=== seven_segment_scanner ===
**seven_segment_scanner: clock nets**

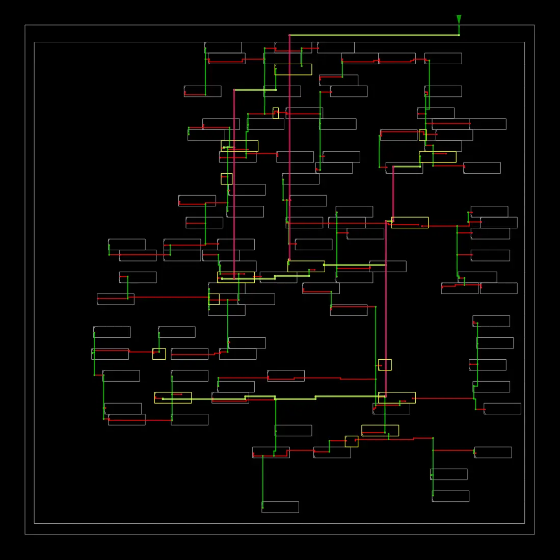

`src/rtl/seven_segment_scanner.sv`:
```
// Four-digit multiplexed hex display driver with a debounced two-button up/down counter.
// The left button decrements the shown value, the right button increments it, and both wrap.
module seven_segment_scanner #(
  parameter int SCAN_DIV        = 50000,
  parameter int DEBOUNCE_CYCLES = 500000
) (
  input  logic        clk,
  input  logic        rst_n,
  input  logic        left_button,
  input  logic        right_button,
  output logic [6:0]  segment_bits,
  output logic [3:0]  grounds,
  output logic [15:0] value
);

  localparam int DB_W = $clog2(DEBOUNCE_CYCLES);
  localparam int SC_W = $clog2(SCAN_DIV);
  localparam logic [DB_W-1:0] DB_LAST = DB_W'(DEBOUNCE_CYCLES - 1);
  localparam logic [SC_W-1:0] SC_LAST = SC_W'(SCAN_DIV - 1);

  typedef enum logic {BLANK, DRIVE} scan_state_t;

  // Bit 0 tracks the left button, bit 1 the right button.
  logic [1:0]            sync1, sync2, stable, stable_d, press;
  logic [1:0][DB_W-1:0]  db_cnt;

  scan_state_t           state;
  logic [1:0]            idx;
  logic [SC_W-1:0]       presc;
  logic [3:0]            nibble;

  function automatic logic [6:0] decode(input logic [3:0] hex);
    case (hex)
      4'h0: decode = 7'b1111110;
      4'h1: decode = 7'b0110000;
      4'h2: decode = 7'b1101101;
      4'h3: decode = 7'b1111001;
      4'h4: decode = 7'b0110011;
      4'h5: decode = 7'b1011011;
      4'h6: decode = 7'b1011111;
      4'h7: decode = 7'b1110000;
      4'h8: decode = 7'b1111111;
      4'h9: decode = 7'b1111011;
      4'hA: decode = 7'b1110111;
      4'hB: decode = 7'b0011111;
      4'hC: decode = 7'b1001110;
      4'hD: decode = 7'b0111101;
      4'hE: decode = 7'b1001111;
      4'hF: decode = 7'b1000111;
    endcase
  endfunction

  always_ff @(posedge clk or negedge rst_n) begin
    if (!rst_n) begin
      sync1    <= '0;
      sync2    <= '0;
      stable   <= '0;
      stable_d <= '0;
      db_cnt   <= '0;
    end else begin
      // NOTE: non-blocking keeps sync2 one full cycle behind sync1, which the synchronizer relies on.
      sync1    <= {right_button, left_button};
      sync2    <= sync1;
      stable_d <= stable;
      for (int b = 0; b < 2; b++) begin
        if (sync2[b] == stable[b]) begin
          db_cnt[b] <= '0;
        end else if (db_cnt[b] == DB_LAST) begin
          stable[b] <= sync2[b];
          db_cnt[b] <= '0;
        end else begin
          db_cnt[b] <= db_cnt[b] + 1'b1;
        end
      end
    end
  end

  // Only the accepted press edge counts; release and held levels produce nothing.
  assign press = stable & ~stable_d;

  always_ff @(posedge clk or negedge rst_n) begin
    if (!rst_n) begin
      value <= '0;
    end else begin
      case (press)
        2'b10:   value <= value + 1'b1;
        2'b01:   value <= value - 1'b1;
        default: value <= value;
      endcase
    end
  end

  assign nibble = value[{idx, 2'b00} +: 4];

  // One dark cycle between digits keeps two digits from ever being lit together.
  always_ff @(posedge clk or negedge rst_n) begin
    if (!rst_n) begin
      state        <= BLANK;
      idx          <= '0;
      presc        <= '0;
      grounds      <= 4'b1111;
      segment_bits <= '0;
    end else begin
      case (state)
        BLANK: begin
          grounds      <= 4'b1111;
          segment_bits <= '0;
          state        <= DRIVE;
        end
        DRIVE: begin
          grounds      <= ~(4'b0001 << idx);
          segment_bits <= decode(nibble);
          if (presc == SC_LAST) begin
            presc <= '0;
            idx   <= idx + 1'b1;
            state <= BLANK;
          end else begin
            presc <= presc + 1'b1;
          end
        end
      endcase
    end
  end

endmodule

```
`config.mk`:
```
export PLATFORM = sky130hd
export DESIGN_NAME = seven_segment_scanner
export DESIGN_NICKNAME = d
export VERILOG_FILES = /design/src/rtl/seven_segment_scanner.sv
export SDC_FILE = /design/constraint.sdc
export NUM_CORES = 1
export LEC_CHECK = 0
export ABC_CLOCK_PERIOD_IN_PS = 5800
export CAP_MARGIN = 30
export CORE_MARGIN = 2
export CORE_UTILIZATION = 35
export DETAILED_ROUTE_END_ITERATION = 8
export RECOVER_POWER = 100
export SLEW_MARGIN = 0
export SYNTH_ARGS = -nofsm -noshare
export SYNTH_HDL_FRONTEND = slang
export SYNTH_SLANG_ARGS = --single-unit
```
`constraint.sdc`:
```
create_clock -name clk -period 5.8 [get_ports clk]
set_input_delay 0.58 -clock clk [delete_from_list [all_inputs] [get_ports clk]]
set_output_delay 0.58 -clock clk [all_outputs]
set_load 0.01 [all_outputs]
```
=== fifo_ptr_sync_status ===
==> src/rtl/fifo_ptr_sync_status.sv <==
// Receiving side of the async FIFO gray-pointer crossing: synchronises the remote
// gray pointer and produces registered full/empty, almost flags and fill level.
module fifo_ptr_sync_status #(
  parameter int n             = 4,
  parameter int SYNC_STAGES   = 2,
  parameter int IS_WRITE_SIDE = 1,
  parameter int ALMOST_THRESH = 1
) (
  input  logic         clk,
  input  logic         rst_n,
  input  logic [n-1:0] remote_gptr,
  input  logic [n-1:0] local_gnext,
  input  logic [n-1:0] local_bnext,
  output logic         flag,
  output logic         almost_flag,
  output logic [n-1:0] level,
  output logic [n-1:0] remote_bsync
);

  localparam int DEPTH = 2 ** (n - 1);
  localparam logic [n:0] ALMOST_FULL_LIM = (n+1)'(DEPTH - ALMOST_THRESH);
  localparam logic [n:0] ALMOST_EMPTY_LIM = (n+1)'(ALMOST_THRESH);
  localparam logic FLAG_RST = (IS_WRITE_SIDE != 0) ? 1'b0 : 1'b1;
  localparam logic ALMOST_RST = (IS_WRITE_SIDE != 0) ? (ALMOST_THRESH >= DEPTH) : 1'b1;

  function automatic logic [n-1:0] gray2bin(input logic [n-1:0] g);
    logic [n-1:0] b;
    b[n-1] = g[n-1];
    for (int i = n - 2; i >= 0; i--) begin
      b[i] = b[i+1] ^ g[i];
    end
    return b;
  endfunction

  logic [n-1:0] sync_q [SYNC_STAGES];
  logic [n-1:0] sync_g;
  logic [n-1:0] sync_b;
  logic [n-1:0] full_tgt;
  logic [n-1:0] level_d;
  logic         flag_d;
  logic         almost_d;
  logic         flag_q;
  logic         almost_q;
  logic [n-1:0] level_q;
  logic [n-1:0] bsync_q;

  always_ff @(posedge clk or negedge rst_n) begin
    if (!rst_n) begin
      for (int i = 0; i < SYNC_STAGES; i++) begin
        sync_q[i] <= '0;
      end
    end else begin
      sync_q[0] <= remote_gptr;
      for (int i = 1; i < SYNC_STAGES; i++) begin
        sync_q[i] <= sync_q[i-1];
      end
    end
  end

  assign sync_g = sync_q[SYNC_STAGES-1];
  assign sync_b = gray2bin(sync_g);

  // Full when the local pointer is exactly one lap ahead: top two gray bits inverted.
  generate
    if (n == 2) begin : g_tgt_n2
      assign full_tgt = ~sync_g;
    end else begin : g_tgt_wide
      assign full_tgt = {~sync_g[n-1:n-2], sync_g[n-3:0]};
    end
  endgenerate

  always_comb begin
    flag_d   = 1'b0;
    level_d  = '0;
    almost_d = 1'b0;
    if (IS_WRITE_SIDE != 0) begin
      flag_d   = (local_gnext == full_tgt);
      level_d  = local_bnext - sync_b;
      almost_d = ({1'b0, level_d} >= ALMOST_FULL_LIM);
    end else begin
      flag_d   = (local_gnext == sync_g);
      level_d  = sync_b - local_bnext;
      almost_d = ({1'b0, level_d} <= ALMOST_EMPTY_LIM);
    end
  end

  always_ff @(posedge clk or negedge rst_n) begin
    if (!rst_n) begin
      flag_q   <= FLAG_RST;
      almost_q <= ALMOST_RST;
      level_q  <= '0;
      bsync_q  <= '0;
    end else begin
      flag_q   <= flag_d;
      almost_q <= almost_d;
      level_q  <= level_d;
      bsync_q  <= sync_b;
    end
  end

  assign flag         = flag_q;
  assign almost_flag  = almost_q;
  assign level        = level_q;
  assign remote_bsync = bsync_q;

endmodule

==> config.mk <==
export PLATFORM = sky130hd
export DESIGN_NAME = fifo_ptr_sync_status
export DESIGN_NICKNAME = d
export VERILOG_FILES = /design/src/rtl/fifo_ptr_sync_status.sv
export SDC_FILE = /design/constraint.sdc
export NUM_CORES = 1
export LEC_CHECK = 0
export CAP_MARGIN = 20
export CORE_MARGIN = 5
export CORE_UTILIZATION = 40
export CTS_BUF_LIST = sky130_fd_sc_hd__clkbuf_16
export CTS_CLUSTER_DIAMETER = 30
export CTS_CLUSTER_SIZE = 10
export DETAILED_ROUTE_END_ITERATION = 10
export GPL_ROUTABILITY_DRIVEN = 0
export MAX_ROUTING_LAYER = met4
export PLACE_DENSITY_LB_ADDON = 0.15
export SLEW_MARGIN = 20
export SYNTH_ARGS = -nofsm -noshare
export SYNTH_HDL_FRONTEND = slang
export SYNTH_SLANG_ARGS = --single-unit
==> constraint.sdc <==
create_clock -name clk -period 4.2 [get_ports clk]
set_input_delay 1.26 -clock clk [delete_from_list [all_inputs] [get_ports clk]]
set_output_delay 1.26 -clock clk [all_outputs]
set_load 0.05 [all_outputs]
=== jtag_tap_target ===
`src/rtl/jtag_tap_target_pkg.sv`:
```
// Shared JTAG definitions: TAP state encodings (common to master and target),
// default opcodes, and the TAP next-state function.
package jtag_tap_target_pkg;

  typedef enum logic [3:0] {
    TAP_EXIT2_DR   = 4'h0,
    TAP_EXIT1_DR   = 4'h1,
    TAP_SHIFT_DR   = 4'h2,
    TAP_PAUSE_DR   = 4'h3,
    TAP_SELECT_IR  = 4'h4,
    TAP_UPDATE_DR  = 4'h5,
    TAP_CAPTURE_DR = 4'h6,
    TAP_SELECT_DR  = 4'h7,
    TAP_EXIT2_IR   = 4'h8,
    TAP_EXIT1_IR   = 4'h9,
    TAP_SHIFT_IR   = 4'hA,
    TAP_PAUSE_IR   = 4'hB,
    TAP_RTI        = 4'hC,
    TAP_UPDATE_IR  = 4'hD,
    TAP_CAPTURE_IR = 4'hE,
    TAP_TLR        = 4'hF
  } tap_state_t;

  typedef enum logic [1:0] {
    DR_BYPASS,
    DR_IDCODE,
    DR_USER
  } dr_sel_t;

  localparam int          IR_LEN_DEF       = 10;
  localparam int          USER_LEN_DEF     = 32;
  localparam logic [31:0] IDCODE_VAL_DEF   = 32'h1000_0E7F;
  localparam logic [9:0]  INSTR_IDCODE_DEF = 10'h003;
  localparam logic [9:0]  INSTR_USER_DEF   = 10'h302;
  localparam logic [9:0]  INSTR_BYPASS_DEF = 10'h3FF;

  function automatic tap_state_t tap_next(input tap_state_t s, input logic tms);
    case (s)
      TAP_TLR:        return tms ? TAP_TLR       : TAP_RTI;
      TAP_RTI:        return tms ? TAP_SELECT_DR : TAP_RTI;
      TAP_SELECT_DR:  return tms ? TAP_SELECT_IR : TAP_CAPTURE_DR;
      TAP_CAPTURE_DR: return tms ? TAP_EXIT1_DR  : TAP_SHIFT_DR;
      TAP_SHIFT_DR:   return tms ? TAP_EXIT1_DR  : TAP_SHIFT_DR;
      TAP_EXIT1_DR:   return tms ? TAP_UPDATE_DR : TAP_PAUSE_DR;
      TAP_PAUSE_DR:   return tms ? TAP_EXIT2_DR  : TAP_PAUSE_DR;
      TAP_EXIT2_DR:   return tms ? TAP_UPDATE_DR : TAP_SHIFT_DR;
      TAP_UPDATE_DR:  return tms ? TAP_SELECT_DR : TAP_RTI;
      TAP_SELECT_IR:  return tms ? TAP_TLR       : TAP_CAPTURE_IR;
      TAP_CAPTURE_IR: return tms ? TAP_EXIT1_IR  : TAP_SHIFT_IR;
      TAP_SHIFT_IR:   return tms ? TAP_EXIT1_IR  : TAP_SHIFT_IR;
      TAP_EXIT1_IR:   return tms ? TAP_UPDATE_IR : TAP_PAUSE_IR;
      TAP_PAUSE_IR:   return tms ? TAP_EXIT2_IR  : TAP_PAUSE_IR;
      TAP_EXIT2_IR:   return tms ? TAP_UPDATE_IR : TAP_SHIFT_IR;
      TAP_UPDATE_IR:  return tms ? TAP_SELECT_DR : TAP_RTI;
      default:        return TAP_TLR;
    endcase
  endfunction

endpackage

```
`src/rtl/jtag_tap_target_pin_sync.sv`:
```
// Brings the JTAG pins into the clk domain and derives single-clk TCK edge pulses.
// With JTAG_TAP_TARGET_TRST_EN defined, also synchronises trst_n.
module jtag_pin_sync (
  input  logic clk,
  input  logic rst,
  input  logic tck,
  input  logic tms,
  input  logic tdi,
`ifdef JTAG_TAP_TARGET_TRST_EN
  input  logic trst_n,
  output logic trst_sync_n,
`endif
  output logic tck_rise,
  output logic tck_fall,
  output logic tms_sync,
  output logic tdi_sync
);

  logic [2:0] tck_q;
  logic [1:0] tms_q;
  logic [1:0] tdi_q;

  // NOTE: sequential state uses non-blocking assignments so every flop samples pre-edge values.
  always_ff @(posedge clk) begin
    if (rst) begin
      tck_q <= '0;
      tms_q <= '0;
      tdi_q <= '0;
    end else begin
      tck_q <= {tck_q[1:0], tck};
      tms_q <= {tms_q[0], tms};
      tdi_q <= {tdi_q[0], tdi};
    end
  end

  // tms/tdi come from the same stage as tck_q[1] so they line up with tck_rise
  assign tck_rise = tck_q[1] & ~tck_q[2];
  assign tck_fall = ~tck_q[1] & tck_q[2];
  assign tms_sync = tms_q[1];
  assign tdi_sync = tdi_q[1];

`ifdef JTAG_TAP_TARGET_TRST_EN
  logic [1:0] trst_q;

  always_ff @(posedge clk) begin
    if (rst) trst_q <= '0;
    else     trst_q <= {trst_q[0], trst_n};
  end

  assign trst_sync_n = trst_q[1];
`endif

endmodule

```
`src/rtl/jtag_tap_target.sv`:
```
// JTAG TAP responder with IR, BYPASS, IDCODE and one USER data register.
// Optional test-reset pin enabled by defining JTAG_TAP_TARGET_TRST_EN.
module jtag_tap_target
  import jtag_tap_target_pkg::*;
#(
  parameter int                IR_LEN       = IR_LEN_DEF,
  parameter logic [31:0]       IDCODE_VAL   = IDCODE_VAL_DEF,
  parameter logic [IR_LEN-1:0] INSTR_IDCODE = INSTR_IDCODE_DEF,
  parameter logic [IR_LEN-1:0] INSTR_USER   = INSTR_USER_DEF,
  parameter int                USER_LEN     = USER_LEN_DEF
) (
  input  logic                clk,
  input  logic                rst,
  input  logic                tck,
  input  logic                tms,
  input  logic                tdi,
`ifdef JTAG_TAP_TARGET_TRST_EN
  input  logic                trst_n,
`endif
  output logic                tdo,
  output logic                tdo_oe,
  output logic [3:0]          tap_state,
  output logic [IR_LEN-1:0]   ir_value,
  input  logic [USER_LEN-1:0] user_dr_in,
  output logic [USER_LEN-1:0] user_dr_out,
  output logic                user_dr_update
);

  logic tck_rise, tck_fall, tms_sync, tdi_sync, trst_active;

  jtag_pin_sync u_sync (
    .clk         (clk),
    .rst         (rst),
    .tck         (tck),
    .tms         (tms),
    .tdi         (tdi),
`ifdef JTAG_TAP_TARGET_TRST_EN
    .trst_n      (trst_n),
    .trst_sync_n (trst_sync_n),
`endif
    .tck_rise    (tck_rise),
    .tck_fall    (tck_fall),
    .tms_sync    (tms_sync),
    .tdi_sync    (tdi_sync)
  );

`ifdef JTAG_TAP_TARGET_TRST_EN
  logic trst_sync_n;
  assign trst_active = ~trst_sync_n;
`else
  assign trst_active = 1'b0;
`endif

  tap_state_t          state_q, state_d;
  dr_sel_t             dr_sel;
  logic                in_shift, shift_lsb;
  logic [IR_LEN-1:0]   ir_shift;
  logic [31:0]         id_shift;
  logic [USER_LEN-1:0] usr_shift;
  logic                bypass_q;

  always_ff @(posedge clk) begin
    if (rst || trst_active) state_q <= TAP_TLR;
    else if (tck_rise)      state_q <= state_d;
  end

  always_comb state_d = tap_next(state_q, tms_sync);

  // NOTE: every always_comb output gets a default first so no path infers a latch.
  always_comb begin
    dr_sel    = DR_BYPASS;
    in_shift  = 1'b0;
    shift_lsb = 1'b0;
    if (ir_value == INSTR_IDCODE)    dr_sel = DR_IDCODE;
    else if (ir_value == INSTR_USER) dr_sel = DR_USER;
    case (state_q)
      TAP_SHIFT_IR: begin
        in_shift  = 1'b1;
        shift_lsb = ir_shift[0];
      end
      TAP_SHIFT_DR: begin
        in_shift = 1'b1;
        case (dr_sel)
          DR_IDCODE: shift_lsb = id_shift[0];
          DR_USER:   shift_lsb = usr_shift[0];
          default:   shift_lsb = bypass_q;
        endcase
      end
      default: ;
    endcase
  end

  assign tap_state = state_q;

  // NOTE: shift registers are reset explicitly so a reset mid-shift discards partial data.
  always_ff @(posedge clk) begin
    user_dr_update <= 1'b0;
    if (rst) begin
      ir_shift    <= '0;
      id_shift    <= '0;
      usr_shift   <= '0;
      bypass_q    <= 1'b0;
      ir_value    <= INSTR_IDCODE;
      user_dr_out <= '0;
      tdo         <= 1'b0;
      tdo_oe      <= 1'b0;
    end else if (trst_active) begin
      ir_value <= INSTR_IDCODE;
      tdo      <= 1'b0;
      tdo_oe   <= 1'b0;
    end else if (tck_rise) begin
      case (state_q)
        TAP_CAPTURE_IR: ir_shift <= {{(IR_LEN-2){1'b0}}, 2'b01};
        TAP_SHIFT_IR:   ir_shift <= {tdi_sync, ir_shift[IR_LEN-1:1]};
        TAP_UPDATE_IR:  ir_value <= ir_shift;
        TAP_CAPTURE_DR: begin
          case (dr_sel)
            DR_IDCODE: id_shift  <= IDCODE_VAL;
            DR_USER:   usr_shift <= user_dr_in;
            default:   bypass_q  <= 1'b0;
          endcase
        end
        TAP_SHIFT_DR: begin
          case (dr_sel)
            DR_IDCODE: id_shift  <= {tdi_sync, id_shift[31:1]};
            DR_USER:   usr_shift <= {tdi_sync, usr_shift[USER_LEN-1:1]};
            default:   bypass_q  <= tdi_sync;
          endcase
        end
        TAP_UPDATE_DR: begin
          if (dr_sel == DR_USER) begin
            user_dr_out    <= usr_shift;
            user_dr_update <= 1'b1;
          end
        end
        default: ;
      endcase
      // UPDATE_IR never leads to TLR, so this cannot collide with the IR load above
      if (state_d == TAP_TLR) ir_value <= INSTR_IDCODE;
    end else if (tck_fall) begin
      tdo    <= in_shift & shift_lsb;
      tdo_oe <= in_shift;
    end
  end

endmodule
```
`config.mk`:
```
export PLATFORM = sky130hd
export DESIGN_NAME = jtag_tap_target
export DESIGN_NICKNAME = d
export VERILOG_FILES = /design/src/rtl/jtag_tap_target_pkg.sv /design/src/rtl/jtag_tap_target_pin_sync.sv /design/src/rtl/jtag_tap_target.sv
export SDC_FILE = /design/constraint.sdc
export NUM_CORES = 1
export LEC_CHECK = 0
export ABC_CLOCK_PERIOD_IN_PS = 2970
export CORE_MARGIN = 2
export CORE_UTILIZATION = 40
export CTS_BUF_LIST = sky130_fd_sc_hd__clkbuf_4 sky130_fd_sc_hd__clkbuf_8
export DETAILED_ROUTE_END_ITERATION = 16
export SYNTH_ARGS = -nofsm -noshare
export SYNTH_HDL_FRONTEND = slang
export SYNTH_SLANG_ARGS = --single-unit
```
`constraint.sdc`:
```
create_clock -name clk -period 2.97 [get_ports clk]
set_clock_uncertainty 0.2 [all_clocks]
set_input_delay 0.297 -clock clk [delete_from_list [all_inputs] [get_ports clk]]
set_output_delay 0.297 -clock clk [all_outputs]
set_load 0.05 [all_outputs]
```
=== ct_obs_fifo ===
==> src/rtl/ct_obs_fifo.sv <==
// Per-copy event FIFO; a push into a full FIFO is accepted only alongside a pop.
// Contents are invisible until the cycle after the push (no bypass).
module ct_obs_fifo #(
  parameter int unsigned DEPTH = 8,
  parameter int unsigned TW    = 35
) (
  input  logic          clk,
  input  logic          rst,
  input  logic          flush,
  input  logic          push,
  input  logic          pop,
  input  logic [TW-1:0] din,
  output logic          full,
  output logic          empty,
  output logic [TW-1:0] head
);

  localparam int unsigned PW = $clog2(DEPTH);

  logic [TW-1:0] mem_q [DEPTH];
  logic [PW-1:0] rd_q, wr_q;
  logic [PW:0]   cnt_q;
  logic          do_pop, do_push;

  assign empty   = (cnt_q == '0);
  assign full    = (cnt_q == (PW + 1)'(DEPTH));
  assign head    = mem_q[rd_q];
  assign do_pop  = pop && !empty;
  assign do_push = push && (!full || do_pop);

  always_ff @(posedge clk) begin
    if (rst || flush) begin
      rd_q  <= '0;
      wr_q  <= '0;
      cnt_q <= '0;
    end else begin
      if (do_push) begin
        mem_q[wr_q] <= din;
        wr_q        <= wr_q + PW'(1);
      end
      if (do_pop) begin
        rd_q <= rd_q + PW'(1);
      end
      if (do_push && !do_pop) begin
        cnt_q <= cnt_q + (PW + 1)'(1);
      end else if (!do_push && do_pop) begin
        cnt_q <= cnt_q - (PW + 1)'(1);
      end
    end
  end

endmodule

==> config.mk <==
export PLATFORM = sky130hd
export DESIGN_NAME = ct_obs_fifo
export DESIGN_NICKNAME = d
export VERILOG_FILES = /design/src/rtl/ct_obs_fifo.sv
export SDC_FILE = /design/constraint.sdc
export NUM_CORES = 1
export LEC_CHECK = 0
export CAP_MARGIN = 20
export CORE_MARGIN = 4
export CORE_UTILIZATION = 55
export CTS_BUF_LIST = sky130_fd_sc_hd__clkbuf_8
export DETAILED_ROUTE_END_ITERATION = 12
export GPL_ROUTABILITY_DRIVEN = 0
export PLACE_DENSITY = 0.87
export SLEW_MARGIN = 20
export SYNTH_ARGS = -nofsm -noshare
export SYNTH_HDL_FRONTEND = slang
export SYNTH_SLANG_ARGS = --single-unit
export TNS_END_PERCENT = 20
==> constraint.sdc <==
create_clock -name clk -period 4.2 [get_ports clk]
set_clock_uncertainty 0.05 [all_clocks]
set_input_delay 0.84 -clock clk [delete_from_list [all_inputs] [get_ports clk]]
set_output_delay 0.84 -clock clk [all_outputs]
set_load 0.1 [all_outputs]
=== ice40_rgb_channel ===
==> src/rtl/ice40_osc_rgb_model_pkg.sv <==
// rtl/ice40_osc_rgb_model_pkg.sv - shared constants and code helpers for the iCE40 osc/RGB model
package ice40_model_pkg;

    localparam int DIV_2   = 0;
    localparam int DIV_4   = 1;
    localparam int DIV_8   = 2;
    localparam int DIV_16  = 3;
    localparam int DIV_MAX = DIV_16;

    localparam int MA_PER_BIT_FULL = 4;
    localparam int MA_PER_BIT_HALF = 2;

    localparam int CNT_W = 16;

    // Thermometer form: once a zero is seen scanning upward, no ones may follow.
    function automatic logic is_thermo(input logic [5:0] code);
        logic seen_zero;
        is_thermo = 1'b1;
        seen_zero = 1'b0;
        for (int i = 0; i < 6; i++) begin
            if (!code[i]) begin
                seen_zero = 1'b1;
            end else if (seen_zero) begin
                is_thermo = 1'b0;
            end
        end
    endfunction

    function automatic logic [2:0] popcount6(input logic [5:0] v);
        popcount6 = 3'd0;
        for (int i = 0; i < 6; i++) begin
            popcount6 = popcount6 + {2'b00, v[i]};
        end
    endfunction

endpackage

==> src/rtl/ice40_rgb_channel.sv <==
// rtl/ice40_rgb_channel.sv - one RGB current sink: registered active-low enable and mA report
module ice40_rgb_channel
    import ice40_model_pkg::*;
#(
    parameter bit HALF_MODE = 1'b0
) (
    input  logic       clk_i,
    input  logic       rst_ni,
    input  logic       en_i,
    input  logic       pwm_i,
    input  logic [5:0] code_i,
    output logic       rgb_o,
    output logic [4:0] ma_o
);

    localparam logic [4:0] MA_PER_BIT = HALF_MODE ? 5'(MA_PER_BIT_HALF) : 5'(MA_PER_BIT_FULL);

    logic       on;
    logic [4:0] ma_on;
    logic       rgb_q, rgb_d;
    logic [4:0] ma_q, ma_d;

    always_comb begin
        on    = en_i & pwm_i & (code_i != 6'd0) & is_thermo(code_i);
        ma_on = {2'b00, popcount6(code_i)} * MA_PER_BIT;
        rgb_d = ~on;
        ma_d  = on ? ma_on : 5'd0;
    end

    always_ff @(posedge clk_i or negedge rst_ni) begin
        if (!rst_ni) begin
            rgb_q <= 1'b1;
            ma_q  <= 5'd0;
        end else begin
            rgb_q <= rgb_d;
            ma_q  <= ma_d;
        end
    end

    assign rgb_o = rgb_q;
    assign ma_o  = ma_q;

endmodule

==> config.mk <==
export PLATFORM = sky130hd
export DESIGN_NAME = ice40_rgb_channel
export DESIGN_NICKNAME = d
export VERILOG_FILES = /design/src/rtl/ice40_osc_rgb_model_pkg.sv /design/src/rtl/ice40_rgb_channel.sv
export SDC_FILE = /design/constraint.sdc
export NUM_CORES = 1
export LEC_CHECK = 0
export CAP_MARGIN = 20
export CORE_AREA = 2 2 39 41
export DETAILED_ROUTE_END_ITERATION = 10
export DIE_AREA = 0 0 41 43
export GPL_ROUTABILITY_DRIVEN = 0
export PLACE_DENSITY = 0.63
export SETUP_SLACK_MARGIN = 0.15
export SLEW_MARGIN = 20
export SYNTH_ARGS = -nofsm -noshare
export SYNTH_HDL_FRONTEND = slang
export SYNTH_SLANG_ARGS = --single-unit
export TNS_END_PERCENT = 30
==> constraint.sdc <==
create_clock -name clk_i -period 0.8 [get_ports clk_i]
set_input_delay 0.08 -clock clk_i [delete_from_list [all_inputs] [get_ports clk_i]]
set_output_delay 0.08 -clock clk_i [all_outputs]
set_load 0.01 [all_outputs]

==> gallery <==
Clock distribution.
picture 1
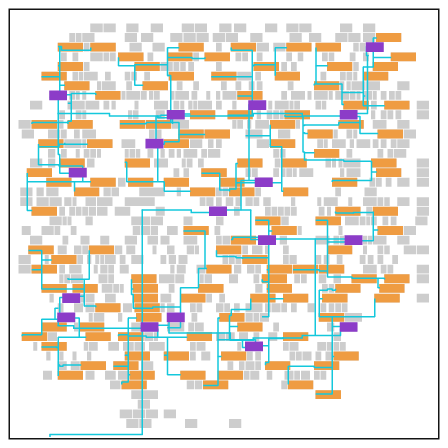
picture 2
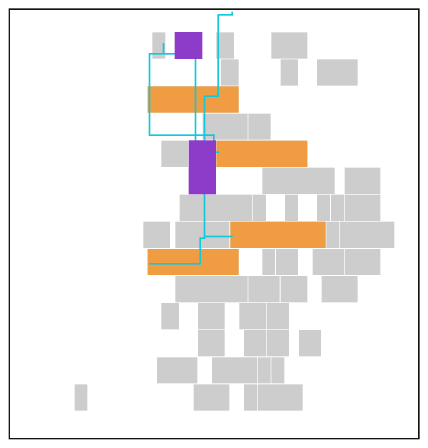
picture 3
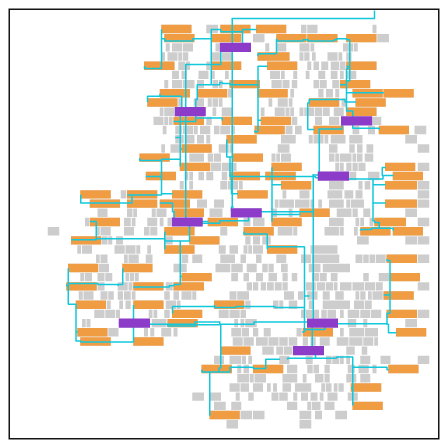
picture 4
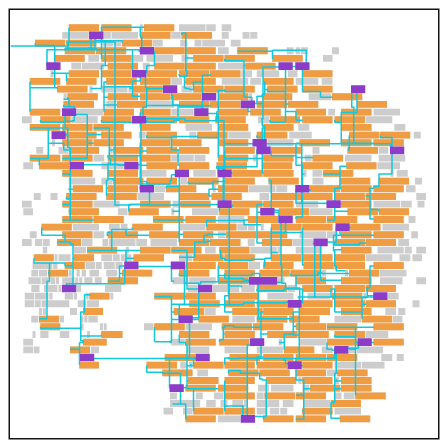
picture 5
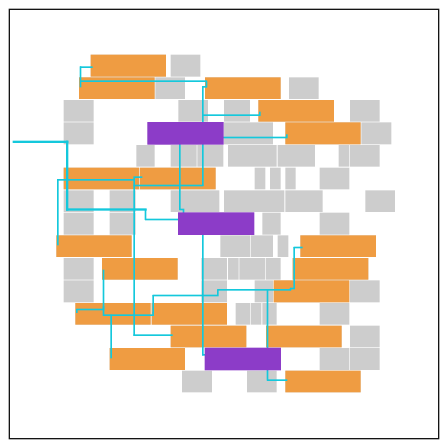
picture 4 -> ct_obs_fifo
picture 3 -> seven_segment_scanner
picture 5 -> fifo_ptr_sync_status
picture 2 -> ice40_rgb_channel
picture 1 -> jtag_tap_target

**jtag_tap_target: M1 wires**

Supply wires on this layer in gray. Cells faint in the background.
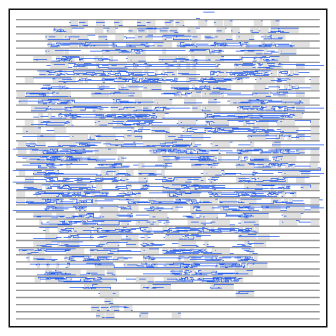
nets with wire on the layer: 665
share of all routed wire: 48%
main direction: horizontal
wire length on this layer: 6280 um
longest straight run: 52.0 um
Total Routed Length: 13100 um
GRT met1 Usage: 25.2%

==> CHANGELOG.md, jtag_tap_target <==
### Changed

* Max FO, Critical Path at 18
* Most common reg cell: dfxtp_1
* Pwr dens at 499 mW/mm^2
* Post-CTS sizing at 0
* Ys cells at slightly above 600
* Wire per inst at 15.1 um
* Die Wd at ~120 um
* P_sw at approximately 0.73 mW
* Sw Ratio at 21.7%
* Ao+oa area frac at 22.0%
* Avg Cell Area, Syn at 8.76 um^2
* Clock network share of area at under 10%
* Seq pwr share at 53.0%
* Hold EP: ir_shift[8]
* Pin count of the biggest net entering global routing at 62
* Status: completed
* Post-route cell area at 0.00672 mm^2
* Routed wl met2 at 6140 um
* DP HPWL at 8030 um
* Critical path depth at 1
* Arr. time, crit path at 2100 ps
* Max Freq at 0.386 GHz
* Layout cells sized above 1 at between 8 and 9%
* Logic share of the area at 37.2%
* HP Start: rst
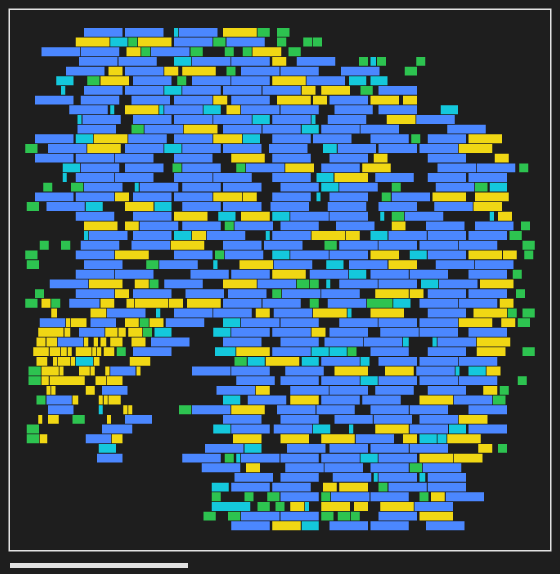
**Above:** ct_obs_fifo (placed cells, one color a class).
Scale bar: 50 um.
[yellow] remaining logic cells | cells: 166 | share of their area: 20%
[cyan] clock drivers and dummy loads | cells: 81 | share of their area: 6.6%
[green] remaining buffers and delay cells | cells: 91 | share of their area: 6.1%
[blue] registers | cells: 293 | share of their area: 67%
final core occ: 65.5%
Seq/total area: 65.3%

==> CHANGELOG.md, ct_obs_fifo <==
### Changed

* Worst path max stage delay at 720 ps
* GR peak layer: met2
* Arr. time, crit path at 2790 ps
* Top-count cell post-synth: edfxtp_1
* XOR Share, Synth at less than 1%
* Top cell excl fill/tap: edfxtp_1
* Lkg Pwr at 4.34 nW
* Setup Viol. Count Final at 0
* Ys cells at around 480
* # rows at about 52
* Critical path depth at 4
* Pwr dens at 451 mW/mm^2
* Clock network share of area at roughly 6.4%
* Seq share, synth at 76.2%
* Ao+oa area frac at 0.737%
* Drt drc at 0
* Ys Warns at 0
* Clock buffer depth at 3
* Max Used Layer: met5
* Initial antenna violation count at 1
* Area reported by Yosys stat at 0.0114 mm^2
* Final Hold Vio Count at 0
* Critical path's top delay family: multiplexers
* GRT Overall Usage at roughly 18%
* Synthesized instance count at 481
* Comb_multi_in at 162
* Status: completed
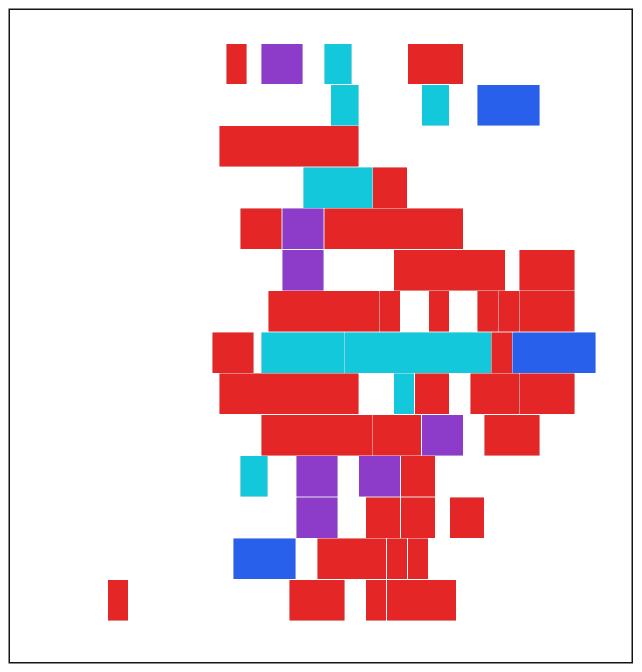
**Above:** ice40_rgb_channel (drive-strength map).
[cyan] x2 | cells: 8 | share: 15%
[red] x1 and smaller | cells: 34 | share: 65%
[purple] x3 and x4 | cells: 7 | share: 13%
[blue] x6 and larger | cells: 3 | share: 5.8%
Worst Slack Setup Final: -1110 ps
Non-CTS buffers: 17

==> CHANGELOG.md, ice40_rgb_channel <==
### Changed

* Status: complete, but fails checks
* Violated checks: setup timing
* Placed cell area at 502 um^2
* Final worst path period share at 239%
* Routed wl met2 at 367 um
* Congestion Overflow GR at 0
* Comb pwr share at 28.3%
* DRT met1 WL at 242 um
* XOR Share, Synth at 0%
* Worst Slack Setup Final at -1110 ps
* Logic share of the area at ~38%
* Seq pwr share at a little under a third
* Lkg Pwr at roughly 0.26 nW
* Final Hold Vio Count at 0
* Setup Viol. Count Final at 7
* CP Capture Point: ma_o[3]
* Worst path max stage delay at between 500 and 600 ps
* Core Area at 0.00138 mm^2
* Vias in the first global route at 255
* Comb_multi_in at 20
* Seq/total area at 19.7%
* Total chip power at 0.677 mW
* Post-CTS sizing at 31
* Max Freq at between 0.5 and 0.6 GHz
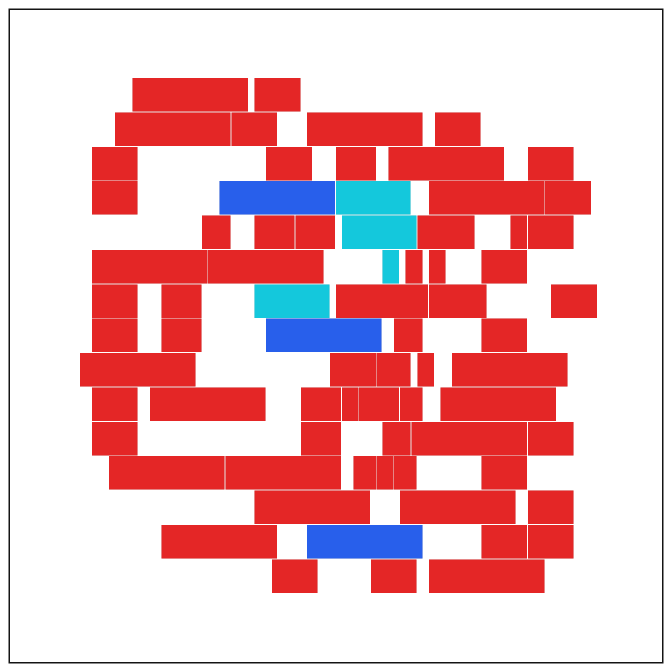
**Above:** fifo_ptr_sync_status (drive-strength map).
[red] x1 and smaller | cells: 66 | share: 90%
[cyan] x2 | cells: 4 | share: 5.5%
[blue] x6 and larger | cells: 3 | share: 4.1%
post-route cell area: 0.00102 mm^2
Non-CTS buffers: 23

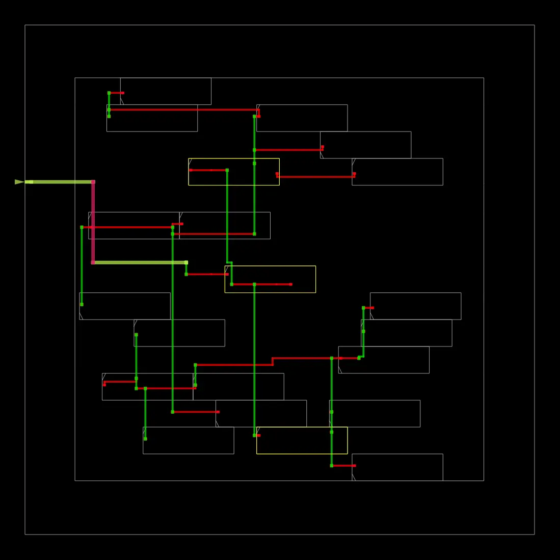
**Above:** fifo_ptr_sync_status (clock nets).
CLK BUF: 3
# clock sinks: 18

==> CHANGELOG.md, fifo_ptr_sync_status <==
### Changed

* Flip-flops at 18
* P_int at just under 0.4 mW
* R2R cell count at 10
* Max-Cap Viols at 0
* Comb pwr share at 30.3%
* Total chip power at 0.555 mW
* Placed cell area at 943 um^2
* Post-synth area hogs: dfrtp_1 (65%), xnor2_1 (5.1%), xor2_2 (4.7%), xor2_1 (3.8%), ha_1 (3.6%)
* Arr. time, crit path at 2910 ps
* Hold Buf Count CTS at 0
* RSZ-0062 raised after global routing: false
* HP Start: sync_q[7]
* Initial antenna violation count at 0
* Status: completed
* Top cell excl fill/tap: clkdlybuf4s50_1
* Sw Ratio at between 30% and 40%
* Seq share, synth at 65.1%
* Congestion Overflow GR at 0
* Most common reg cell: dfrtp_1
* FP Util at 41.0%
* Max Freq at 0.365 GHz
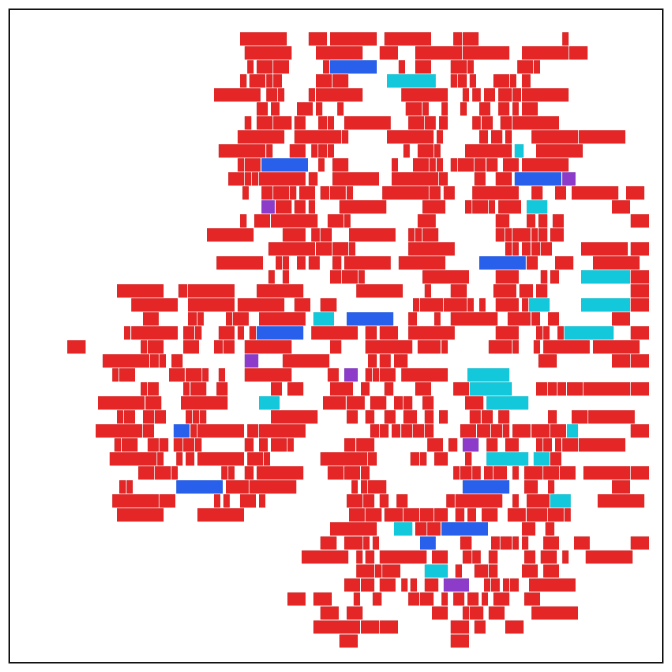
**Above:** seven_segment_scanner (drive-strength map).
[purple] x3 and x4 | cells: 6 | share: 1.1%
[cyan] x2 | cells: 18 | share: 3.2%
[blue] x6 and larger | cells: 11 | share: 1.9%
[red] x1 and smaller | cells: 536 | share: 94%
Worst Slack Setup Final: 2750 ps
Area Overhead vs Synth: 12.7%

About 'clock nets' of seven_segment_scanner:
# clock sinks: 92
flip-flops: 92
CLK BUF: 10
Max Clock Skew: 13.1 ps
number of CTS-inserted buffers: 9

==> CHANGELOG.md, seven_segment_scanner <==
### Changed

* Status: completed
* Post-CTS Setup Bufs at 0
* Drt drc at 0
* Routed wl met2 at 5380 um
* Clk. pwr at 0.558 mW
* Sw Ratio at 23.3%
* Largest cell class by area: logic gates
* Comb pwr share at 2.0%
* Ys cells at 552
* R2R Setup Slk at 2750 ps
* Fin crit period at slightly above 3000 ps
* P_sw at 0.288 mW
* Biggest regs: db_cnt (38), presc (16), value (16)
* Hold Buf Count CTS at 0
* Vias per cell at ~5.4
* Final hold slack at 398 ps
* Flop+latch power at 0.651 mW
* Non-CTS buffers at 33
* GR peak layer: met2
* XOR Share, Synth at 11.3%
* Max FFs per register at 38
* Grt met3 use at 3.12%
* Initial antenna violation count at 0
* Synth area leader: dfrtp_1
* FFs w/ async S/R, synth at 100%

=== add_serial_driver ===
**add_serial_driver: clock nets**

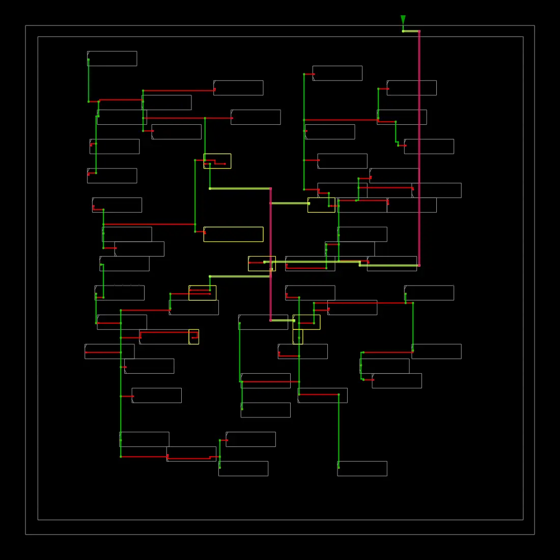

## src/rtl/add_serial_driver.sv

```systemverilog
// Drives a multi-cycle serial adder: holds operands and add_en for LAT cycles,
// then captures the adder result, checks it against a local sum and queues it.
module add_serial_driver #(
  parameter int LAT = 10
) (
  input  logic       clk,
  input  logic       rst,
  input  logic       in_valid,
  output logic       in_ready,
  input  logic [7:0] in_a,
  input  logic [7:0] in_b,
  output logic       add_en,
  output logic [7:0] add_a,
  output logic [7:0] add_b,
  input  logic [7:0] add_out,
  output logic       res_valid,
  input  logic       res_ready,
  output logic [7:0] res_data,
  output logic       res_ovf,
  output logic       res_err,
  output logic       busy
);

  typedef enum logic [1:0] {IDLE, RUN, CAPTURE} state_t;

  typedef struct packed {
    logic       ovf;
    logic       err;
    logic [7:0] sum;
  } res_t;

  state_t          state_q, state_d;
  logic [7:0]      cnt_q, cnt_d;
  logic [7:0]      a_q, a_d, b_q, b_d;
  res_t [1:0]      fifo_q, fifo_d;
  logic            wr_ptr_q, wr_ptr_d, rd_ptr_q, rd_ptr_d;
  logic [1:0]      count_q, count_d;

  logic            accept, push, pop;
  logic [8:0]      sum;
  res_t            entry;

  assign in_ready  = (state_q == IDLE) && (count_q < 2'd2);
  assign accept    = in_valid && in_ready;
  assign busy      = (state_q != IDLE);
  assign add_en    = (state_q == RUN);
  assign add_a     = a_q;
  assign add_b     = b_q;

  // Local reference sum; its carry is the reported overflow.
  assign sum       = {1'b0, a_q} + {1'b0, b_q};
  assign entry     = '{ovf: sum[8], err: (add_out != sum[7:0]), sum: add_out};

  assign push      = (state_q == CAPTURE);
  assign pop       = res_valid && res_ready;

  assign res_valid = (count_q != 2'd0);
  assign res_data  = fifo_q[rd_ptr_q].sum;
  assign res_ovf   = fifo_q[rd_ptr_q].ovf;
  assign res_err   = fifo_q[rd_ptr_q].err;

  always_comb begin
    state_d = state_q;
    cnt_d   = cnt_q;
    a_d     = a_q;
    b_d     = b_q;
    case (state_q)
      IDLE: if (accept) begin
        a_d     = in_a;
        b_d     = in_b;
        cnt_d   = 8'd0;
        state_d = RUN;
      end
      RUN: begin
        if (cnt_q == 8'(LAT - 1)) state_d = CAPTURE;
        else                      cnt_d   = cnt_q + 8'd1;
      end
      CAPTURE: state_d = IDLE;
      default: state_d = IDLE;
    endcase
  end

  // in_ready guarantees a push never meets a full FIFO.
  always_comb begin
    fifo_d   = fifo_q;
    if (push) fifo_d[wr_ptr_q] = entry;
    wr_ptr_d = wr_ptr_q ^ push;
    rd_ptr_d = rd_ptr_q ^ pop;
    count_d  = count_q + 2'(push) - 2'(pop);
  end

  always_ff @(posedge clk or posedge rst) begin
    if (rst) begin
      state_q  <= IDLE;
      cnt_q    <= '0;
      a_q      <= '0;
      b_q      <= '0;
      fifo_q   <= '0;
      wr_ptr_q <= 1'b0;
      rd_ptr_q <= 1'b0;
      count_q  <= '0;
    end else begin
      state_q  <= state_d;
      cnt_q    <= cnt_d;
      a_q      <= a_d;
      b_q      <= b_d;
      fifo_q   <= fifo_d;
      wr_ptr_q <= wr_ptr_d;
      rd_ptr_q <= rd_ptr_d;
      count_q  <= count_d;
    end
  end

endmodule
```

## config.mk

```make
export PLATFORM = sky130hd
export DESIGN_NAME = add_serial_driver
export DESIGN_NICKNAME = d
export VERILOG_FILES = /design/src/rtl/add_serial_driver.sv
export SDC_FILE = /design/constraint.sdc
export NUM_CORES = 1
export LEC_CHECK = 0
export ABC_AREA = 1
export CAP_MARGIN = 15
export CORE_MARGIN = 2
export CORE_UTILIZATION = 33
export CTS_CLUSTER_SIZE = 8
export DETAILED_ROUTE_END_ITERATION = 8
export GPL_TIMING_DRIVEN = 0
export PLACE_DENSITY = 0.67
export SLEW_MARGIN = 10
export SYNTH_ARGS = -nofsm -noshare
export SYNTH_HDL_FRONTEND = slang
export SYNTH_SLANG_ARGS = --single-unit
```

## constraint.sdc

```tcl
create_clock -name clk -period 4.8 [get_ports clk]
set_input_delay 0.72 -clock clk [delete_from_list [all_inputs] [get_ports clk]]
set_output_delay 0.72 -clock clk [all_outputs]
set_load 0.05 [all_outputs]
```

=== de1_key_input_pio_flat ===
--- config.mk ---
export PLATFORM = sky130hd
export DESIGN_NAME = de1_key_input_pio_flat
export DESIGN_NICKNAME = d
export VERILOG_FILES = /design/src/rtl/de1_pio_pkg.sv /design/src/rtl/de1_key_input_pio_if.sv /design/src/rtl/de1_debounce_bit.sv /design/src/rtl/de1_key_input_pio.sv /design/src/flat_wrapper.sv
export SDC_FILE = /design/constraint.sdc
export NUM_CORES = 1
export LEC_CHECK = 0
export CORE_MARGIN = 8
export CORE_UTILIZATION = 45
export CTS_BUF_LIST = sky130_fd_sc_hd__clkbuf_8
export DETAILED_ROUTE_END_ITERATION = 10
export PLACE_DENSITY = 0.77
export SKIP_CTS_REPAIR_TIMING = 1
export SLEW_MARGIN = 5
export SYNTH_ARGS = -nofsm -noshare
export SYNTH_HDL_FRONTEND = slang
export SYNTH_HIERARCHICAL = 1
export SYNTH_SLANG_ARGS = --single-unit
--- constraint.sdc ---
create_clock -name clk -period 1.9 [get_ports clk]
set_input_delay 0.38 -clock clk [delete_from_list [all_inputs] [get_ports clk]]
set_output_delay 0.38 -clock clk [all_outputs]
set_load 0.05 [all_outputs]
--- src/rtl/de1_pio_pkg.sv ---
// Shared register map and edge-selection constants for the DE1 input PIO.
package de1_pio_pkg;

    localparam int BUS_WIDTH = 32;

    typedef logic [1:0]           addr_t;
    typedef logic [BUS_WIDTH-1:0] word_t;

    localparam addr_t ADDR_DATA    = 2'd0;
    localparam addr_t ADDR_RSVD    = 2'd1;
    localparam addr_t ADDR_IRQMASK = 2'd2;
    localparam addr_t ADDR_EDGECAP = 2'd3;

    localparam int EDGE_RISE = 0;
    localparam int EDGE_FALL = 1;
    localparam int EDGE_ANY  = 2;

endpackage

--- src/rtl/de1_key_input_pio_if.sv ---
// Avalon-MM slave window of the input PIO, including its level interrupt.
interface de1_key_input_pio_if;
    import de1_pio_pkg::*;

    addr_t address;
    logic  chipselect;
    logic  write_n;
    word_t writedata;
    word_t readdata;
    logic  irq;

    modport master (
        output address, chipselect, write_n, writedata,
        input  readdata, irq
    );

    modport slave (
        input  address, chipselect, write_n, writedata,
        output readdata, irq
    );

endinterface

--- src/rtl/de1_debounce_bit.sv ---
// One input bit: two-flop synchroniser followed by a hold-time debounce counter.
module de1_debounce_bit #(
    parameter int DEBOUNCE_CYCLES = 50000,
    parameter bit IDLE_LEVEL      = 1'b1
) (
    input  logic clk,
    input  logic reset_n,
    input  logic din,
    output logic stable
);

    localparam int            CW       = $clog2(DEBOUNCE_CYCLES + 1);
    localparam logic [CW-1:0] CNT_LAST = CW'(DEBOUNCE_CYCLES - 1);

    logic          sync_q1;
    logic          sync_q2;
    logic [CW-1:0] cnt;

    // NOTE: sequential state uses non-blocking assignments so every flop samples pre-edge values.
    always_ff @(posedge clk or negedge reset_n) begin
        if (!reset_n) begin
            sync_q1 <= IDLE_LEVEL;
            sync_q2 <= IDLE_LEVEL;
            stable  <= IDLE_LEVEL;
            cnt     <= '0;
        end else begin
            sync_q1 <= din;
            sync_q2 <= sync_q1;
            // A bounce back to the accepted level restarts the hold count.
            if (sync_q2 == stable) begin
                cnt <= '0;
            end else if (cnt == CNT_LAST) begin
                stable <= sync_q2;
                cnt    <= '0;
            end else begin
                cnt <= cnt + 1'b1;
            end
        end
    end

endmodule

--- src/rtl/de1_key_input_pio.sv ---
// Debounced input PIO with sticky edge capture, write-1-to-clear, and a maskable level IRQ.
module de1_key_input_pio
    import de1_pio_pkg::*;
#(
    parameter int WIDTH           = 4,
    parameter int DEBOUNCE_CYCLES = 50000,
    parameter int EDGE_TYPE       = EDGE_FALL,
    parameter bit IDLE_LEVEL      = 1'b1
) (
    input  logic               clk,
    input  logic               reset_n,
    input  logic [WIDTH-1:0]   in_port,
    de1_key_input_pio_if.slave bus
);

    logic [WIDTH-1:0] stable;
    logic [WIDTH-1:0] prev;
    logic [WIDTH-1:0] rise;
    logic [WIDTH-1:0] fall;
    logic [WIDTH-1:0] sel_edges;
    logic [WIDTH-1:0] clr_bits;
    logic [WIDTH-1:0] edge_capture;
    logic [WIDTH-1:0] irq_mask;
    logic             irq_q;
    logic             wr_en;
    logic             unused_wdata;

    for (genvar gi = 0; gi < WIDTH; gi++) begin : g_bit
        de1_debounce_bit #(
            .DEBOUNCE_CYCLES (DEBOUNCE_CYCLES),
            .IDLE_LEVEL      (IDLE_LEVEL)
        ) u_debounce (
            .clk     (clk),
            .reset_n (reset_n),
            .din     (in_port[gi]),
            .stable  (stable[gi])
        );
    end

    assign rise = stable & ~prev;
    assign fall = ~stable & prev;

    // NOTE: every always_comb output gets a default first so no latch is inferred.
    always_comb begin
        sel_edges = fall;
        if (EDGE_TYPE == EDGE_RISE) sel_edges = rise;
        else if (EDGE_TYPE == EDGE_ANY) sel_edges = rise | fall;
    end

    assign wr_en        = bus.chipselect & ~bus.write_n;
    assign clr_bits     = (wr_en && bus.address == ADDR_EDGECAP) ? bus.writedata[WIDTH-1:0] : '0;
    assign unused_wdata = ^bus.writedata;

    // NOTE: all control registers are reset explicitly; there is no memory here left unreset.
    always_ff @(posedge clk or negedge reset_n) begin
        if (!reset_n) begin
            prev         <= {WIDTH{IDLE_LEVEL}};
            irq_mask     <= '0;
            edge_capture <= '0;
            irq_q        <= 1'b0;
        end else begin
            prev <= stable;
            if (wr_en && bus.address == ADDR_IRQMASK) irq_mask <= bus.writedata[WIDTH-1:0];
            // Set has priority over a simultaneous write-1-to-clear.
            edge_capture <= (edge_capture & ~clr_bits) | sel_edges;
            irq_q        <= |(edge_capture & irq_mask);
        end
    end

    assign bus.irq = irq_q;

    always_comb begin
        bus.readdata = '0;
        unique case (bus.address)
            ADDR_DATA:    bus.readdata = BUS_WIDTH'(stable);
            ADDR_RSVD:    bus.readdata = '0;
            ADDR_IRQMASK: bus.readdata = BUS_WIDTH'(irq_mask);
            ADDR_EDGECAP: bus.readdata = BUS_WIDTH'(edge_capture);
            default:      bus.readdata = '0;
        endcase
    end

endmodule

--- src/flat_wrapper.sv ---
// flat-port wrapper written by rule: the top's interface ports become plain ports
module de1_key_input_pio_flat import de1_pio_pkg::*;
#(
    parameter int WIDTH           = 4,
    parameter int DEBOUNCE_CYCLES = 50000,
    parameter int EDGE_TYPE       = EDGE_FALL,
    parameter bit IDLE_LEVEL      = 1'b1
)
  (clk, reset_n, in_port, bus_address, bus_chipselect, bus_write_n, bus_writedata, bus_readdata, bus_irq);
  de1_key_input_pio_if bus_i ();
  input  logic clk;
  input  logic reset_n;
  input  logic [WIDTH-1:0] in_port;
  input wire logic [$bits(bus_i.address)-1:0] bus_address;
  input wire logic [$bits(bus_i.chipselect)-1:0] bus_chipselect;
  input wire logic [$bits(bus_i.write_n)-1:0] bus_write_n;
  input wire logic [$bits(bus_i.writedata)-1:0] bus_writedata;
  output wire logic [$bits(bus_i.readdata)-1:0] bus_readdata;
  output wire logic [$bits(bus_i.irq)-1:0] bus_irq;
  assign bus_i.address = bus_address;
  assign bus_i.chipselect = bus_chipselect;
  assign bus_i.write_n = bus_write_n;
  assign bus_i.writedata = bus_writedata;
  assign bus_readdata = bus_i.readdata;
  assign bus_irq = bus_i.irq;
  de1_key_input_pio #(.WIDTH(WIDTH), .DEBOUNCE_CYCLES(DEBOUNCE_CYCLES), .EDGE_TYPE(EDGE_TYPE), .IDLE_LEVEL(IDLE_LEVEL)) u_core (.clk(clk), .reset_n(reset_n), .in_port(in_port), .bus(bus_i));
endmodule
**add_serial_driver: drive-strength map**

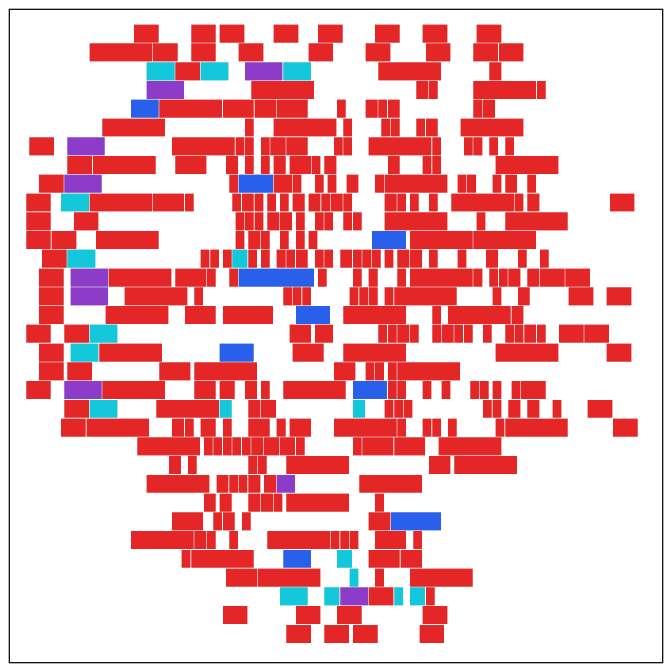
[cyan] x2 | cells: 17 | share: 4.5%
[red] x1 and smaller | cells: 346 | share: 91%
[blue] x6 and larger | cells: 9 | share: 2.4%
[purple] x3 and x4 | cells: 9 | share: 2.4%
Worst Slack Setup Final: 1980 ps
post-route cell area: 0.00354 mm^2
Area Overhead vs Synth: 30.7%

About 'clock nets' of add_serial_driver:
number of CTS-inserted buffers: 5
flip-flops: 50

==> CHANGELOG.md, add_serial_driver <==
### Changed

* Status: completed
* Reg-to-Reg End: fifo_q[9]
* HP Start: fifo_q[14]
* Initial antenna violation count at 0
* Comb_multi_in at 209
* Drt drc at 0
* Total Routed Length at between 5000 and 6000 um
* H-tree depth at 2
* Multi-input gate area at 0.00123 mm^2
* P_sw at between 1 and 1.5 mW
* Avg Cell Area, Syn at about 8.6 um^2
* Clock latency (worst-skew pair) at 300 ps
* Max Freq at 0.354 GHz
* FA/HA/MAJ Cells, Area Fraction at under 10%
* CP cell instances: clkbuf_1 -> nand2_1 -> o21ai_0 -> clkdlybuf4s50_1
* Basic Gates by Area at 19.8%
* Post-synth top cells: nand2_1 (95), dfrtp_1 (50), inv_1 (47), o21ai_0 (26), ha_1 (14)
* Finished Layout Cells at just under 500
* Critical Path Source: rd_ptr_q
* Worst path max stage delay at 850 ps
* Synth Net Count at 358
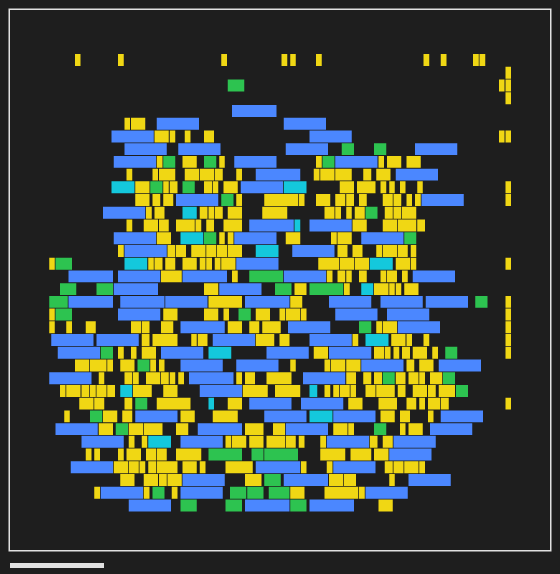
**Above:** de1_key_input_pio_flat (placed cells, one color a class).
Scale bar: 20 um.
[blue] registers | cells: 89 | share of their area: 46%
[yellow] remaining logic cells | cells: 319 | share of their area: 42%
[green] remaining buffers and delay cells | cells: 44 | share of their area: 8.5%
[cyan] clock drivers and dummy loads | cells: 16 | share of their area: 3.5%
Seq/total area: 44.3%
# rows: 36
post-route cell area: 0.00508 mm^2
final core occ: 52.4%

==> CHANGELOG.md, de1_key_input_pio_flat <==
### Changed

* Die Wd at 115 um
* First-pass GRT wire length at 14000 um
* Non-CTS buffers at 44
* Clock network share of area at 3.43%
* RD Place Congestion at 0.806
* Worst slack, placed at -312 ps
* Area reported by Yosys stat at 0.00445 mm^2
* Tool Warnings at 55
* Reg clk slew, reported paths at 80 ps
* Top-count cell post-synth: dfrtp_1
* Worst hold path class: flop to flop
* Final worst path period share at around 99%
* Critical Path Source: u_core/g_bit[2].u_debounce/cnt[11]
* First-pass DRT Iterations at 4
* GRT met1 Usage at 16.4%
* H-tree depth at 3
* Status: completed
* Number of fillers in the final layout at roughly 870
* Basic Gates by Area at 23.4%
* Seq share, synth at 50.5%
* Max-Cap Viols at 0
* R2R Setup Slk at 30 ps
* Port Buffer Count at 18
* Largest cell class by area: sequential cells
* CLK BUF at 10
* Root Driver: clkbuf_8
* Comb power at about 0.44 mW

=== sha256_nonce_scanner_flat ===
**sha256_nonce_scanner_flat: placed cells, one color a class**

Scale bar: 200 um.
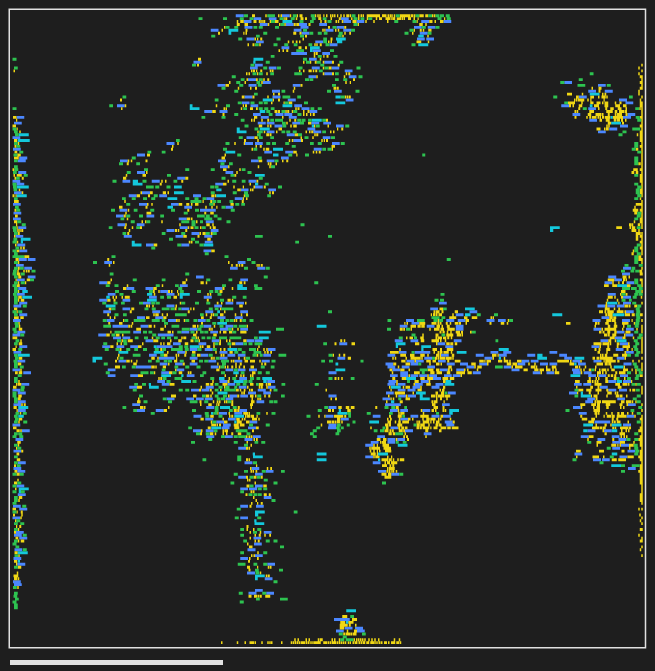

**config.mk**
```make
export PLATFORM = sky130hd
export DESIGN_NAME = sha256_nonce_scanner_flat
export DESIGN_NICKNAME = d
export VERILOG_FILES = /design/src/rtl/sha256_miner_pkg.sv /design/src/rtl/sha256_nonce_scanner_if.sv /design/src/rtl/sha256_nonce_scanner_slot_delay_line.sv /design/src/rtl/sha256_nonce_scanner.sv /design/src/flat_wrapper.sv
export SDC_FILE = /design/constraint.sdc
export NUM_CORES = 1
export LEC_CHECK = 0
export ABC_AREA = 1
export CORE_AREA = 2 2 593 595
export CTS_BUF_LIST = sky130_fd_sc_hd__clkbuf_4 sky130_fd_sc_hd__clkbuf_8 sky130_fd_sc_hd__clkbuf_16
export CTS_CLUSTER_DIAMETER = 150
export DETAILED_ROUTE_END_ITERATION = 6
export DIE_AREA = 0 0 595 597
export SKIP_CTS_REPAIR_TIMING = 1
export SLEW_MARGIN = 40
export SYNTH_ARGS = -nofsm -noshare
export SYNTH_HDL_FRONTEND = slang
export SYNTH_HIERARCHICAL = 1
export SYNTH_SLANG_ARGS = --single-unit
```
**constraint.sdc**
```tcl
create_clock -name clk -period 3.3 [get_ports clk]
set_input_delay 0.495 -clock clk [delete_from_list [all_inputs] [get_ports clk]]
set_output_delay 0.495 -clock clk [all_outputs]
set_load 0.01 [all_outputs]
```
**src/rtl/sha256_miner_pkg.sv**
```systemverilog
// Shared types and constants for the SHA-256 nonce scanner and its neighbours.
package sha256_miner_pkg;

  typedef enum logic [1:0] {
    IDLE  = 2'd0,
    SCAN  = 2'd1,
    DRAIN = 2'd2,
    DONE  = 2'd3
  } scan_state_e;

  localparam logic [31:0] PAD_WORD4 = 32'h8000_0000;
  localparam logic [31:0] PAD_LEN   = 32'h0000_0280;

  // Word idx of a 512-bit block, word 0 in the least significant bits.
  function automatic logic [31:0] block_word(input logic [511:0] blk, input logic [3:0] idx);
    return blk[{idx, 5'd0} +: 32];
  endfunction

endpackage

```
**src/rtl/sha256_nonce_scanner_if.sv**
```systemverilog
// Golden-nonce result port: valid/ready handshake plus the dropped-result counter.
interface sha256_nonce_scanner_if;
  logic        gold_valid;
  logic        gold_ready;
  logic [31:0] gold_nonce;
  logic [15:0] gold_dropped;

  modport master (output gold_valid, output gold_nonce, output gold_dropped, input gold_ready);
  modport slave  (input gold_valid, input gold_nonce, input gold_dropped, output gold_ready);
endinterface

```
**src/rtl/sha256_nonce_scanner_slot_delay_line.sv**
```systemverilog
// 1-bit shift register marking which hash_result cycles belong to an issued nonce.
module slot_delay_line #(
  parameter int unsigned DEPTH = 65
) (
  input  logic clk,
  input  logic rst_n,
  input  logic clear,
  input  logic din,
  output logic dout
);
  logic [DEPTH-1:0] sr;

  always_ff @(posedge clk) begin
    if (!rst_n || clear) sr <= '0;
    else                 sr <= {sr[DEPTH-2:0], din};
  end

  assign dout = sr[DEPTH-1];
endmodule

```
**src/rtl/sha256_nonce_scanner.sv**
```systemverilog
// Feeds one nonce per LOOP cycles into sha256_transform and reports nonces whose
// hash has ZERO_BITS leading zeros through a valid/ready result port.
module sha256_nonce_scanner
  import sha256_miner_pkg::*;
#(
  parameter int unsigned LOOP         = 4,
  parameter int unsigned RESULT_DELAY = 65,
  parameter int unsigned ZERO_BITS    = 32
) (
  input  logic                          clk,
  input  logic                          rst_n,
  input  logic                          work_load,
  input  logic [255:0]                  work_midstate,
  input  logic [95:0]                   work_tail,
  input  logic [31:0]                   nonce_start,
  input  logic [31:0]                   nonce_end,
  output logic                          hash_feedback,
  output logic [5:0]                    hash_cnt,
  output logic [255:0]                  hash_state,
  output logic [511:0]                  hash_input,
  input  logic [255:0]                  hash_result,
  sha256_nonce_scanner_if.master        gold,
  output logic                          busy,
  output logic                          done
);
  localparam int unsigned   DW         = $clog2(RESULT_DELAY);
  localparam logic [5:0]    CNT_LAST   = 6'(LOOP - 1);
  localparam logic [DW-1:0] DRAIN_LAST = DW'(RESULT_DELAY - 1);

  scan_state_e     state, state_next;
  logic [255:0]    midstate_q;
  logic [95:0]     tail_q;
  logic [31:0]     end_q, nonce, check_nonce;
  logic [5:0]      cnt;
  logic [DW-1:0]   drain_cnt;
  logic            pad_en, slot, tap, golden, run_next;
  logic            unused_hash_bits;

  assign slot     = (state == SCAN) && (cnt == '0);
  assign run_next = (state_next == SCAN) || (state_next == DRAIN);
  // A result landing in the same cycle as new work belongs to the abandoned range.
  assign golden   = tap && (hash_result[255 -: ZERO_BITS] == '0) && !work_load;

  always_ff @(posedge clk) begin
    if (!rst_n) state <= IDLE;
    else        state <= state_next;
  end

  always_comb begin
    state_next = state;
    unique case (state)
      SCAN:    if (slot && (nonce == end_q)) state_next = DRAIN;
      DRAIN:   if (drain_cnt == DRAIN_LAST)  state_next = DONE;
      default: state_next = state;
    endcase
    if (work_load) state_next = SCAN;
  end

  always_ff @(posedge clk) begin
    if (!rst_n) begin
      midstate_q  <= '0;
      tail_q      <= '0;
      end_q       <= '0;
      nonce       <= '0;
      check_nonce <= '0;
      cnt         <= '0;
      drain_cnt   <= '0;
      pad_en      <= 1'b0;
    end else if (work_load) begin
      midstate_q  <= work_midstate;
      tail_q      <= work_tail;
      end_q       <= nonce_end;
      nonce       <= nonce_start;
      check_nonce <= nonce_start;
      cnt         <= '0;
      drain_cnt   <= '0;
      pad_en      <= 1'b1;
    end else begin
      if (slot) nonce       <= nonce + 32'd1;
      if (tap)  check_nonce <= check_nonce + 32'd1;
      cnt       <= (!run_next || cnt == CNT_LAST) ? '0 : cnt + 6'd1;
      drain_cnt <= (state == DRAIN) ? drain_cnt + 1'b1 : '0;
    end
  end

  always_ff @(posedge clk) begin
    if (!rst_n) begin
      gold.gold_valid   <= 1'b0;
      gold.gold_nonce   <= '0;
      gold.gold_dropped <= '0;
    end else begin
      if (gold.gold_valid && gold.gold_ready) gold.gold_valid <= 1'b0;
      if (golden) begin
        if (!gold.gold_valid || gold.gold_ready) begin
          gold.gold_valid <= 1'b1;
          gold.gold_nonce <= check_nonce;
        end else if (gold.gold_dropped != '1) begin
          gold.gold_dropped <= gold.gold_dropped + 16'd1;
        end
      end
    end
  end

  slot_delay_line #(.DEPTH(RESULT_DELAY)) u_slots (
    .clk   (clk),
    .rst_n (rst_n),
    .clear (work_load),
    .din   (slot),
    .dout  (tap)
  );

  assign hash_cnt      = cnt;
  assign hash_feedback = (cnt != '0);
  assign hash_state    = midstate_q;
  // Pad words stay 0 until work is loaded so every output is 0 out of reset.
  assign hash_input    = {pad_en ? PAD_LEN : 32'h0, 320'h0, pad_en ? PAD_WORD4 : 32'h0,
                          nonce, tail_q};
  assign busy          = (state == SCAN) || (state == DRAIN);
  assign done          = (state == DONE);
  assign unused_hash_bits = ^hash_result;
endmodule

```
**src/flat_wrapper.sv**
```systemverilog
// flat-port wrapper written by rule: the top's interface ports become plain ports
module sha256_nonce_scanner_flat import sha256_miner_pkg::*;
#(
  parameter int unsigned LOOP         = 4,
  parameter int unsigned RESULT_DELAY = 65,
  parameter int unsigned ZERO_BITS    = 32
)
  (clk, rst_n, work_load, work_midstate, work_tail, nonce_start, nonce_end, hash_feedback, hash_cnt, hash_state, hash_input, hash_result, busy, done, gold_gold_valid, gold_gold_nonce, gold_gold_dropped, gold_gold_ready);
  sha256_nonce_scanner_if gold_i ();
  input  logic clk;
  input  logic rst_n;
  input  logic work_load;
  input  logic [255:0] work_midstate;
  input  logic [95:0] work_tail;
  input  logic [31:0] nonce_start;
  input  logic [31:0] nonce_end;
  output logic hash_feedback;
  output logic [5:0] hash_cnt;
  output logic [255:0] hash_state;
  output logic [511:0] hash_input;
  input  logic [255:0] hash_result;
  output logic busy;
  output logic done;
  output wire logic [$bits(gold_i.gold_valid)-1:0] gold_gold_valid;
  output wire logic [$bits(gold_i.gold_nonce)-1:0] gold_gold_nonce;
  output wire logic [$bits(gold_i.gold_dropped)-1:0] gold_gold_dropped;
  input wire logic [$bits(gold_i.gold_ready)-1:0] gold_gold_ready;
  assign gold_gold_valid = gold_i.gold_valid;
  assign gold_gold_nonce = gold_i.gold_nonce;
  assign gold_gold_dropped = gold_i.gold_dropped;
  assign gold_i.gold_ready = gold_gold_ready;
  sha256_nonce_scanner #(.LOOP(LOOP), .RESULT_DELAY(RESULT_DELAY), .ZERO_BITS(ZERO_BITS)) u_core (.clk(clk), .rst_n(rst_n), .work_load(work_load), .work_midstate(work_midstate), .work_tail(work_tail), .nonce_start(nonce_start), .nonce_end(nonce_end), .hash_feedback(hash_feedback), .hash_cnt(hash_cnt), .hash_state(hash_state), .hash_input(hash_input), .hash_result(hash_result), .gold(gold_i), .busy(busy), .done(done));
endmodule
```
=== step_control_multi ===
--- src/rtl/step_control_multi_pkg.sv ---
// Shared types and sizing helpers for the multi-instruction step controller.
package step_ctrl_pkg;

    typedef enum logic [1:0] {RUN, DRAIN, HALTED, STEP} step_state_t;

    function automatic int inflight_width(input int depth);
        return (depth < 1) ? 1 : $clog2(depth + 1);
    endfunction

endpackage

--- src/rtl/step_control_multi_debounce.sv ---
// Synchronises and debounces the raw step button into a single-cycle rise pulse.
module button_debounce #(
    parameter int SYNC_STAGES     = 2,
    parameter int DEBOUNCE_CYCLES = 16
) (
    input  logic clk,
    input  logic rst_n,
    input  logic button,
    output logic pulse
);

    logic [SYNC_STAGES-1:0] sync_q;
    logic                   sync_out;
    logic                   level;
    logic                   level_d;

    always_ff @(posedge clk or negedge rst_n) begin
        if (!rst_n) begin
            sync_q <= '0;
        end else begin
            sync_q <= {sync_q[SYNC_STAGES-2:0], button};
        end
    end

    assign sync_out = sync_q[SYNC_STAGES-1];

    generate
        if (DEBOUNCE_CYCLES == 0) begin : g_bypass
            assign level = sync_out;
        end else begin : g_filter
            localparam int CW = $clog2(DEBOUNCE_CYCLES + 1);
            localparam logic [CW-1:0] CMAX = CW'(DEBOUNCE_CYCLES);

            logic          cand;
            logic [CW-1:0] cnt;
            logic [CW-1:0] cnt_next;

            // cnt counts consecutive equal samples, including the current one
            always_comb begin
                cnt_next = cnt;
                if (sync_out != cand) begin
                    cnt_next = CW'(1);
                end else if (cnt != CMAX) begin
                    cnt_next = cnt + CW'(1);
                end
            end

            always_ff @(posedge clk or negedge rst_n) begin
                if (!rst_n) begin
                    cand  <= 1'b0;
                    cnt   <= '0;
                    level <= 1'b0;
                end else begin
                    cand <= sync_out;
                    cnt  <= cnt_next;
                    if (cnt_next == CMAX) begin
                        level <= sync_out;
                    end
                end
            end
        end
    endgenerate

    always_ff @(posedge clk or negedge rst_n) begin
        if (!rst_n) begin
            level_d <= 1'b0;
            pulse   <= 1'b0;
        end else begin
            level_d <= level;
            pulse   <= level & ~level_d;
        end
    end

endmodule

--- src/rtl/step_control_multi.sv ---
// Fetch gate for the debug front panel: free run, N-instruction stepping with drain,
// and PC breakpoints that let the breakpoint instruction through once on resume.
module step_control_multi
    import step_ctrl_pkg::*;
#(
    parameter int PC_W            = 32,
    parameter int CNT_W           = 8,
    parameter int PIPE_DEPTH      = 5,
    parameter int SYNC_STAGES     = 2,
    parameter int DEBOUNCE_CYCLES = 16
) (
    input  logic                                     clk,
    input  logic                                     rst_n,
    input  logic                                     step_button,
    input  logic                                     step_enable,
    input  logic [CNT_W-1:0]                         step_count,
    input  logic                                     bp_enable,
    input  logic [PC_W-1:0]                          bp_addr,
    input  logic [PC_W-1:0]                          fetch_pc,
    input  logic                                     fetch_fire,
    input  logic                                     instr_retire,
    output logic                                     fetch_enable,
    output logic                                     halted,
    output logic                                     bp_hit,
    output logic [inflight_width(PIPE_DEPTH)-1:0]    inflight
);

    localparam int IW = inflight_width(PIPE_DEPTH);
    localparam logic [IW-1:0] FULL = IW'(PIPE_DEPTH);

    step_state_t      state;
    logic             en_q;
    logic             bp_skip;
    logic             bp_pending;
    logic [CNT_W-1:0] remaining;
    logic [PC_W-1:0]  bp_addr_q;
    logic             step_pulse;
    logic             qual_fire;
    logic             bp_match;
    logic [IW-1:0]    inflight_next;

    button_debounce #(
        .SYNC_STAGES    (SYNC_STAGES),
        .DEBOUNCE_CYCLES(DEBOUNCE_CYCLES)
    ) u_debounce (
        .clk   (clk),
        .rst_n (rst_n),
        .button(step_button),
        .pulse (step_pulse)
    );

    // The breakpoint term is the only combinational path, so the match cycle never fetches
    assign bp_match     = bp_enable & (fetch_pc == bp_addr) & ~bp_skip;
    assign fetch_enable = en_q & ~((state == RUN) & bp_match);
    assign qual_fire    = fetch_fire & fetch_enable;

    always_comb begin
        inflight_next = inflight;
        if (qual_fire && !instr_retire && inflight != FULL) begin
            inflight_next = inflight + IW'(1);
        end else if (!qual_fire && instr_retire && inflight != '0) begin
            inflight_next = inflight - IW'(1);
        end
    end

    always_ff @(posedge clk or negedge rst_n) begin
        if (!rst_n) begin
            inflight <= '0;
        end else begin
            inflight <= inflight_next;
        end
    end

    // Skip flag lets the breakpoint instruction through exactly once after a halt
    always_ff @(posedge clk or negedge rst_n) begin
        if (!rst_n) begin
            bp_skip   <= 1'b0;
            bp_addr_q <= '0;
        end else begin
            bp_addr_q <= bp_addr;
            if (state == RUN && bp_match) begin
                bp_skip <= 1'b1;
            end else if (qual_fire || bp_addr != bp_addr_q) begin
                bp_skip <= 1'b0;
            end
        end
    end

    always_ff @(posedge clk or negedge rst_n) begin
        if (!rst_n) begin
            state      <= RUN;
            en_q       <= 1'b1;
            halted     <= 1'b0;
            bp_hit     <= 1'b0;
            bp_pending <= 1'b0;
            remaining  <= '0;
        end else begin
            bp_hit <= 1'b0;
            unique case (state)
                RUN: begin
                    if (bp_match) begin
                        state      <= DRAIN;
                        en_q       <= 1'b0;
                        bp_hit     <= 1'b1;
                        bp_pending <= 1'b1;
                    end else if (step_enable) begin
                        state <= DRAIN;
                        en_q  <= 1'b0;
                    end
                end
                DRAIN: begin
                    if (inflight_next == '0) begin
                        state      <= HALTED;
                        halted     <= 1'b1;
                        bp_pending <= 1'b0;
                    end else if (!step_enable && !bp_pending) begin
                        state <= RUN;
                        en_q  <= 1'b1;
                    end
                end
                HALTED: begin
                    if (!step_enable) begin
                        state  <= RUN;
                        en_q   <= 1'b1;
                        halted <= 1'b0;
                    end else if (step_pulse) begin
                        state     <= STEP;
                        en_q      <= 1'b1;
                        halted    <= 1'b0;
                        remaining <= (step_count == '0) ? CNT_W'(1) : step_count;
                    end
                end
                STEP: begin
                    if (!step_enable) begin
                        state     <= RUN;
                        en_q      <= 1'b1;
                        remaining <= '0;
                    end else if (qual_fire) begin
                        remaining <= remaining - CNT_W'(1);
                        if (remaining == CNT_W'(1)) begin
                            state <= DRAIN;
                            en_q  <= 1'b0;
                        end
                    end
                end
                default: begin
                    state <= RUN;
                    en_q  <= 1'b1;
                end
            endcase
        end
    end

endmodule

--- config.mk ---
export PLATFORM = sky130hd
export DESIGN_NAME = step_control_multi
export DESIGN_NICKNAME = d
export VERILOG_FILES = /design/src/rtl/step_control_multi_pkg.sv /design/src/rtl/step_control_multi_debounce.sv /design/src/rtl/step_control_multi.sv
export SDC_FILE = /design/constraint.sdc
export NUM_CORES = 1
export LEC_CHECK = 0
export CELL_PAD_IN_SITES_DETAIL_PLACEMENT = 1
export CELL_PAD_IN_SITES_GLOBAL_PLACEMENT = 1
export CORE_MARGIN = 4
export CORE_UTILIZATION = 34
export DETAILED_ROUTE_END_ITERATION = 7
export PLACE_DENSITY = 0.88
export SYNTH_ARGS = -nofsm -noshare
export SYNTH_HDL_FRONTEND = slang
export SYNTH_SLANG_ARGS = --single-unit
--- constraint.sdc ---
create_clock -name clk -period 2.9 [get_ports clk]
set_input_delay 0.58 -clock clk [delete_from_list [all_inputs] [get_ports clk]]
set_output_delay 0.58 -clock clk [all_outputs]
set_load 0.02 [all_outputs]
=== tow_round_scorer ===
===== config.mk =====
export PLATFORM = sky130hd
export DESIGN_NAME = tow_round_scorer
export DESIGN_NICKNAME = d
export VERILOG_FILES = /design/src/rtl/tow_pkg.sv /design/src/rtl/tow_seg7_digit.sv /design/src/rtl/tow_round_scorer.sv
export SDC_FILE = /design/constraint.sdc
export NUM_CORES = 1
export LEC_CHECK = 0
export CAP_MARGIN = 15
export CELL_PAD_IN_SITES_DETAIL_PLACEMENT = 0
export CELL_PAD_IN_SITES_GLOBAL_PLACEMENT = 1
export CORE_MARGIN = 5
export CORE_UTILIZATION = 44
export CTS_BUF_LIST = sky130_fd_sc_hd__clkbuf_16
export CTS_CLUSTER_SIZE = 30
export DETAILED_ROUTE_END_ITERATION = 8
export PLACE_DENSITY = 0.89
export RECOVER_POWER = 25
export SYNTH_ARGS = -nofsm -noshare
export SYNTH_HDL_FRONTEND = slang
export SYNTH_SLANG_ARGS = --single-unit
export TNS_END_PERCENT = 20

===== constraint.sdc =====
create_clock -name clk -period 2.4 [get_ports clk]
set_clock_uncertainty 0.15 [all_clocks]
set_input_delay 0.48 -clock clk [delete_from_list [all_inputs] [get_ports clk]]
set_output_delay 0.48 -clock clk [all_outputs]
set_load 0.005 [all_outputs]

===== src/rtl/tow_pkg.sv =====
// -----------------------------------------------------------------------------
// tow_pkg
// Shared definitions for the tug-of-war scorer:
//   - scorer_state_t : round FSM states (PLAY, HOLD, OVER)
//   - SEG_BLANK      : all segments off (active-low)
//   - SEG_DIGIT      : active-low gfedcba patterns for digits 0..9
//   - seg7_encode()  : value -> pattern, blank for values above 9
// -----------------------------------------------------------------------------
package tow_pkg;

    typedef enum logic [1:0] {
        PLAY = 2'd0,
        HOLD = 2'd1,
        OVER = 2'd2
    } scorer_state_t;

    localparam logic [6:0] SEG_BLANK = 7'b1111111;

    localparam logic [6:0] SEG_DIGIT [0:9] = '{
        7'b1000000,  // 0
        7'b1111001,  // 1
        7'b0100100,  // 2
        7'b0110000,  // 3
        7'b0011001,  // 4
        7'b0010010,  // 5
        7'b0000010,  // 6
        7'b1111000,  // 7
        7'b0000000,  // 8
        7'b0010000   // 9
    };

    function automatic logic [6:0] seg7_encode(input logic [3:0] value);
        logic [6:0] seg;
        if (value > 4'd9) begin
            seg = SEG_BLANK;
        end else begin
            seg = SEG_DIGIT[value];
        end
        return seg;
    endfunction

endpackage


===== src/rtl/tow_seg7_digit.sv =====
// -----------------------------------------------------------------------------
// tow_seg7_digit
// Combinational seven-segment decode of one score digit.
// Ports:
//   value [3:0] in  : digit to show (values above 9 show blank)
//   blank       in  : force all segments off
//   seg   [6:0] out : active-low gfedcba pattern (unregistered)
// -----------------------------------------------------------------------------
module tow_seg7_digit
    import tow_pkg::*;
(
    input  logic [3:0] value,
    input  logic       blank,
    output logic [6:0] seg
);

    // Blank overrides the decoded digit.
    always_comb begin
        if (blank) begin
            seg = SEG_BLANK;
        end else begin
            seg = seg7_encode(value);
        end
    end

endmodule


===== src/rtl/tow_round_scorer.sv =====
// -----------------------------------------------------------------------------
// tow_round_scorer
// Match-level score keeper for the tug-of-war game. Detects round wins from
// the end lights plus press pulses, bumps the winner's score, holds the board
// for HOLD_CYCLES, then pulses round_reset to restart the playfield. The match
// ends (game_over, sticky until reset) when a score reaches WIN_LIMIT.
//
// Parameters:
//   WIN_LIMIT    : score that ends the match (1..9)
//   HOLD_CYCLES  : cycles the finished board is held (>= 2)
//   BLINK_CYCLES : half-period of the winner blink in OVER
// Ports:
//   clk         in  : system clock
//   reset       in  : synchronous active-high match clear
//   L, R        in  : one-cycle player press pulses
//   lmost,rmost in  : leftmost / rightmost playfield lights
//   round_reset out : one-cycle playfield restart pulse (registered)
//   game_over   out : high while the match is finished (registered)
//   hex_left    out : active-low 7-seg of the left score (registered)
//   hex_right   out : active-low 7-seg of the right score (registered)
// Build option:
//   SCORER_BLINK_EN : when defined, the winner's digit blinks in OVER.
// -----------------------------------------------------------------------------
module tow_round_scorer
    import tow_pkg::*;
#(
    parameter int WIN_LIMIT    = 7,
    parameter int HOLD_CYCLES  = 50_000_000,
    parameter int BLINK_CYCLES = 12_500_000
) (
    input  logic       clk,
    input  logic       reset,
    input  logic       L,
    input  logic       R,
    input  logic       lmost,
    input  logic       rmost,
    output logic       round_reset,
    output logic       game_over,
    output logic [6:0] hex_left,
    output logic [6:0] hex_right
);

    localparam int              HC_W      = $clog2(HOLD_CYCLES);
    localparam logic [HC_W-1:0] HOLD_LAST = HC_W'(HOLD_CYCLES - 1);
    localparam logic [3:0]      LIMIT     = 4'(WIN_LIMIT);

    scorer_state_t   state_q, state_d;
    logic [3:0]      score_l_q, score_l_d;
    logic [3:0]      score_r_q, score_r_d;
    logic [HC_W-1:0] hold_cnt_q, hold_cnt_d;
    logic            round_reset_q, round_reset_d;
    logic            game_over_q, game_over_d;
    logic [6:0]      hex_left_q, hex_left_d;
    logic [6:0]      hex_right_q, hex_right_d;

    logic            win_l_s, win_r_s;
    logic [3:0]      inc_l_s, inc_r_s;
    logic            blank_l_s, blank_r_s;

    // Both end lights lit is an illegal playfield state, so it never scores.
    assign win_l_s = lmost & ~rmost & L & ~R;
    assign win_r_s = rmost & ~lmost & R & ~L;
    assign inc_l_s = score_l_q + 4'd1;
    assign inc_r_s = score_r_q + 4'd1;

    // State register with synchronous reset.
    always_ff @(posedge clk) begin
        if (reset) begin
            state_q <= PLAY;
        end else begin
            state_q <= state_d;
        end
    end

    // Next-state logic: wins only count in PLAY; HOLD times out; OVER is sticky.
    always_comb begin
        state_d = state_q;
        case (state_q)
            PLAY: begin
                if (win_l_s) begin
                    state_d = (inc_l_s == LIMIT) ? OVER : HOLD;
                end else if (win_r_s) begin
                    state_d = (inc_r_s == LIMIT) ? OVER : HOLD;
                end else begin
                    state_d = PLAY;
                end
            end
            HOLD: begin
                if (hold_cnt_q == HOLD_LAST) begin
                    state_d = PLAY;
                end else begin
                    state_d = HOLD;
                end
            end
            OVER:    state_d = OVER;
            default: state_d = PLAY;
        endcase
    end

    // Output/datapath logic: scores, hold counter, restart pulse, game_over.
    always_comb begin
        score_l_d     = score_l_q;
        score_r_d     = score_r_q;
        hold_cnt_d    = '0;
        round_reset_d = 1'b0;
        case (state_q)
            PLAY: begin
                if (win_l_s) begin
                    score_l_d = inc_l_s;
                end else if (win_r_s) begin
                    score_r_d = inc_r_s;
                end else begin
                    score_l_d = score_l_q;
                end
            end
            HOLD: begin
                // The counter returns to zero only through the exit to PLAY.
                if (hold_cnt_q == HOLD_LAST) begin
                    hold_cnt_d    = '0;
                    round_reset_d = 1'b1;
                end else begin
                    hold_cnt_d    = hold_cnt_q + {{(HC_W-1){1'b0}}, 1'b1};
                end
            end
            OVER:    hold_cnt_d = '0;
            default: hold_cnt_d = '0;
        endcase
        game_over_d = (state_d == OVER);
    end

`ifdef SCORER_BLINK_EN
    localparam int              BC_W       = $clog2(BLINK_CYCLES + 1);
    localparam logic [BC_W-1:0] BLINK_LAST = BC_W'(BLINK_CYCLES - 1);

    logic [BC_W-1:0] blink_cnt_q, blink_cnt_d;
    logic            blink_off_q, blink_off_d;

    // Blink registers; cleared on reset.
    always_ff @(posedge clk) begin
        if (reset) begin
            blink_cnt_q <= '0;
            blink_off_q <= 1'b0;
        end else begin
            blink_cnt_q <= blink_cnt_d;
            blink_off_q <= blink_off_d;
        end
    end

    // Blink timing: restarts in the "shown" phase on OVER entry, then toggles
    // every BLINK_CYCLES cycles while the match stays over.
    always_comb begin
        blink_cnt_d = '0;
        blink_off_d = 1'b0;
        if (state_q == OVER) begin
            if (blink_cnt_q == BLINK_LAST) begin
                blink_cnt_d = '0;
                blink_off_d = ~blink_off_q;
            end else begin
                blink_cnt_d = blink_cnt_q + {{(BC_W-1){1'b0}}, 1'b1};
                blink_off_d = blink_off_q;
            end
        end else begin
            blink_cnt_d = '0;
            blink_off_d = 1'b0;
        end
    end

    // Only the digit that reached the limit blinks.
    assign blank_l_s = blink_off_d & (score_l_d == LIMIT);
    assign blank_r_s = blink_off_d & (score_r_d == LIMIT);
`else
    assign blank_l_s = 1'b0;
    assign blank_r_s = 1'b0;
`endif

    // Decode from the next-state scores so the registered display changes on
    // the same edge as the score itself.
    tow_seg7_digit u_digit_left (
        .value (score_l_d),
        .blank (blank_l_s),
        .seg   (hex_left_d)
    );

    tow_seg7_digit u_digit_right (
        .value (score_r_d),
        .blank (blank_r_s),
        .seg   (hex_right_d)
    );

    // Datapath and output registers with synchronous reset.
    always_ff @(posedge clk) begin
        if (reset) begin
            score_l_q     <= 4'd0;
            score_r_q     <= 4'd0;
            hold_cnt_q    <= '0;
            round_reset_q <= 1'b0;
            game_over_q   <= 1'b0;
            hex_left_q    <= SEG_DIGIT[0];
            hex_right_q   <= SEG_DIGIT[0];
        end else begin
            score_l_q     <= score_l_d;
            score_r_q     <= score_r_d;
            hold_cnt_q    <= hold_cnt_d;
            round_reset_q <= round_reset_d;
            game_over_q   <= game_over_d;
            hex_left_q    <= hex_left_d;
            hex_right_q   <= hex_right_d;
        end
    end

    assign round_reset = round_reset_q;
    assign game_over   = game_over_q;
    assign hex_left    = hex_left_q;
    assign hex_right   = hex_right_q;

endmodule

**sha256_nonce_scanner_flat: clock distribution**

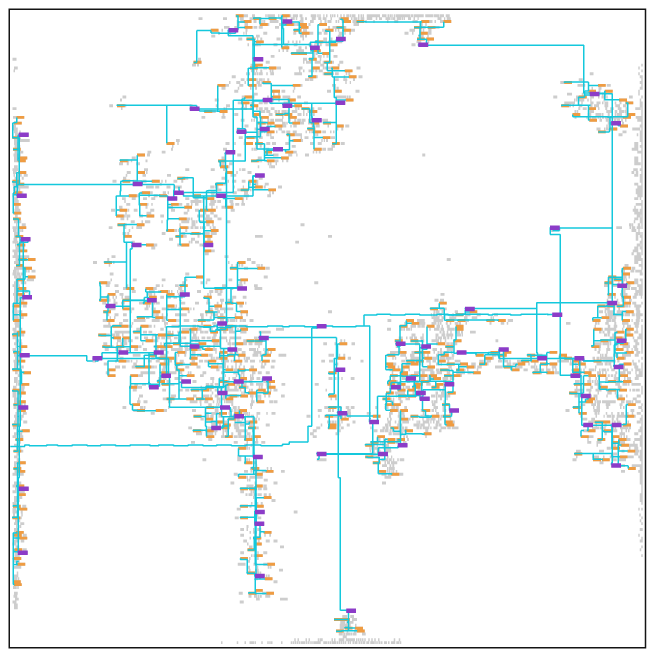
[purple] clock-net drivers | count: 88
[orange] flip-flops | count: 578
[cyan] clock wires | length: 12400 um
routed clock nets: 89
clock latency (worst-skew pair): 830 ps
Clk pwr share: 47.2%
Clk. pwr: 9.74 mW

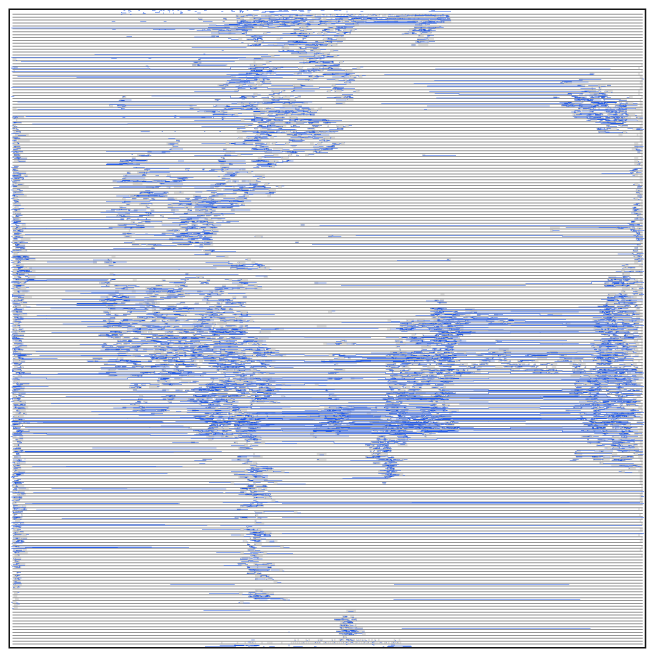
**Above:** sha256_nonce_scanner_flat (M1 wires).
Supply wires on this layer in gray. Cells faint in the background.
longest straight run: 395 um
wire length on this layer: 67.6 mm
nets with wire on the layer: 4026
share of all routed wire: 29%
total number of vias: 25200
GRT met1 Usage: 10.6%

Notes on 'placed cells, one color a class' of sha256_nonce_scanner_flat above:
[green] remaining buffers and delay cells | cells: 939 | share of their area: 26%
[yellow] remaining logic cells | cells: 2535 | share of their area: 33%
[cyan] clock drivers and dummy loads | cells: 156 | share of their area: 8.2%
[blue] registers | cells: 578 | share of their area: 32%
# rows: 217
Core Area: 0.349 mm^2
post-route cell area: 0.0417 mm^2
Seq/total area: 27.7%

==> CHANGELOG.md, sha256_nonce_scanner_flat <==
### Changed

* Max FO, Critical Path at 6
* Max-Cap Viols at 0
* RSZ-0062 raised after global routing: false
* Number of fillers in the final layout at 40200
* Final core occ at 12.0%
* Avg Cell Area, Syn at 7.79 um^2
* Ys Warns at 6
* Number of CTS-inserted buffers at 88
* Met3 wire len at just over 50000 um
* Max FFs per register at 256
* Ys cells at 3295
* Worst EP required at 2800 ps
* Status: completed
* Met2 usage at 21.4%
* Post-synth area hogs: dfxtp_1 (45%), nor2_1 (13%), buf_4 (11%), o21ai_0 (8.3%), nand2_1 (2.9%)
* Finished Layout Cells at 8879
* Final Hold Vio Count at 0
* Crit path buffers/inverters at 3
* Synth area leader: dfxtp_1
* Number of diodes at 72
* Top-count cell post-synth: nor2_1
* Largest cell class by area: sequential cells
* DRT met1 WL at approximately 68000 um
* # clock sinks at slightly below 600
* Post-synth EDFFs at 0
* Flip-flops at 578
* Seq pwr share at 37.0%
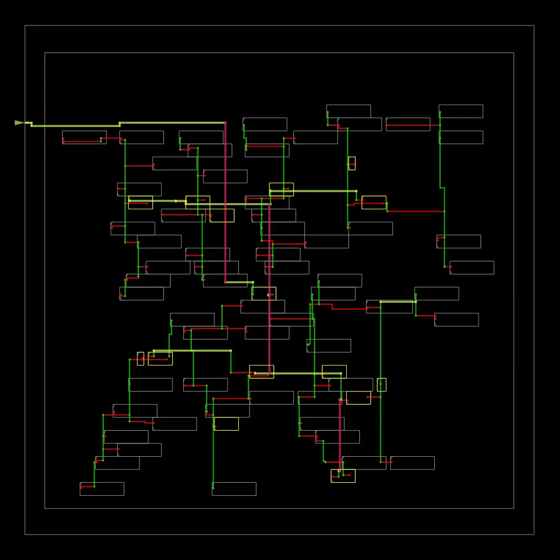
**Above:** step_control_multi (clock nets).
number of CTS-inserted buffers: 9
CLK BUF: 14
clock latency (worst-skew pair): 330 ps
Max Clock Skew: 6.80 ps

==> CHANGELOG.md, step_control_multi <==
### Changed

* Status: complete, but fails checks
* Violated checks: setup timing
* Placed cell area at 0.00462 mm^2
* FFs w/ async S/R, synth at 100%
* Setup Viol. Count Final at 6
* Ao+oa area frac at 13.0%
* Critical Path Source: bp_addr[28]
* Starting DRT DRC Count at 117
* Post-CTS sizing at around 150
* Initial antenna violation count at 1
* Root Driver: clkbuf_8
* Synth mux share at 1.56%
* Sw Ratio at 37.2%
* Top-count cell post-synth: dfrtp_1
* Slew Limit Fails at 0
* Inverters at 23
* GRT Overall Usage at between 10% and 20%
* Reg clk slew, reported paths at about 70 ps
* Synth logic family: XOR/XNOR gates
* Non-CTS buffers at 140
* Worst Slack Setup Final at -218 ps
* DP HPWL at approximately 7900 um
* Max FFs per register at 32
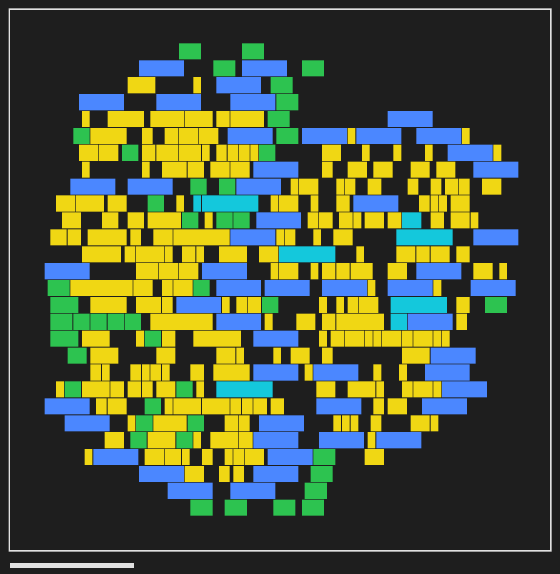
**Above:** tow_round_scorer (placed cells, one color a class).
Scale bar: 20 um.
[blue] registers | cells: 52 | share of their area: 33%
[yellow] remaining logic cells | cells: 220 | share of their area: 50%
[green] remaining buffers and delay cells | cells: 44 | share of their area: 12%
[cyan] clock drivers and dummy loads | cells: 8 | share of their area: 4.6%
# rows: 28
post-route cell area: 0.00327 mm^2
Seq/total area: 31.8%
final core occ: 55.9%
Core Area: 0.00585 mm^2

==> CHANGELOG.md, tow_round_scorer <==
### Changed

* Slew HR at 63.1%
* Comb power at 0.138 mW
* Vias per cell at 5.11
* Status: completed
* Final setup TNS at 0 ps
* P_sw at 0.379 mW
* Routed wl met2 at 2300 um
* Final hold slack at 314 ps
* Worst hold path class: flop to flop
* RD Place Congestion at 0.847
* FP Util at about 44%
* Max FO, Critical Path at 4
* Largest cell class by area: logic gates
* Congestion Overflow GR at 0
* Largest Register: hold_cnt_q
* Worst path max stage delay at 480 ps
* Synth Net Count at just under 300
* Most frequent CP cell: buf_4
* First-pass GRT wire length at ~8500 um
* Post-synth area hogs: dfxtp_1 (40%), ha_1 (7.2%), nor2_1 (6.3%), xor2_1 (5.7%), xnor2_1 (4.7%)
* Number of diodes at 0
* Pin count of the biggest net entering global routing at 26
* Final Hold Vio Count at 0
* Met3 wire len at a little under 100 um
* Die Wd at 86.9 um
* Vias in the first global route at about 2000
* Starting DRT DRC Count at about 44
* Max FFs per register at 26

=== seq_mult_ctrl ===
--- config.mk ---
export PLATFORM = sky130hd
export DESIGN_NAME = seq_mult_ctrl
export DESIGN_NICKNAME = d
export VERILOG_FILES = /design/src/rtl/seq_mult_ctrl.sv
export SDC_FILE = /design/constraint.sdc
export NUM_CORES = 1
export LEC_CHECK = 0
export CAP_MARGIN = 0
export CORE_ASPECT_RATIO = 0.7
export CORE_MARGIN = 1
export CORE_UTILIZATION = 45
export DETAILED_ROUTE_END_ITERATION = 16
export PLACE_DENSITY = 0.74
export SYNTH_ARGS = -nofsm -noshare
export SYNTH_HDL_FRONTEND = slang
export SYNTH_SLANG_ARGS = --single-unit
--- constraint.sdc ---
create_clock -name clk -period 3.15 [get_ports clk]
set_input_delay 0.945 -clock clk [delete_from_list [all_inputs] [get_ports clk]]
set_output_delay 0.945 -clock clk [all_outputs]
set_load 0.005 [all_outputs]
--- src/rtl/seq_mult_ctrl.sv ---
// seq_mult_ctrl: sequential shift-add multiplier with its own control FSM.
// A single start request loads the operands, runs WIDTH accumulate steps,
// then holds the product and pulses done for one cycle.
// ld/en/dp_clr are exported so surrounding datapaths can follow the sequence.
module seq_mult_ctrl #(
    parameter int WIDTH = 8
) (
    input  logic               clk,
    input  logic               reset_n,
    input  logic               start,
    input  logic               clr,
    input  logic [WIDTH-1:0]   a,
    input  logic [WIDTH-1:0]   b,
    output logic               busy,
    output logic               done,
    output logic [2*WIDTH-1:0] product,
    output logic               ld,
    output logic               en,
    output logic               dp_clr
);

    localparam int PW = 2 * WIDTH;
    localparam int CW = $clog2(WIDTH) + 1;
    localparam logic [CW-1:0] LAST_STEP = CW'(WIDTH - 1);

    typedef enum logic [1:0] {
        S_IDLE = 2'd0,
        S_LOAD = 2'd1,
        S_CALC = 2'd2,
        S_DONE = 2'd3
    } state_t;

    state_t          state_q, state_d;
    logic [PW-1:0]   mcand_q, mcand_d;
    logic [WIDTH-1:0] mplier_q, mplier_d;
    logic [PW-1:0]   acc_q, acc_d;
    logic [CW-1:0]   count_q, count_d;
    logic [PW-1:0]   product_q, product_d;
    logic [PW-1:0]   step_sum_s;

    // Next-state selection; clr forces IDLE from any state and beats start.
    always_comb begin
        state_d = state_q;
        if (clr) begin
            state_d = S_IDLE;
        end else begin
            case (state_q)
                S_IDLE: begin
                    if (start) begin
                        state_d = S_LOAD;
                    end else begin
                        state_d = S_IDLE;
                    end
                end
                S_LOAD: state_d = S_CALC;
                S_CALC: begin
                    if (count_q == LAST_STEP) begin
                        state_d = S_DONE;
                    end else begin
                        state_d = S_CALC;
                    end
                end
                S_DONE:  state_d = S_IDLE;
                default: state_d = S_IDLE;
            endcase
        end
    end

    // Accumulator value after the current CALC step (conditional add of mcand).
    always_comb begin
        if (mplier_q[0]) begin
            step_sum_s = acc_q + mcand_q;
        end else begin
            step_sum_s = acc_q;
        end
    end

    // Datapath next values: load, shift-add step, and the product capture
    // on the final step so product is already valid while done is high.
    always_comb begin
        mcand_d   = mcand_q;
        mplier_d  = mplier_q;
        acc_d     = acc_q;
        count_d   = count_q;
        product_d = product_q;
        if (clr) begin
            mcand_d   = '0;
            mplier_d  = '0;
            acc_d     = '0;
            count_d   = '0;
            product_d = '0;
        end else begin
            case (state_q)
                S_LOAD: begin
                    mcand_d  = {{WIDTH{1'b0}}, a};
                    mplier_d = b;
                    acc_d    = '0;
                    count_d  = '0;
                end
                S_CALC: begin
                    acc_d    = step_sum_s;
                    mcand_d  = mcand_q << 1;
                    mplier_d = mplier_q >> 1;
                    count_d  = count_q + CW'(1);
                    if (count_q == LAST_STEP) begin
                        product_d = step_sum_s;
                    end else begin
                        product_d = product_q;
                    end
                end
                default: begin
                    mcand_d = mcand_q;
                end
            endcase
        end
    end

    // State and datapath registers with asynchronous active-low reset.
    always_ff @(posedge clk or negedge reset_n) begin
        if (!reset_n) begin
            state_q   <= S_IDLE;
            mcand_q   <= '0;
            mplier_q  <= '0;
            acc_q     <= '0;
            count_q   <= '0;
            product_q <= '0;
        end else begin
            state_q   <= state_d;
            mcand_q   <= mcand_d;
            mplier_q  <= mplier_d;
            acc_q     <= acc_d;
            count_q   <= count_d;
            product_q <= product_d;
        end
    end

    // Output strobes decoded from registered state; dp_clr also follows clr
    // in the same cycle so a chained datapath clears alongside this one.
    always_comb begin
        busy   = (state_q == S_LOAD) || (state_q == S_CALC);
        done   = (state_q == S_DONE);
        ld     = (state_q == S_LOAD);
        en     = (state_q == S_CALC);
        dp_clr = (state_q == S_LOAD) || clr;
    end

    assign product = product_q;

endmodule

=== dcache_wb_direct_flat ===
File: config.mk
export PLATFORM = sky130hd
export DESIGN_NAME = dcache_wb_direct_flat
export DESIGN_NICKNAME = d
export VERILOG_FILES = /design/src/rtl/dcache_wb_direct_if.sv /design/src/rtl/dcache_wb_direct.sv /design/src/flat_wrapper.sv
export SDC_FILE = /design/constraint.sdc
export NUM_CORES = 2
export LEC_CHECK = 0
export ABC_CLOCK_PERIOD_IN_PS = 7450
export CAP_MARGIN = 10
export CORE_MARGIN = 2
export CORE_UTILIZATION = 55
export CTS_BUF_LIST = sky130_fd_sc_hd__clkbuf_2
export CTS_CLUSTER_DIAMETER = 200
export DETAILED_ROUTE_END_ITERATION = 8
export PLACE_DENSITY = 0.69
export SETUP_SLACK_MARGIN = 0.05
export SLEW_MARGIN = 20
export SYNTH_ARGS = -nofsm -noshare
export SYNTH_HDL_FRONTEND = slang
export SYNTH_SLANG_ARGS = --single-unit
File: constraint.sdc
create_clock -name clk -period 7.45 [get_ports clk]
set_input_delay 1.49 -clock clk [delete_from_list [all_inputs] [get_ports clk]]
set_output_delay 1.49 -clock clk [all_outputs]
set_load 0.1 [all_outputs]
File: src/rtl/dcache_wb_direct_if.sv
// dcache_wb_direct_if: CPU data port and word-wide memory port of the data cache.
// The cache is the slave side; the CPU/memory environment is the master side.
interface dcache_wb_direct_if #(parameter int DATA_W = 32);
    logic              cpu_valid;
    logic              cpu_we;
    logic [31:0]       cpu_addr;
    logic [DATA_W-1:0] cpu_wdata;
    logic [DATA_W-1:0] cpu_rdata;
    logic              cpu_stall;
    logic              mem_req;
    logic              mem_we;
    logic [31:0]       mem_addr;
    logic [DATA_W-1:0] mem_wdata;
    logic [DATA_W-1:0] mem_rdata;
    logic              mem_ack;

    modport slave (
        input  cpu_valid, cpu_we, cpu_addr, cpu_wdata, mem_rdata, mem_ack,
        output cpu_rdata, cpu_stall, mem_req, mem_we, mem_addr, mem_wdata
    );

    modport master (
        output cpu_valid, cpu_we, cpu_addr, cpu_wdata, mem_rdata, mem_ack,
        input  cpu_rdata, cpu_stall, mem_req, mem_we, mem_addr, mem_wdata
    );
endinterface

File: src/rtl/dcache_wb_direct.sv
// dcache_wb_direct: direct-mapped write-back data cache; hits finish in the request
// cycle, misses stall while the victim line is written back and the new line refilled.
module dcache_wb_direct #(
    parameter int DATA_W         = 32,
    parameter int LINES          = 16,
    parameter int WORDS_PER_LINE = 4
) (
    input logic               clk,
    input logic               rst,
    dcache_wb_direct_if.slave bus
);
    localparam int OFF_W = $clog2(WORDS_PER_LINE);
    localparam int IDX_W = $clog2(LINES);
    localparam int TAG_W = 30 - OFF_W - IDX_W;
    localparam int LA_W  = TAG_W + IDX_W;

    typedef enum logic [1:0] {IDLE, WB, REFILL} state_t;

    state_t            r_state, w_state_n;
    logic [OFF_W-1:0]  r_cnt, w_cnt_n;
    logic [LA_W-1:0]   r_line;
    logic [LINES-1:0]  r_valid, r_dirty;
    logic [TAG_W-1:0]  r_tag [LINES];
    logic [DATA_W-1:0] r_data [LINES][WORDS_PER_LINE];
    logic [DATA_W-1:0] r_rdata;

    logic              w_idle, w_hit, w_miss, w_load_hit, w_store_hit, w_ack, w_last, w_unused;
    logic [LA_W-1:0]   w_line;
    logic [TAG_W-1:0]  w_tag;
    logic [IDX_W-1:0]  w_idx;
    logic [OFF_W-1:0]  w_off;
    logic [DATA_W-1:0] w_word;

    // In IDLE the live CPU address selects the line; during a miss the latched one does.
    assign w_idle      = r_state == IDLE;
    assign w_line      = w_idle ? bus.cpu_addr[31:2+OFF_W] : r_line;
    assign w_tag       = w_line[LA_W-1:IDX_W];
    assign w_idx       = w_line[IDX_W-1:0];
    assign w_off       = w_idle ? bus.cpu_addr[OFF_W+1:2] : r_cnt;
    assign w_word      = r_data[w_idx][w_off];
    assign w_hit       = r_valid[w_idx] && r_tag[w_idx] == w_tag;
    assign w_miss      = w_idle && bus.cpu_valid && !w_hit;
    assign w_load_hit  = w_idle && bus.cpu_valid && w_hit && !bus.cpu_we;
    assign w_store_hit = w_idle && bus.cpu_valid && w_hit && bus.cpu_we;
    assign w_ack       = !w_idle && bus.mem_ack;
    assign w_last      = r_cnt == OFF_W'(WORDS_PER_LINE - 1);
    assign w_unused    = ^bus.cpu_addr[1:0];

    assign bus.cpu_stall = w_idle ? w_miss : 1'b1;
    assign bus.cpu_rdata = w_load_hit ? w_word : r_rdata;
    assign bus.mem_req   = !w_idle;
    assign bus.mem_we    = r_state == WB;
    assign bus.mem_addr  = w_idle ? '0 : {r_state == WB ? r_tag[w_idx] : w_tag, w_idx, r_cnt, 2'b00};
    assign bus.mem_wdata = r_state == WB ? w_word : '0;

    always_comb begin
        w_state_n = r_state;
        w_cnt_n   = w_ack ? r_cnt + OFF_W'(1) : r_cnt;
        if (w_miss)
            w_state_n = (r_valid[w_idx] && r_dirty[w_idx]) ? WB : REFILL;
        if (w_ack && w_last)
            w_state_n = r_state == WB ? REFILL : IDLE;
    end

    always_ff @(posedge clk) begin
        if (rst) begin
            r_state <= IDLE;
            r_cnt   <= '0;
            r_valid <= '0;
            r_dirty <= '0;
            r_rdata <= '0;
        end else begin
            r_state <= w_state_n;
            r_cnt   <= w_cnt_n;
            if (w_load_hit)
                r_rdata <= w_word;
            if (w_store_hit)
                r_dirty[w_idx] <= 1'b1;
            if (w_ack && w_last) begin
                r_dirty[w_idx] <= 1'b0;
                if (r_state == REFILL)
                    r_valid[w_idx] <= 1'b1;
            end
        end
    end

    // Line storage carries no reset: its contents are meaningless while the line is invalid.
    always_ff @(posedge clk) begin
        if (w_miss)
            r_line <= bus.cpu_addr[31:2+OFF_W];
        if (w_store_hit)
            r_data[w_idx][w_off] <= bus.cpu_wdata;
        if (w_ack && r_state == REFILL)
            r_data[w_idx][r_cnt] <= bus.mem_rdata;
        if (w_ack && w_last && r_state == REFILL)
            r_tag[w_idx] <= w_tag;
    end
endmodule

File: src/flat_wrapper.sv
// flat-port wrapper written by rule: the top's interface ports become plain ports
module dcache_wb_direct_flat 
#(
    parameter int DATA_W         = 32,
    parameter int LINES          = 16,
    parameter int WORDS_PER_LINE = 4
)
  (clk, rst, bus_cpu_valid, bus_cpu_we, bus_cpu_addr, bus_cpu_wdata, bus_mem_rdata, bus_mem_ack, bus_cpu_rdata, bus_cpu_stall, bus_mem_req, bus_mem_we, bus_mem_addr, bus_mem_wdata);
  dcache_wb_direct_if #(.DATA_W(DATA_W)) bus_i ();
  input logic clk;
  input logic rst;
  input wire logic [$bits(bus_i.cpu_valid)-1:0] bus_cpu_valid;
  input wire logic [$bits(bus_i.cpu_we)-1:0] bus_cpu_we;
  input wire logic [$bits(bus_i.cpu_addr)-1:0] bus_cpu_addr;
  input wire logic [$bits(bus_i.cpu_wdata)-1:0] bus_cpu_wdata;
  input wire logic [$bits(bus_i.mem_rdata)-1:0] bus_mem_rdata;
  input wire logic [$bits(bus_i.mem_ack)-1:0] bus_mem_ack;
  output wire logic [$bits(bus_i.cpu_rdata)-1:0] bus_cpu_rdata;
  output wire logic [$bits(bus_i.cpu_stall)-1:0] bus_cpu_stall;
  output wire logic [$bits(bus_i.mem_req)-1:0] bus_mem_req;
  output wire logic [$bits(bus_i.mem_we)-1:0] bus_mem_we;
  output wire logic [$bits(bus_i.mem_addr)-1:0] bus_mem_addr;
  output wire logic [$bits(bus_i.mem_wdata)-1:0] bus_mem_wdata;
  assign bus_i.cpu_valid = bus_cpu_valid;
  assign bus_i.cpu_we = bus_cpu_we;
  assign bus_i.cpu_addr = bus_cpu_addr;
  assign bus_i.cpu_wdata = bus_cpu_wdata;
  assign bus_i.mem_rdata = bus_mem_rdata;
  assign bus_i.mem_ack = bus_mem_ack;
  assign bus_cpu_rdata = bus_i.cpu_rdata;
  assign bus_cpu_stall = bus_i.cpu_stall;
  assign bus_mem_req = bus_i.mem_req;
  assign bus_mem_we = bus_i.mem_we;
  assign bus_mem_addr = bus_i.mem_addr;
  assign bus_mem_wdata = bus_i.mem_wdata;
  dcache_wb_direct #(.DATA_W(DATA_W), .LINES(LINES), .WORDS_PER_LINE(WORDS_PER_LINE)) u_core (.clk(clk), .rst(rst), .bus(bus_i));
endmodule
=== counter_bank ===
==> src/rtl/counter_bank.sv <==
// Bank of independent up/down counters with per-channel clear/load, optional
// saturation, overflow/underflow flagging (pulse or sticky) and compare-match pulse.
module counter_bank #(
    parameter int unsigned NUM_CH          = 4,
    parameter int unsigned WIDTH           = 8,
    parameter int unsigned SATURATE        = 0,
    parameter int unsigned STICKY_OVERFLOW = 0
) (
    input  logic                    clk_i,
    input  logic                    rst_i,
    input  logic [NUM_CH-1:0]       clear_i,
    input  logic [NUM_CH-1:0]       load_i,
    input  logic [NUM_CH-1:0]       en_i,
    input  logic [NUM_CH-1:0]       down_i,
    input  logic [NUM_CH*WIDTH-1:0] delta_i,
    input  logic [NUM_CH*WIDTH-1:0] d_i,
    input  logic [NUM_CH*WIDTH-1:0] cmp_i,
    output logic [NUM_CH*WIDTH-1:0] q_o,
    output logic [NUM_CH-1:0]       overflow_o,
    output logic [NUM_CH-1:0]       match_o,
    output logic                    any_overflow_o
);

    for (genvar c = 0; c < NUM_CH; c++) begin : g_ch
        logic [WIDTH-1:0] q_r;
        logic [WIDTH-1:0] q_nxt;
        logic [WIDTH-1:0] dlt;
        logic [WIDTH-1:0] dval;
        logic [WIDTH-1:0] cval;
        logic [WIDTH:0]   sum;
        logic             ovf_r;
        logic             ovf_nxt;
        logic             match_r;
        logic             match_nxt;
        logic             upd;
        logic             evt;

        assign dlt  = delta_i[c*WIDTH +: WIDTH];
        assign dval = d_i[c*WIDTH +: WIDTH];
        assign cval = cmp_i[c*WIDTH +: WIDTH];
        assign sum  = {1'b0, q_r} + {1'b0, dlt};

        // Next count, event detection and flag update; clear > load > count > hold
        always_comb begin
            q_nxt     = q_r;
            evt       = 1'b0;
            upd       = 1'b0;
            ovf_nxt   = 1'b0;
            match_nxt = 1'b0;
            if (clear_i[c]) begin
                q_nxt = '0;
                upd   = 1'b1;
            end else if (load_i[c]) begin
                q_nxt = dval;
                upd   = 1'b1;
            end else if (en_i[c]) begin
                upd = 1'b1;
                if (down_i[c]) begin
                    evt   = (dlt > q_r);
                    q_nxt = (evt && (SATURATE != 0)) ? '0 : WIDTH'(q_r - dlt);
                end else begin
                    evt   = sum[WIDTH];
                    q_nxt = (evt && (SATURATE != 0)) ? '1 : sum[WIDTH-1:0];
                end
            end
            if (clear_i[c] || load_i[c]) begin
                ovf_nxt = 1'b0;
            end else if (evt) begin
                ovf_nxt = 1'b1;
            end else begin
                ovf_nxt = (STICKY_OVERFLOW != 0) && ovf_r;
            end
            match_nxt = upd && (q_nxt == cval);
        end

        always_ff @(posedge clk_i) begin
            if (rst_i) begin
                q_r     <= '0;
                ovf_r   <= 1'b0;
                match_r <= 1'b0;
            end else begin
                q_r     <= q_nxt;
                ovf_r   <= ovf_nxt;
                match_r <= match_nxt;
            end
        end

        assign q_o[c*WIDTH +: WIDTH] = q_r;
        assign overflow_o[c]         = ovf_r;
        assign match_o[c]            = match_r;
    end

    assign any_overflow_o = |overflow_o;

endmodule

==> config.mk <==
export PLATFORM = sky130hd
export DESIGN_NAME = counter_bank
export DESIGN_NICKNAME = d
export VERILOG_FILES = /design/src/rtl/counter_bank.sv
export SDC_FILE = /design/constraint.sdc
export NUM_CORES = 1
export LEC_CHECK = 0
export CORE_MARGIN = 3
export CORE_UTILIZATION = 46
export CTS_CLUSTER_DIAMETER = 150
export DETAILED_ROUTE_END_ITERATION = 8
export PLACE_DENSITY = 0.79
export SKIP_LAST_GASP = 1
export SLEW_MARGIN = 20
export SYNTH_ARGS = -nofsm -noshare
export SYNTH_HDL_FRONTEND = slang
export SYNTH_SLANG_ARGS = --single-unit
==> constraint.sdc <==
create_clock -name clk_i -period 2.95 [get_ports clk_i]
set_clock_uncertainty 0.15 [all_clocks]
set_input_delay 0.295 -clock clk_i [delete_from_list [all_inputs] [get_ports clk_i]]
set_output_delay 0.295 -clock clk_i [all_outputs]
set_load 0.03 [all_outputs]
**counter_bank: drive-strength map**

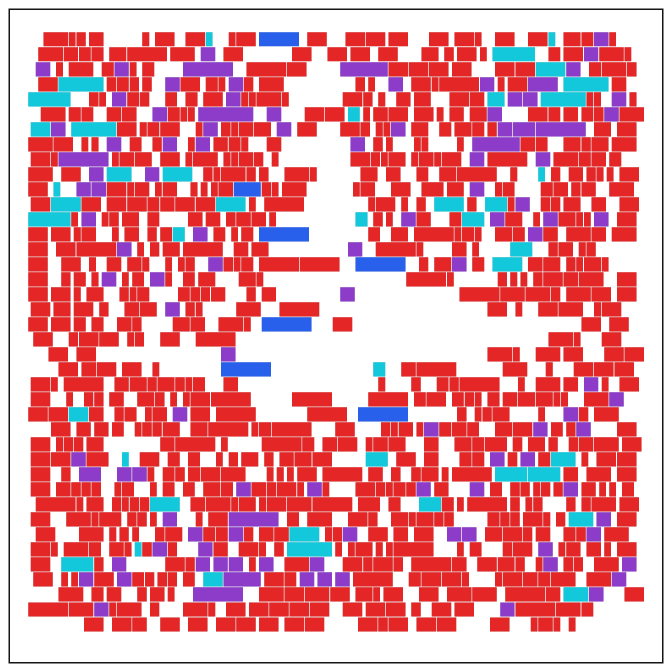
[blue] x6 and larger | cells: 7 | share: 0.70%
[purple] x3 and x4 | cells: 109 | share: 11%
[red] x1 and smaller | cells: 836 | share: 84%
[cyan] x2 | cells: 42 | share: 4.2%
Non-CTS buffers: 252
Area Overhead vs Synth: 45.0%
Worst Slack Setup Final: 6.27 ps
post-route cell area: 0.00839 mm^2

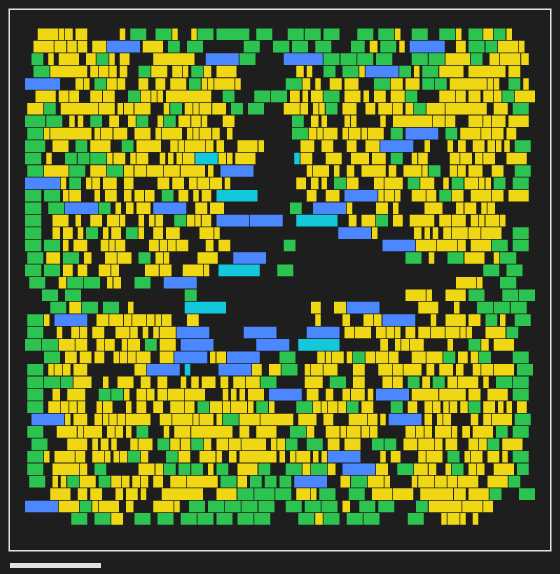
**Above:** counter_bank (placed cells, one color a class).
Scale bar: 20 um.
[cyan] clock drivers and dummy loads | cells: 8 | share of their area: 1.8%
[blue] registers | cells: 40 | share of their area: 9.9%
[yellow] remaining logic cells | cells: 694 | share of their area: 60%
[green] remaining buffers and delay cells | cells: 252 | share of their area: 28%
Seq/total area: 9.63%
final core occ: 69.0%
Core Area: 0.0122 mm^2
# rows: 40

==> CHANGELOG.md, counter_bank <==
### Changed

* P_sw at 0.839 mW
* Clock buffer depth at 2
* Finished Layout Cells at between 1000 and 1500
* Critical Path Sink Type: flop
* DP HPWL at 14200 um
* Number of fillers in the final layout at between 1000 and 1500
* Post-CTS sizing at 9
* Comb_multi_in at 625
* Layout cells sized above 1 at 15.9%
* Crit path buffers/inverters at 2
* Total Routed Length at 17900 um
* Flop+latch power at 0.596 mW
* FFs w/ async S/R, synth at 0%
* Fin crit period at 2940 ps
* XOR Share, Synth at between 3 and 4%
* Final setup TNS at 0 ps
* Lkg Pwr at 3.64 nW
* Pwr top: combinational cells
* Vias per cell at about 5.7
* Ys Warns at 0
* Multi-input gate area at 0.00468 mm^2
* Clock latency (worst-skew pair) at 280 ps
* Pwr dens at 278 mW/mm^2
* FP Util at a little under half
* Synth flops at 40
* Status: completed
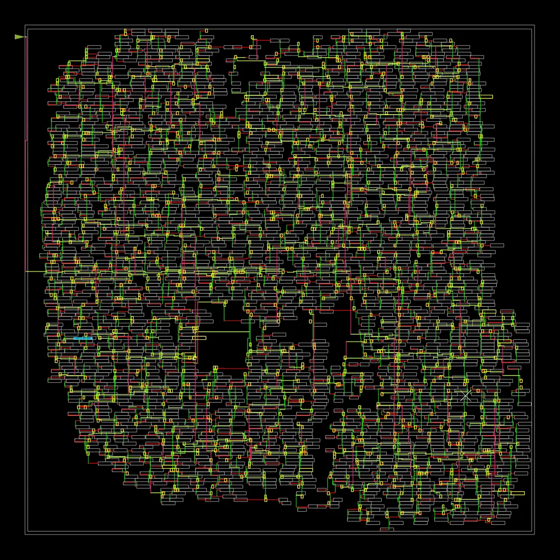
**Above:** dcache_wb_direct_flat (clock nets).
# clock sinks: 2528
number of CTS-inserted buffers: 625
Clk. pwr: 9.02 mW
clock latency (worst-skew pair): 1940 ps
CLK BUF: 918

==> CHANGELOG.md, dcache_wb_direct_flat <==
### Changed

* Clock network share of area at 4.91%
* FP Util at 55.3%
* Status: complete, but fails checks
* Starting DRT DRC Count at 8361
* Die height at about 420 um
* Largest Register: u_core.r_data
* RSZ-0062 raised after global routing: false
* GRT met1 Usage at 42.4%
* Number of diodes at 15
* Drt drc at 2
* Violated checks: DRC
* Post-synth area hogs: edfxtp_1 (78%), a221oi_1 (3.5%), a22o_1 (3.5%), o22ai_1 (2.6%), a22oi_1 (2.1%)
* P_int at 20.3 mW
* Reg area at between 0.07 and 0.08 mm^2
* Max Clock Skew at 213 ps
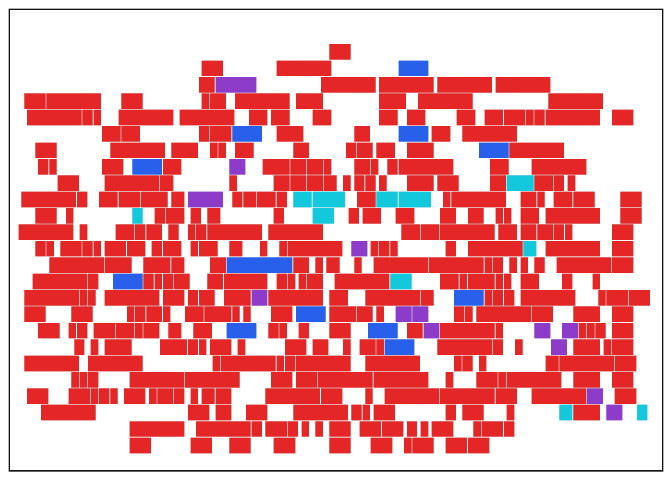
**Above:** seq_mult_ctrl (drive-strength map).
[blue] x6 and larger | cells: 12 | share: 3.0%
[red] x1 and smaller | cells: 367 | share: 91%
[cyan] x2 | cells: 11 | share: 2.7%
[purple] x3 and x4 | cells: 13 | share: 3.2%
Worst Slack Setup Final: 59.3 ps
post-route cell area: 0.00423 mm^2
Non-CTS buffers: 50
Area Overhead vs Synth: 19.1%

==> CHANGELOG.md, seq_mult_ctrl <==
### Changed

* Number of CTS-inserted buffers at 9
* Synth Cell Area at 0.00355 mm^2
* Arr. time, crit path at 2150 ps
* Reg area at 0.00155 mm^2
* Basic Gates by Area at 12.9%
* Layout cells sized above 1 at between 8 and 9%
* Total chip power at around 1.8 mW
* Critical path's top delay family: buffers and inverters
* Status: completed
* Vias per cell at 5.54
* Buffer share of cell area at 11.1%
* Synth mux share at ~7.6%
* Clock network share of area at 4.76%
* Synthesized instance count at 359
* # clock sinks at 62


## Gallery

Drive-strength map.
shot_01.png
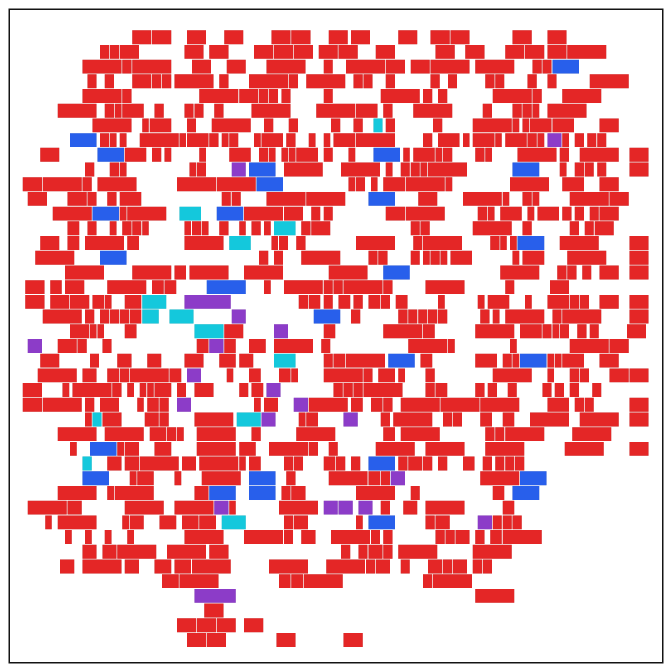
shot_02.png
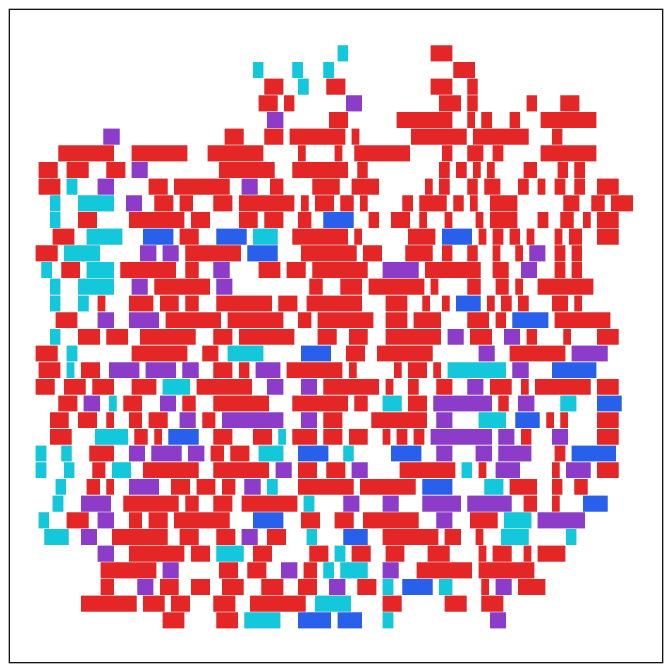
shot_03.png
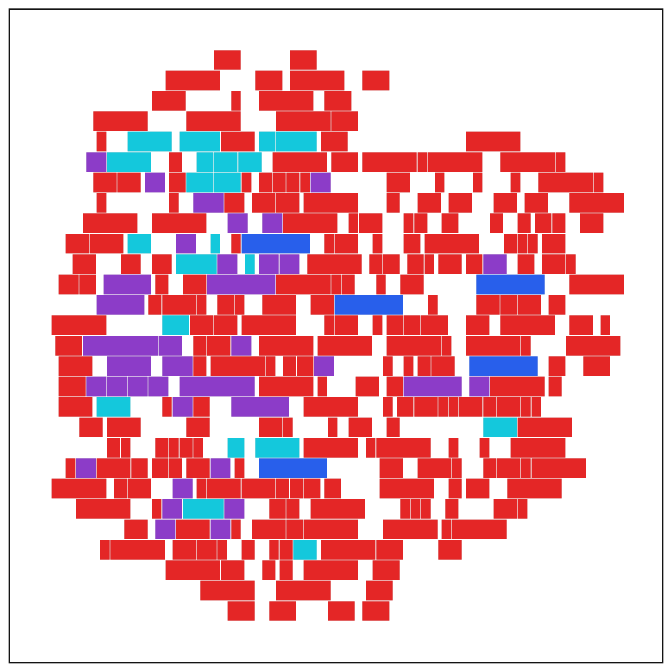
shot_04.png
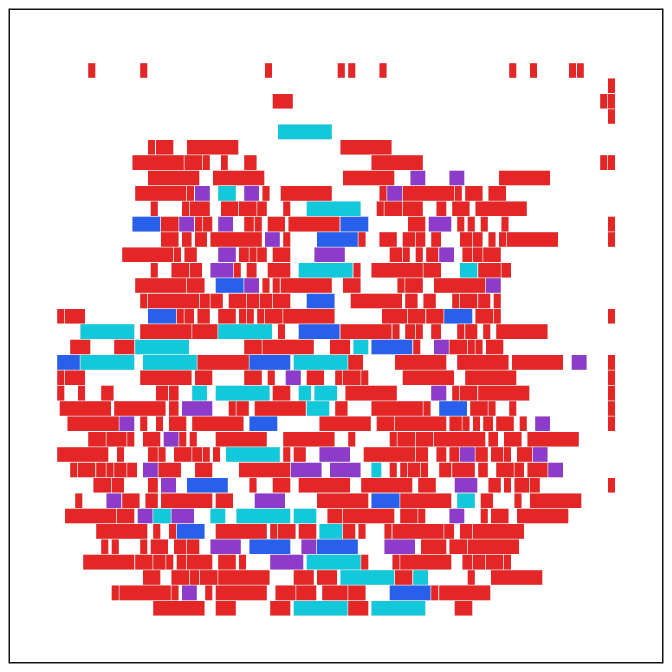
shot_05.png
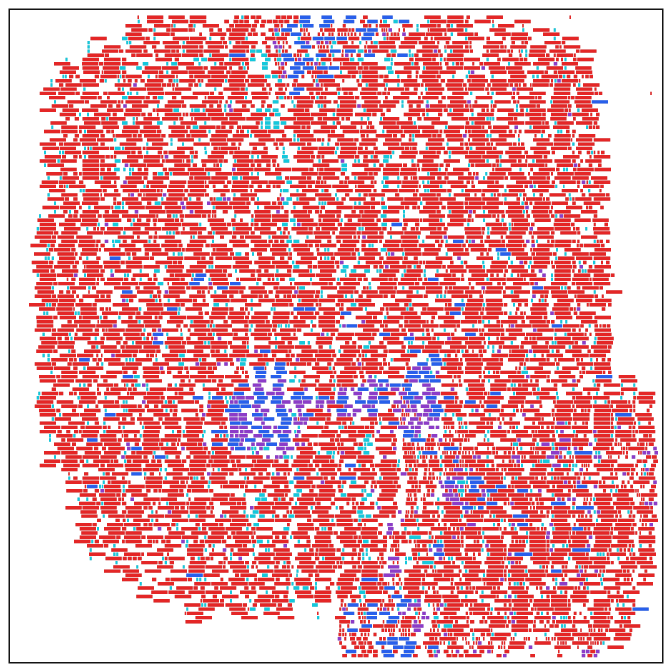
shot_06.png
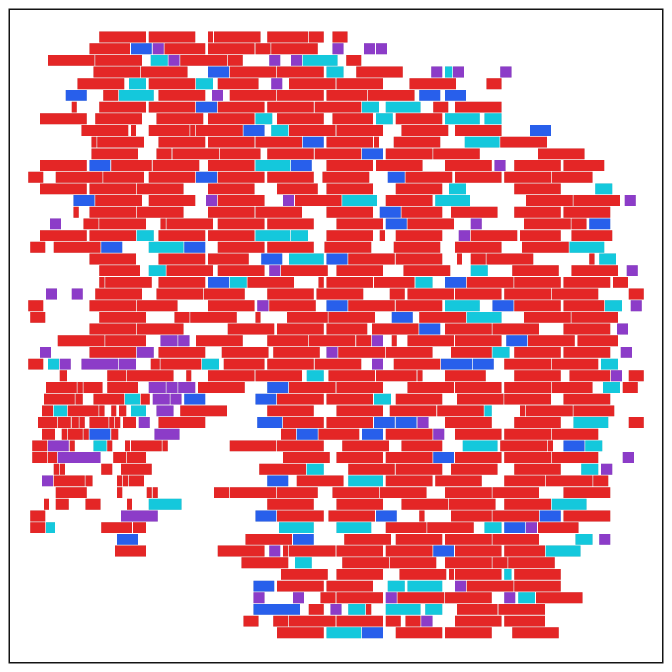
shot_02.png comes from step_control_multi.
shot_01.png comes from jtag_tap_target.
shot_05.png comes from dcache_wb_direct_flat.
shot_06.png comes from ct_obs_fifo.
shot_03.png comes from tow_round_scorer.
shot_04.png comes from de1_key_input_pio_flat.


==> gallery <==
Placed cells, one color a class.
panel A
Scale bar: 20 um.
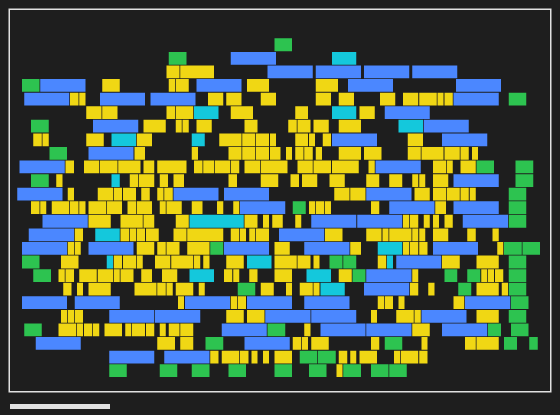
panel B
Scale bar: 20 um.
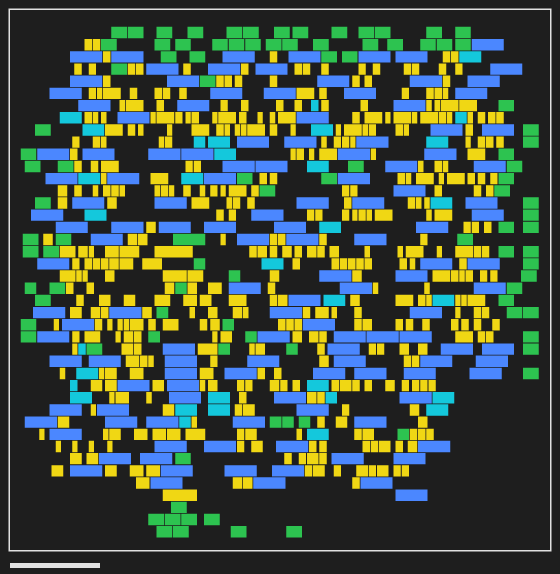
panel C
Scale bar: 20 um.
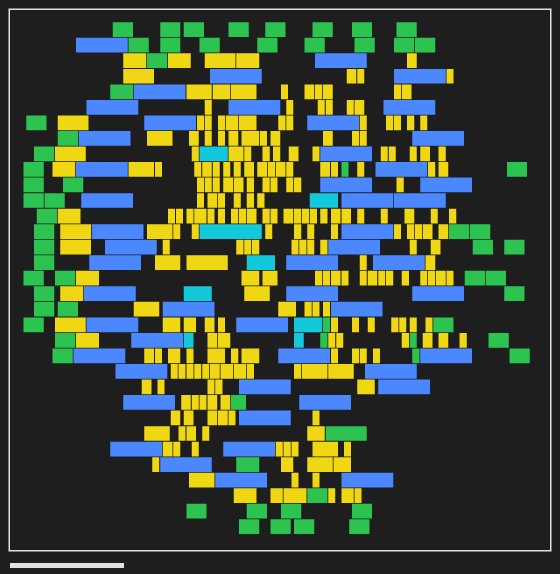
panel D
Scale bar: 100 um.
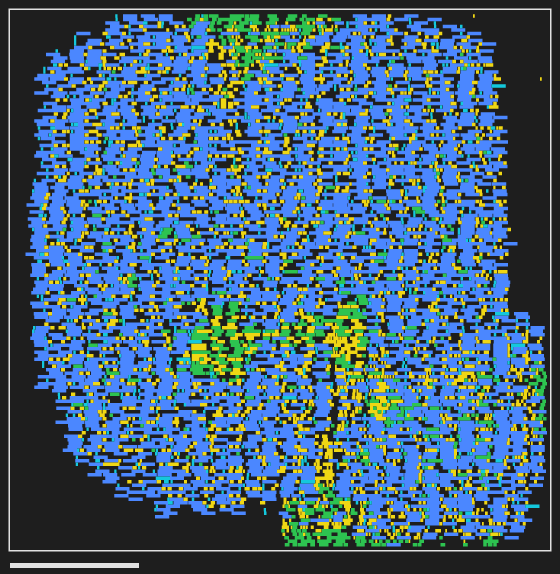
panel E
Scale bar: 10 um.
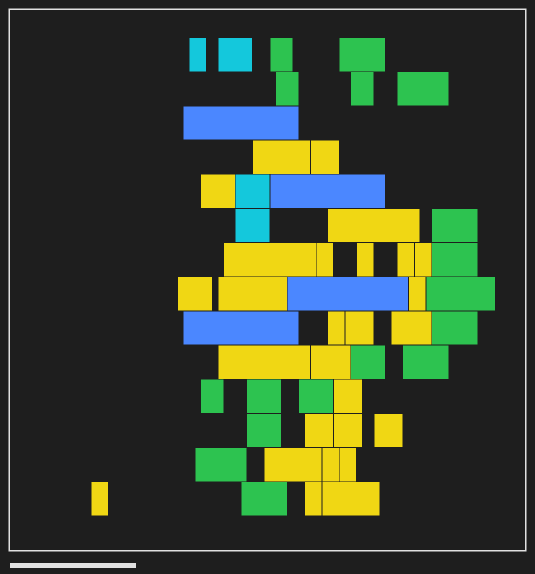
panel F
Scale bar: 20 um.
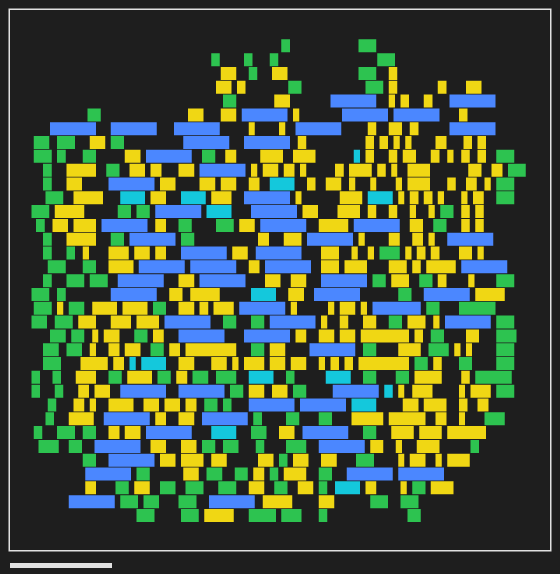
- smallest die: panel E
- most cells: panel D
Panel F comes from step_control_multi.
Panel B comes from jtag_tap_target.
Panel D comes from dcache_wb_direct_flat.
Panel A comes from seq_mult_ctrl.
Panel E comes from ice40_rgb_channel.
Panel C comes from add_serial_driver.

Power figures rest on the tool's default switching activity, not on a simulated workload.
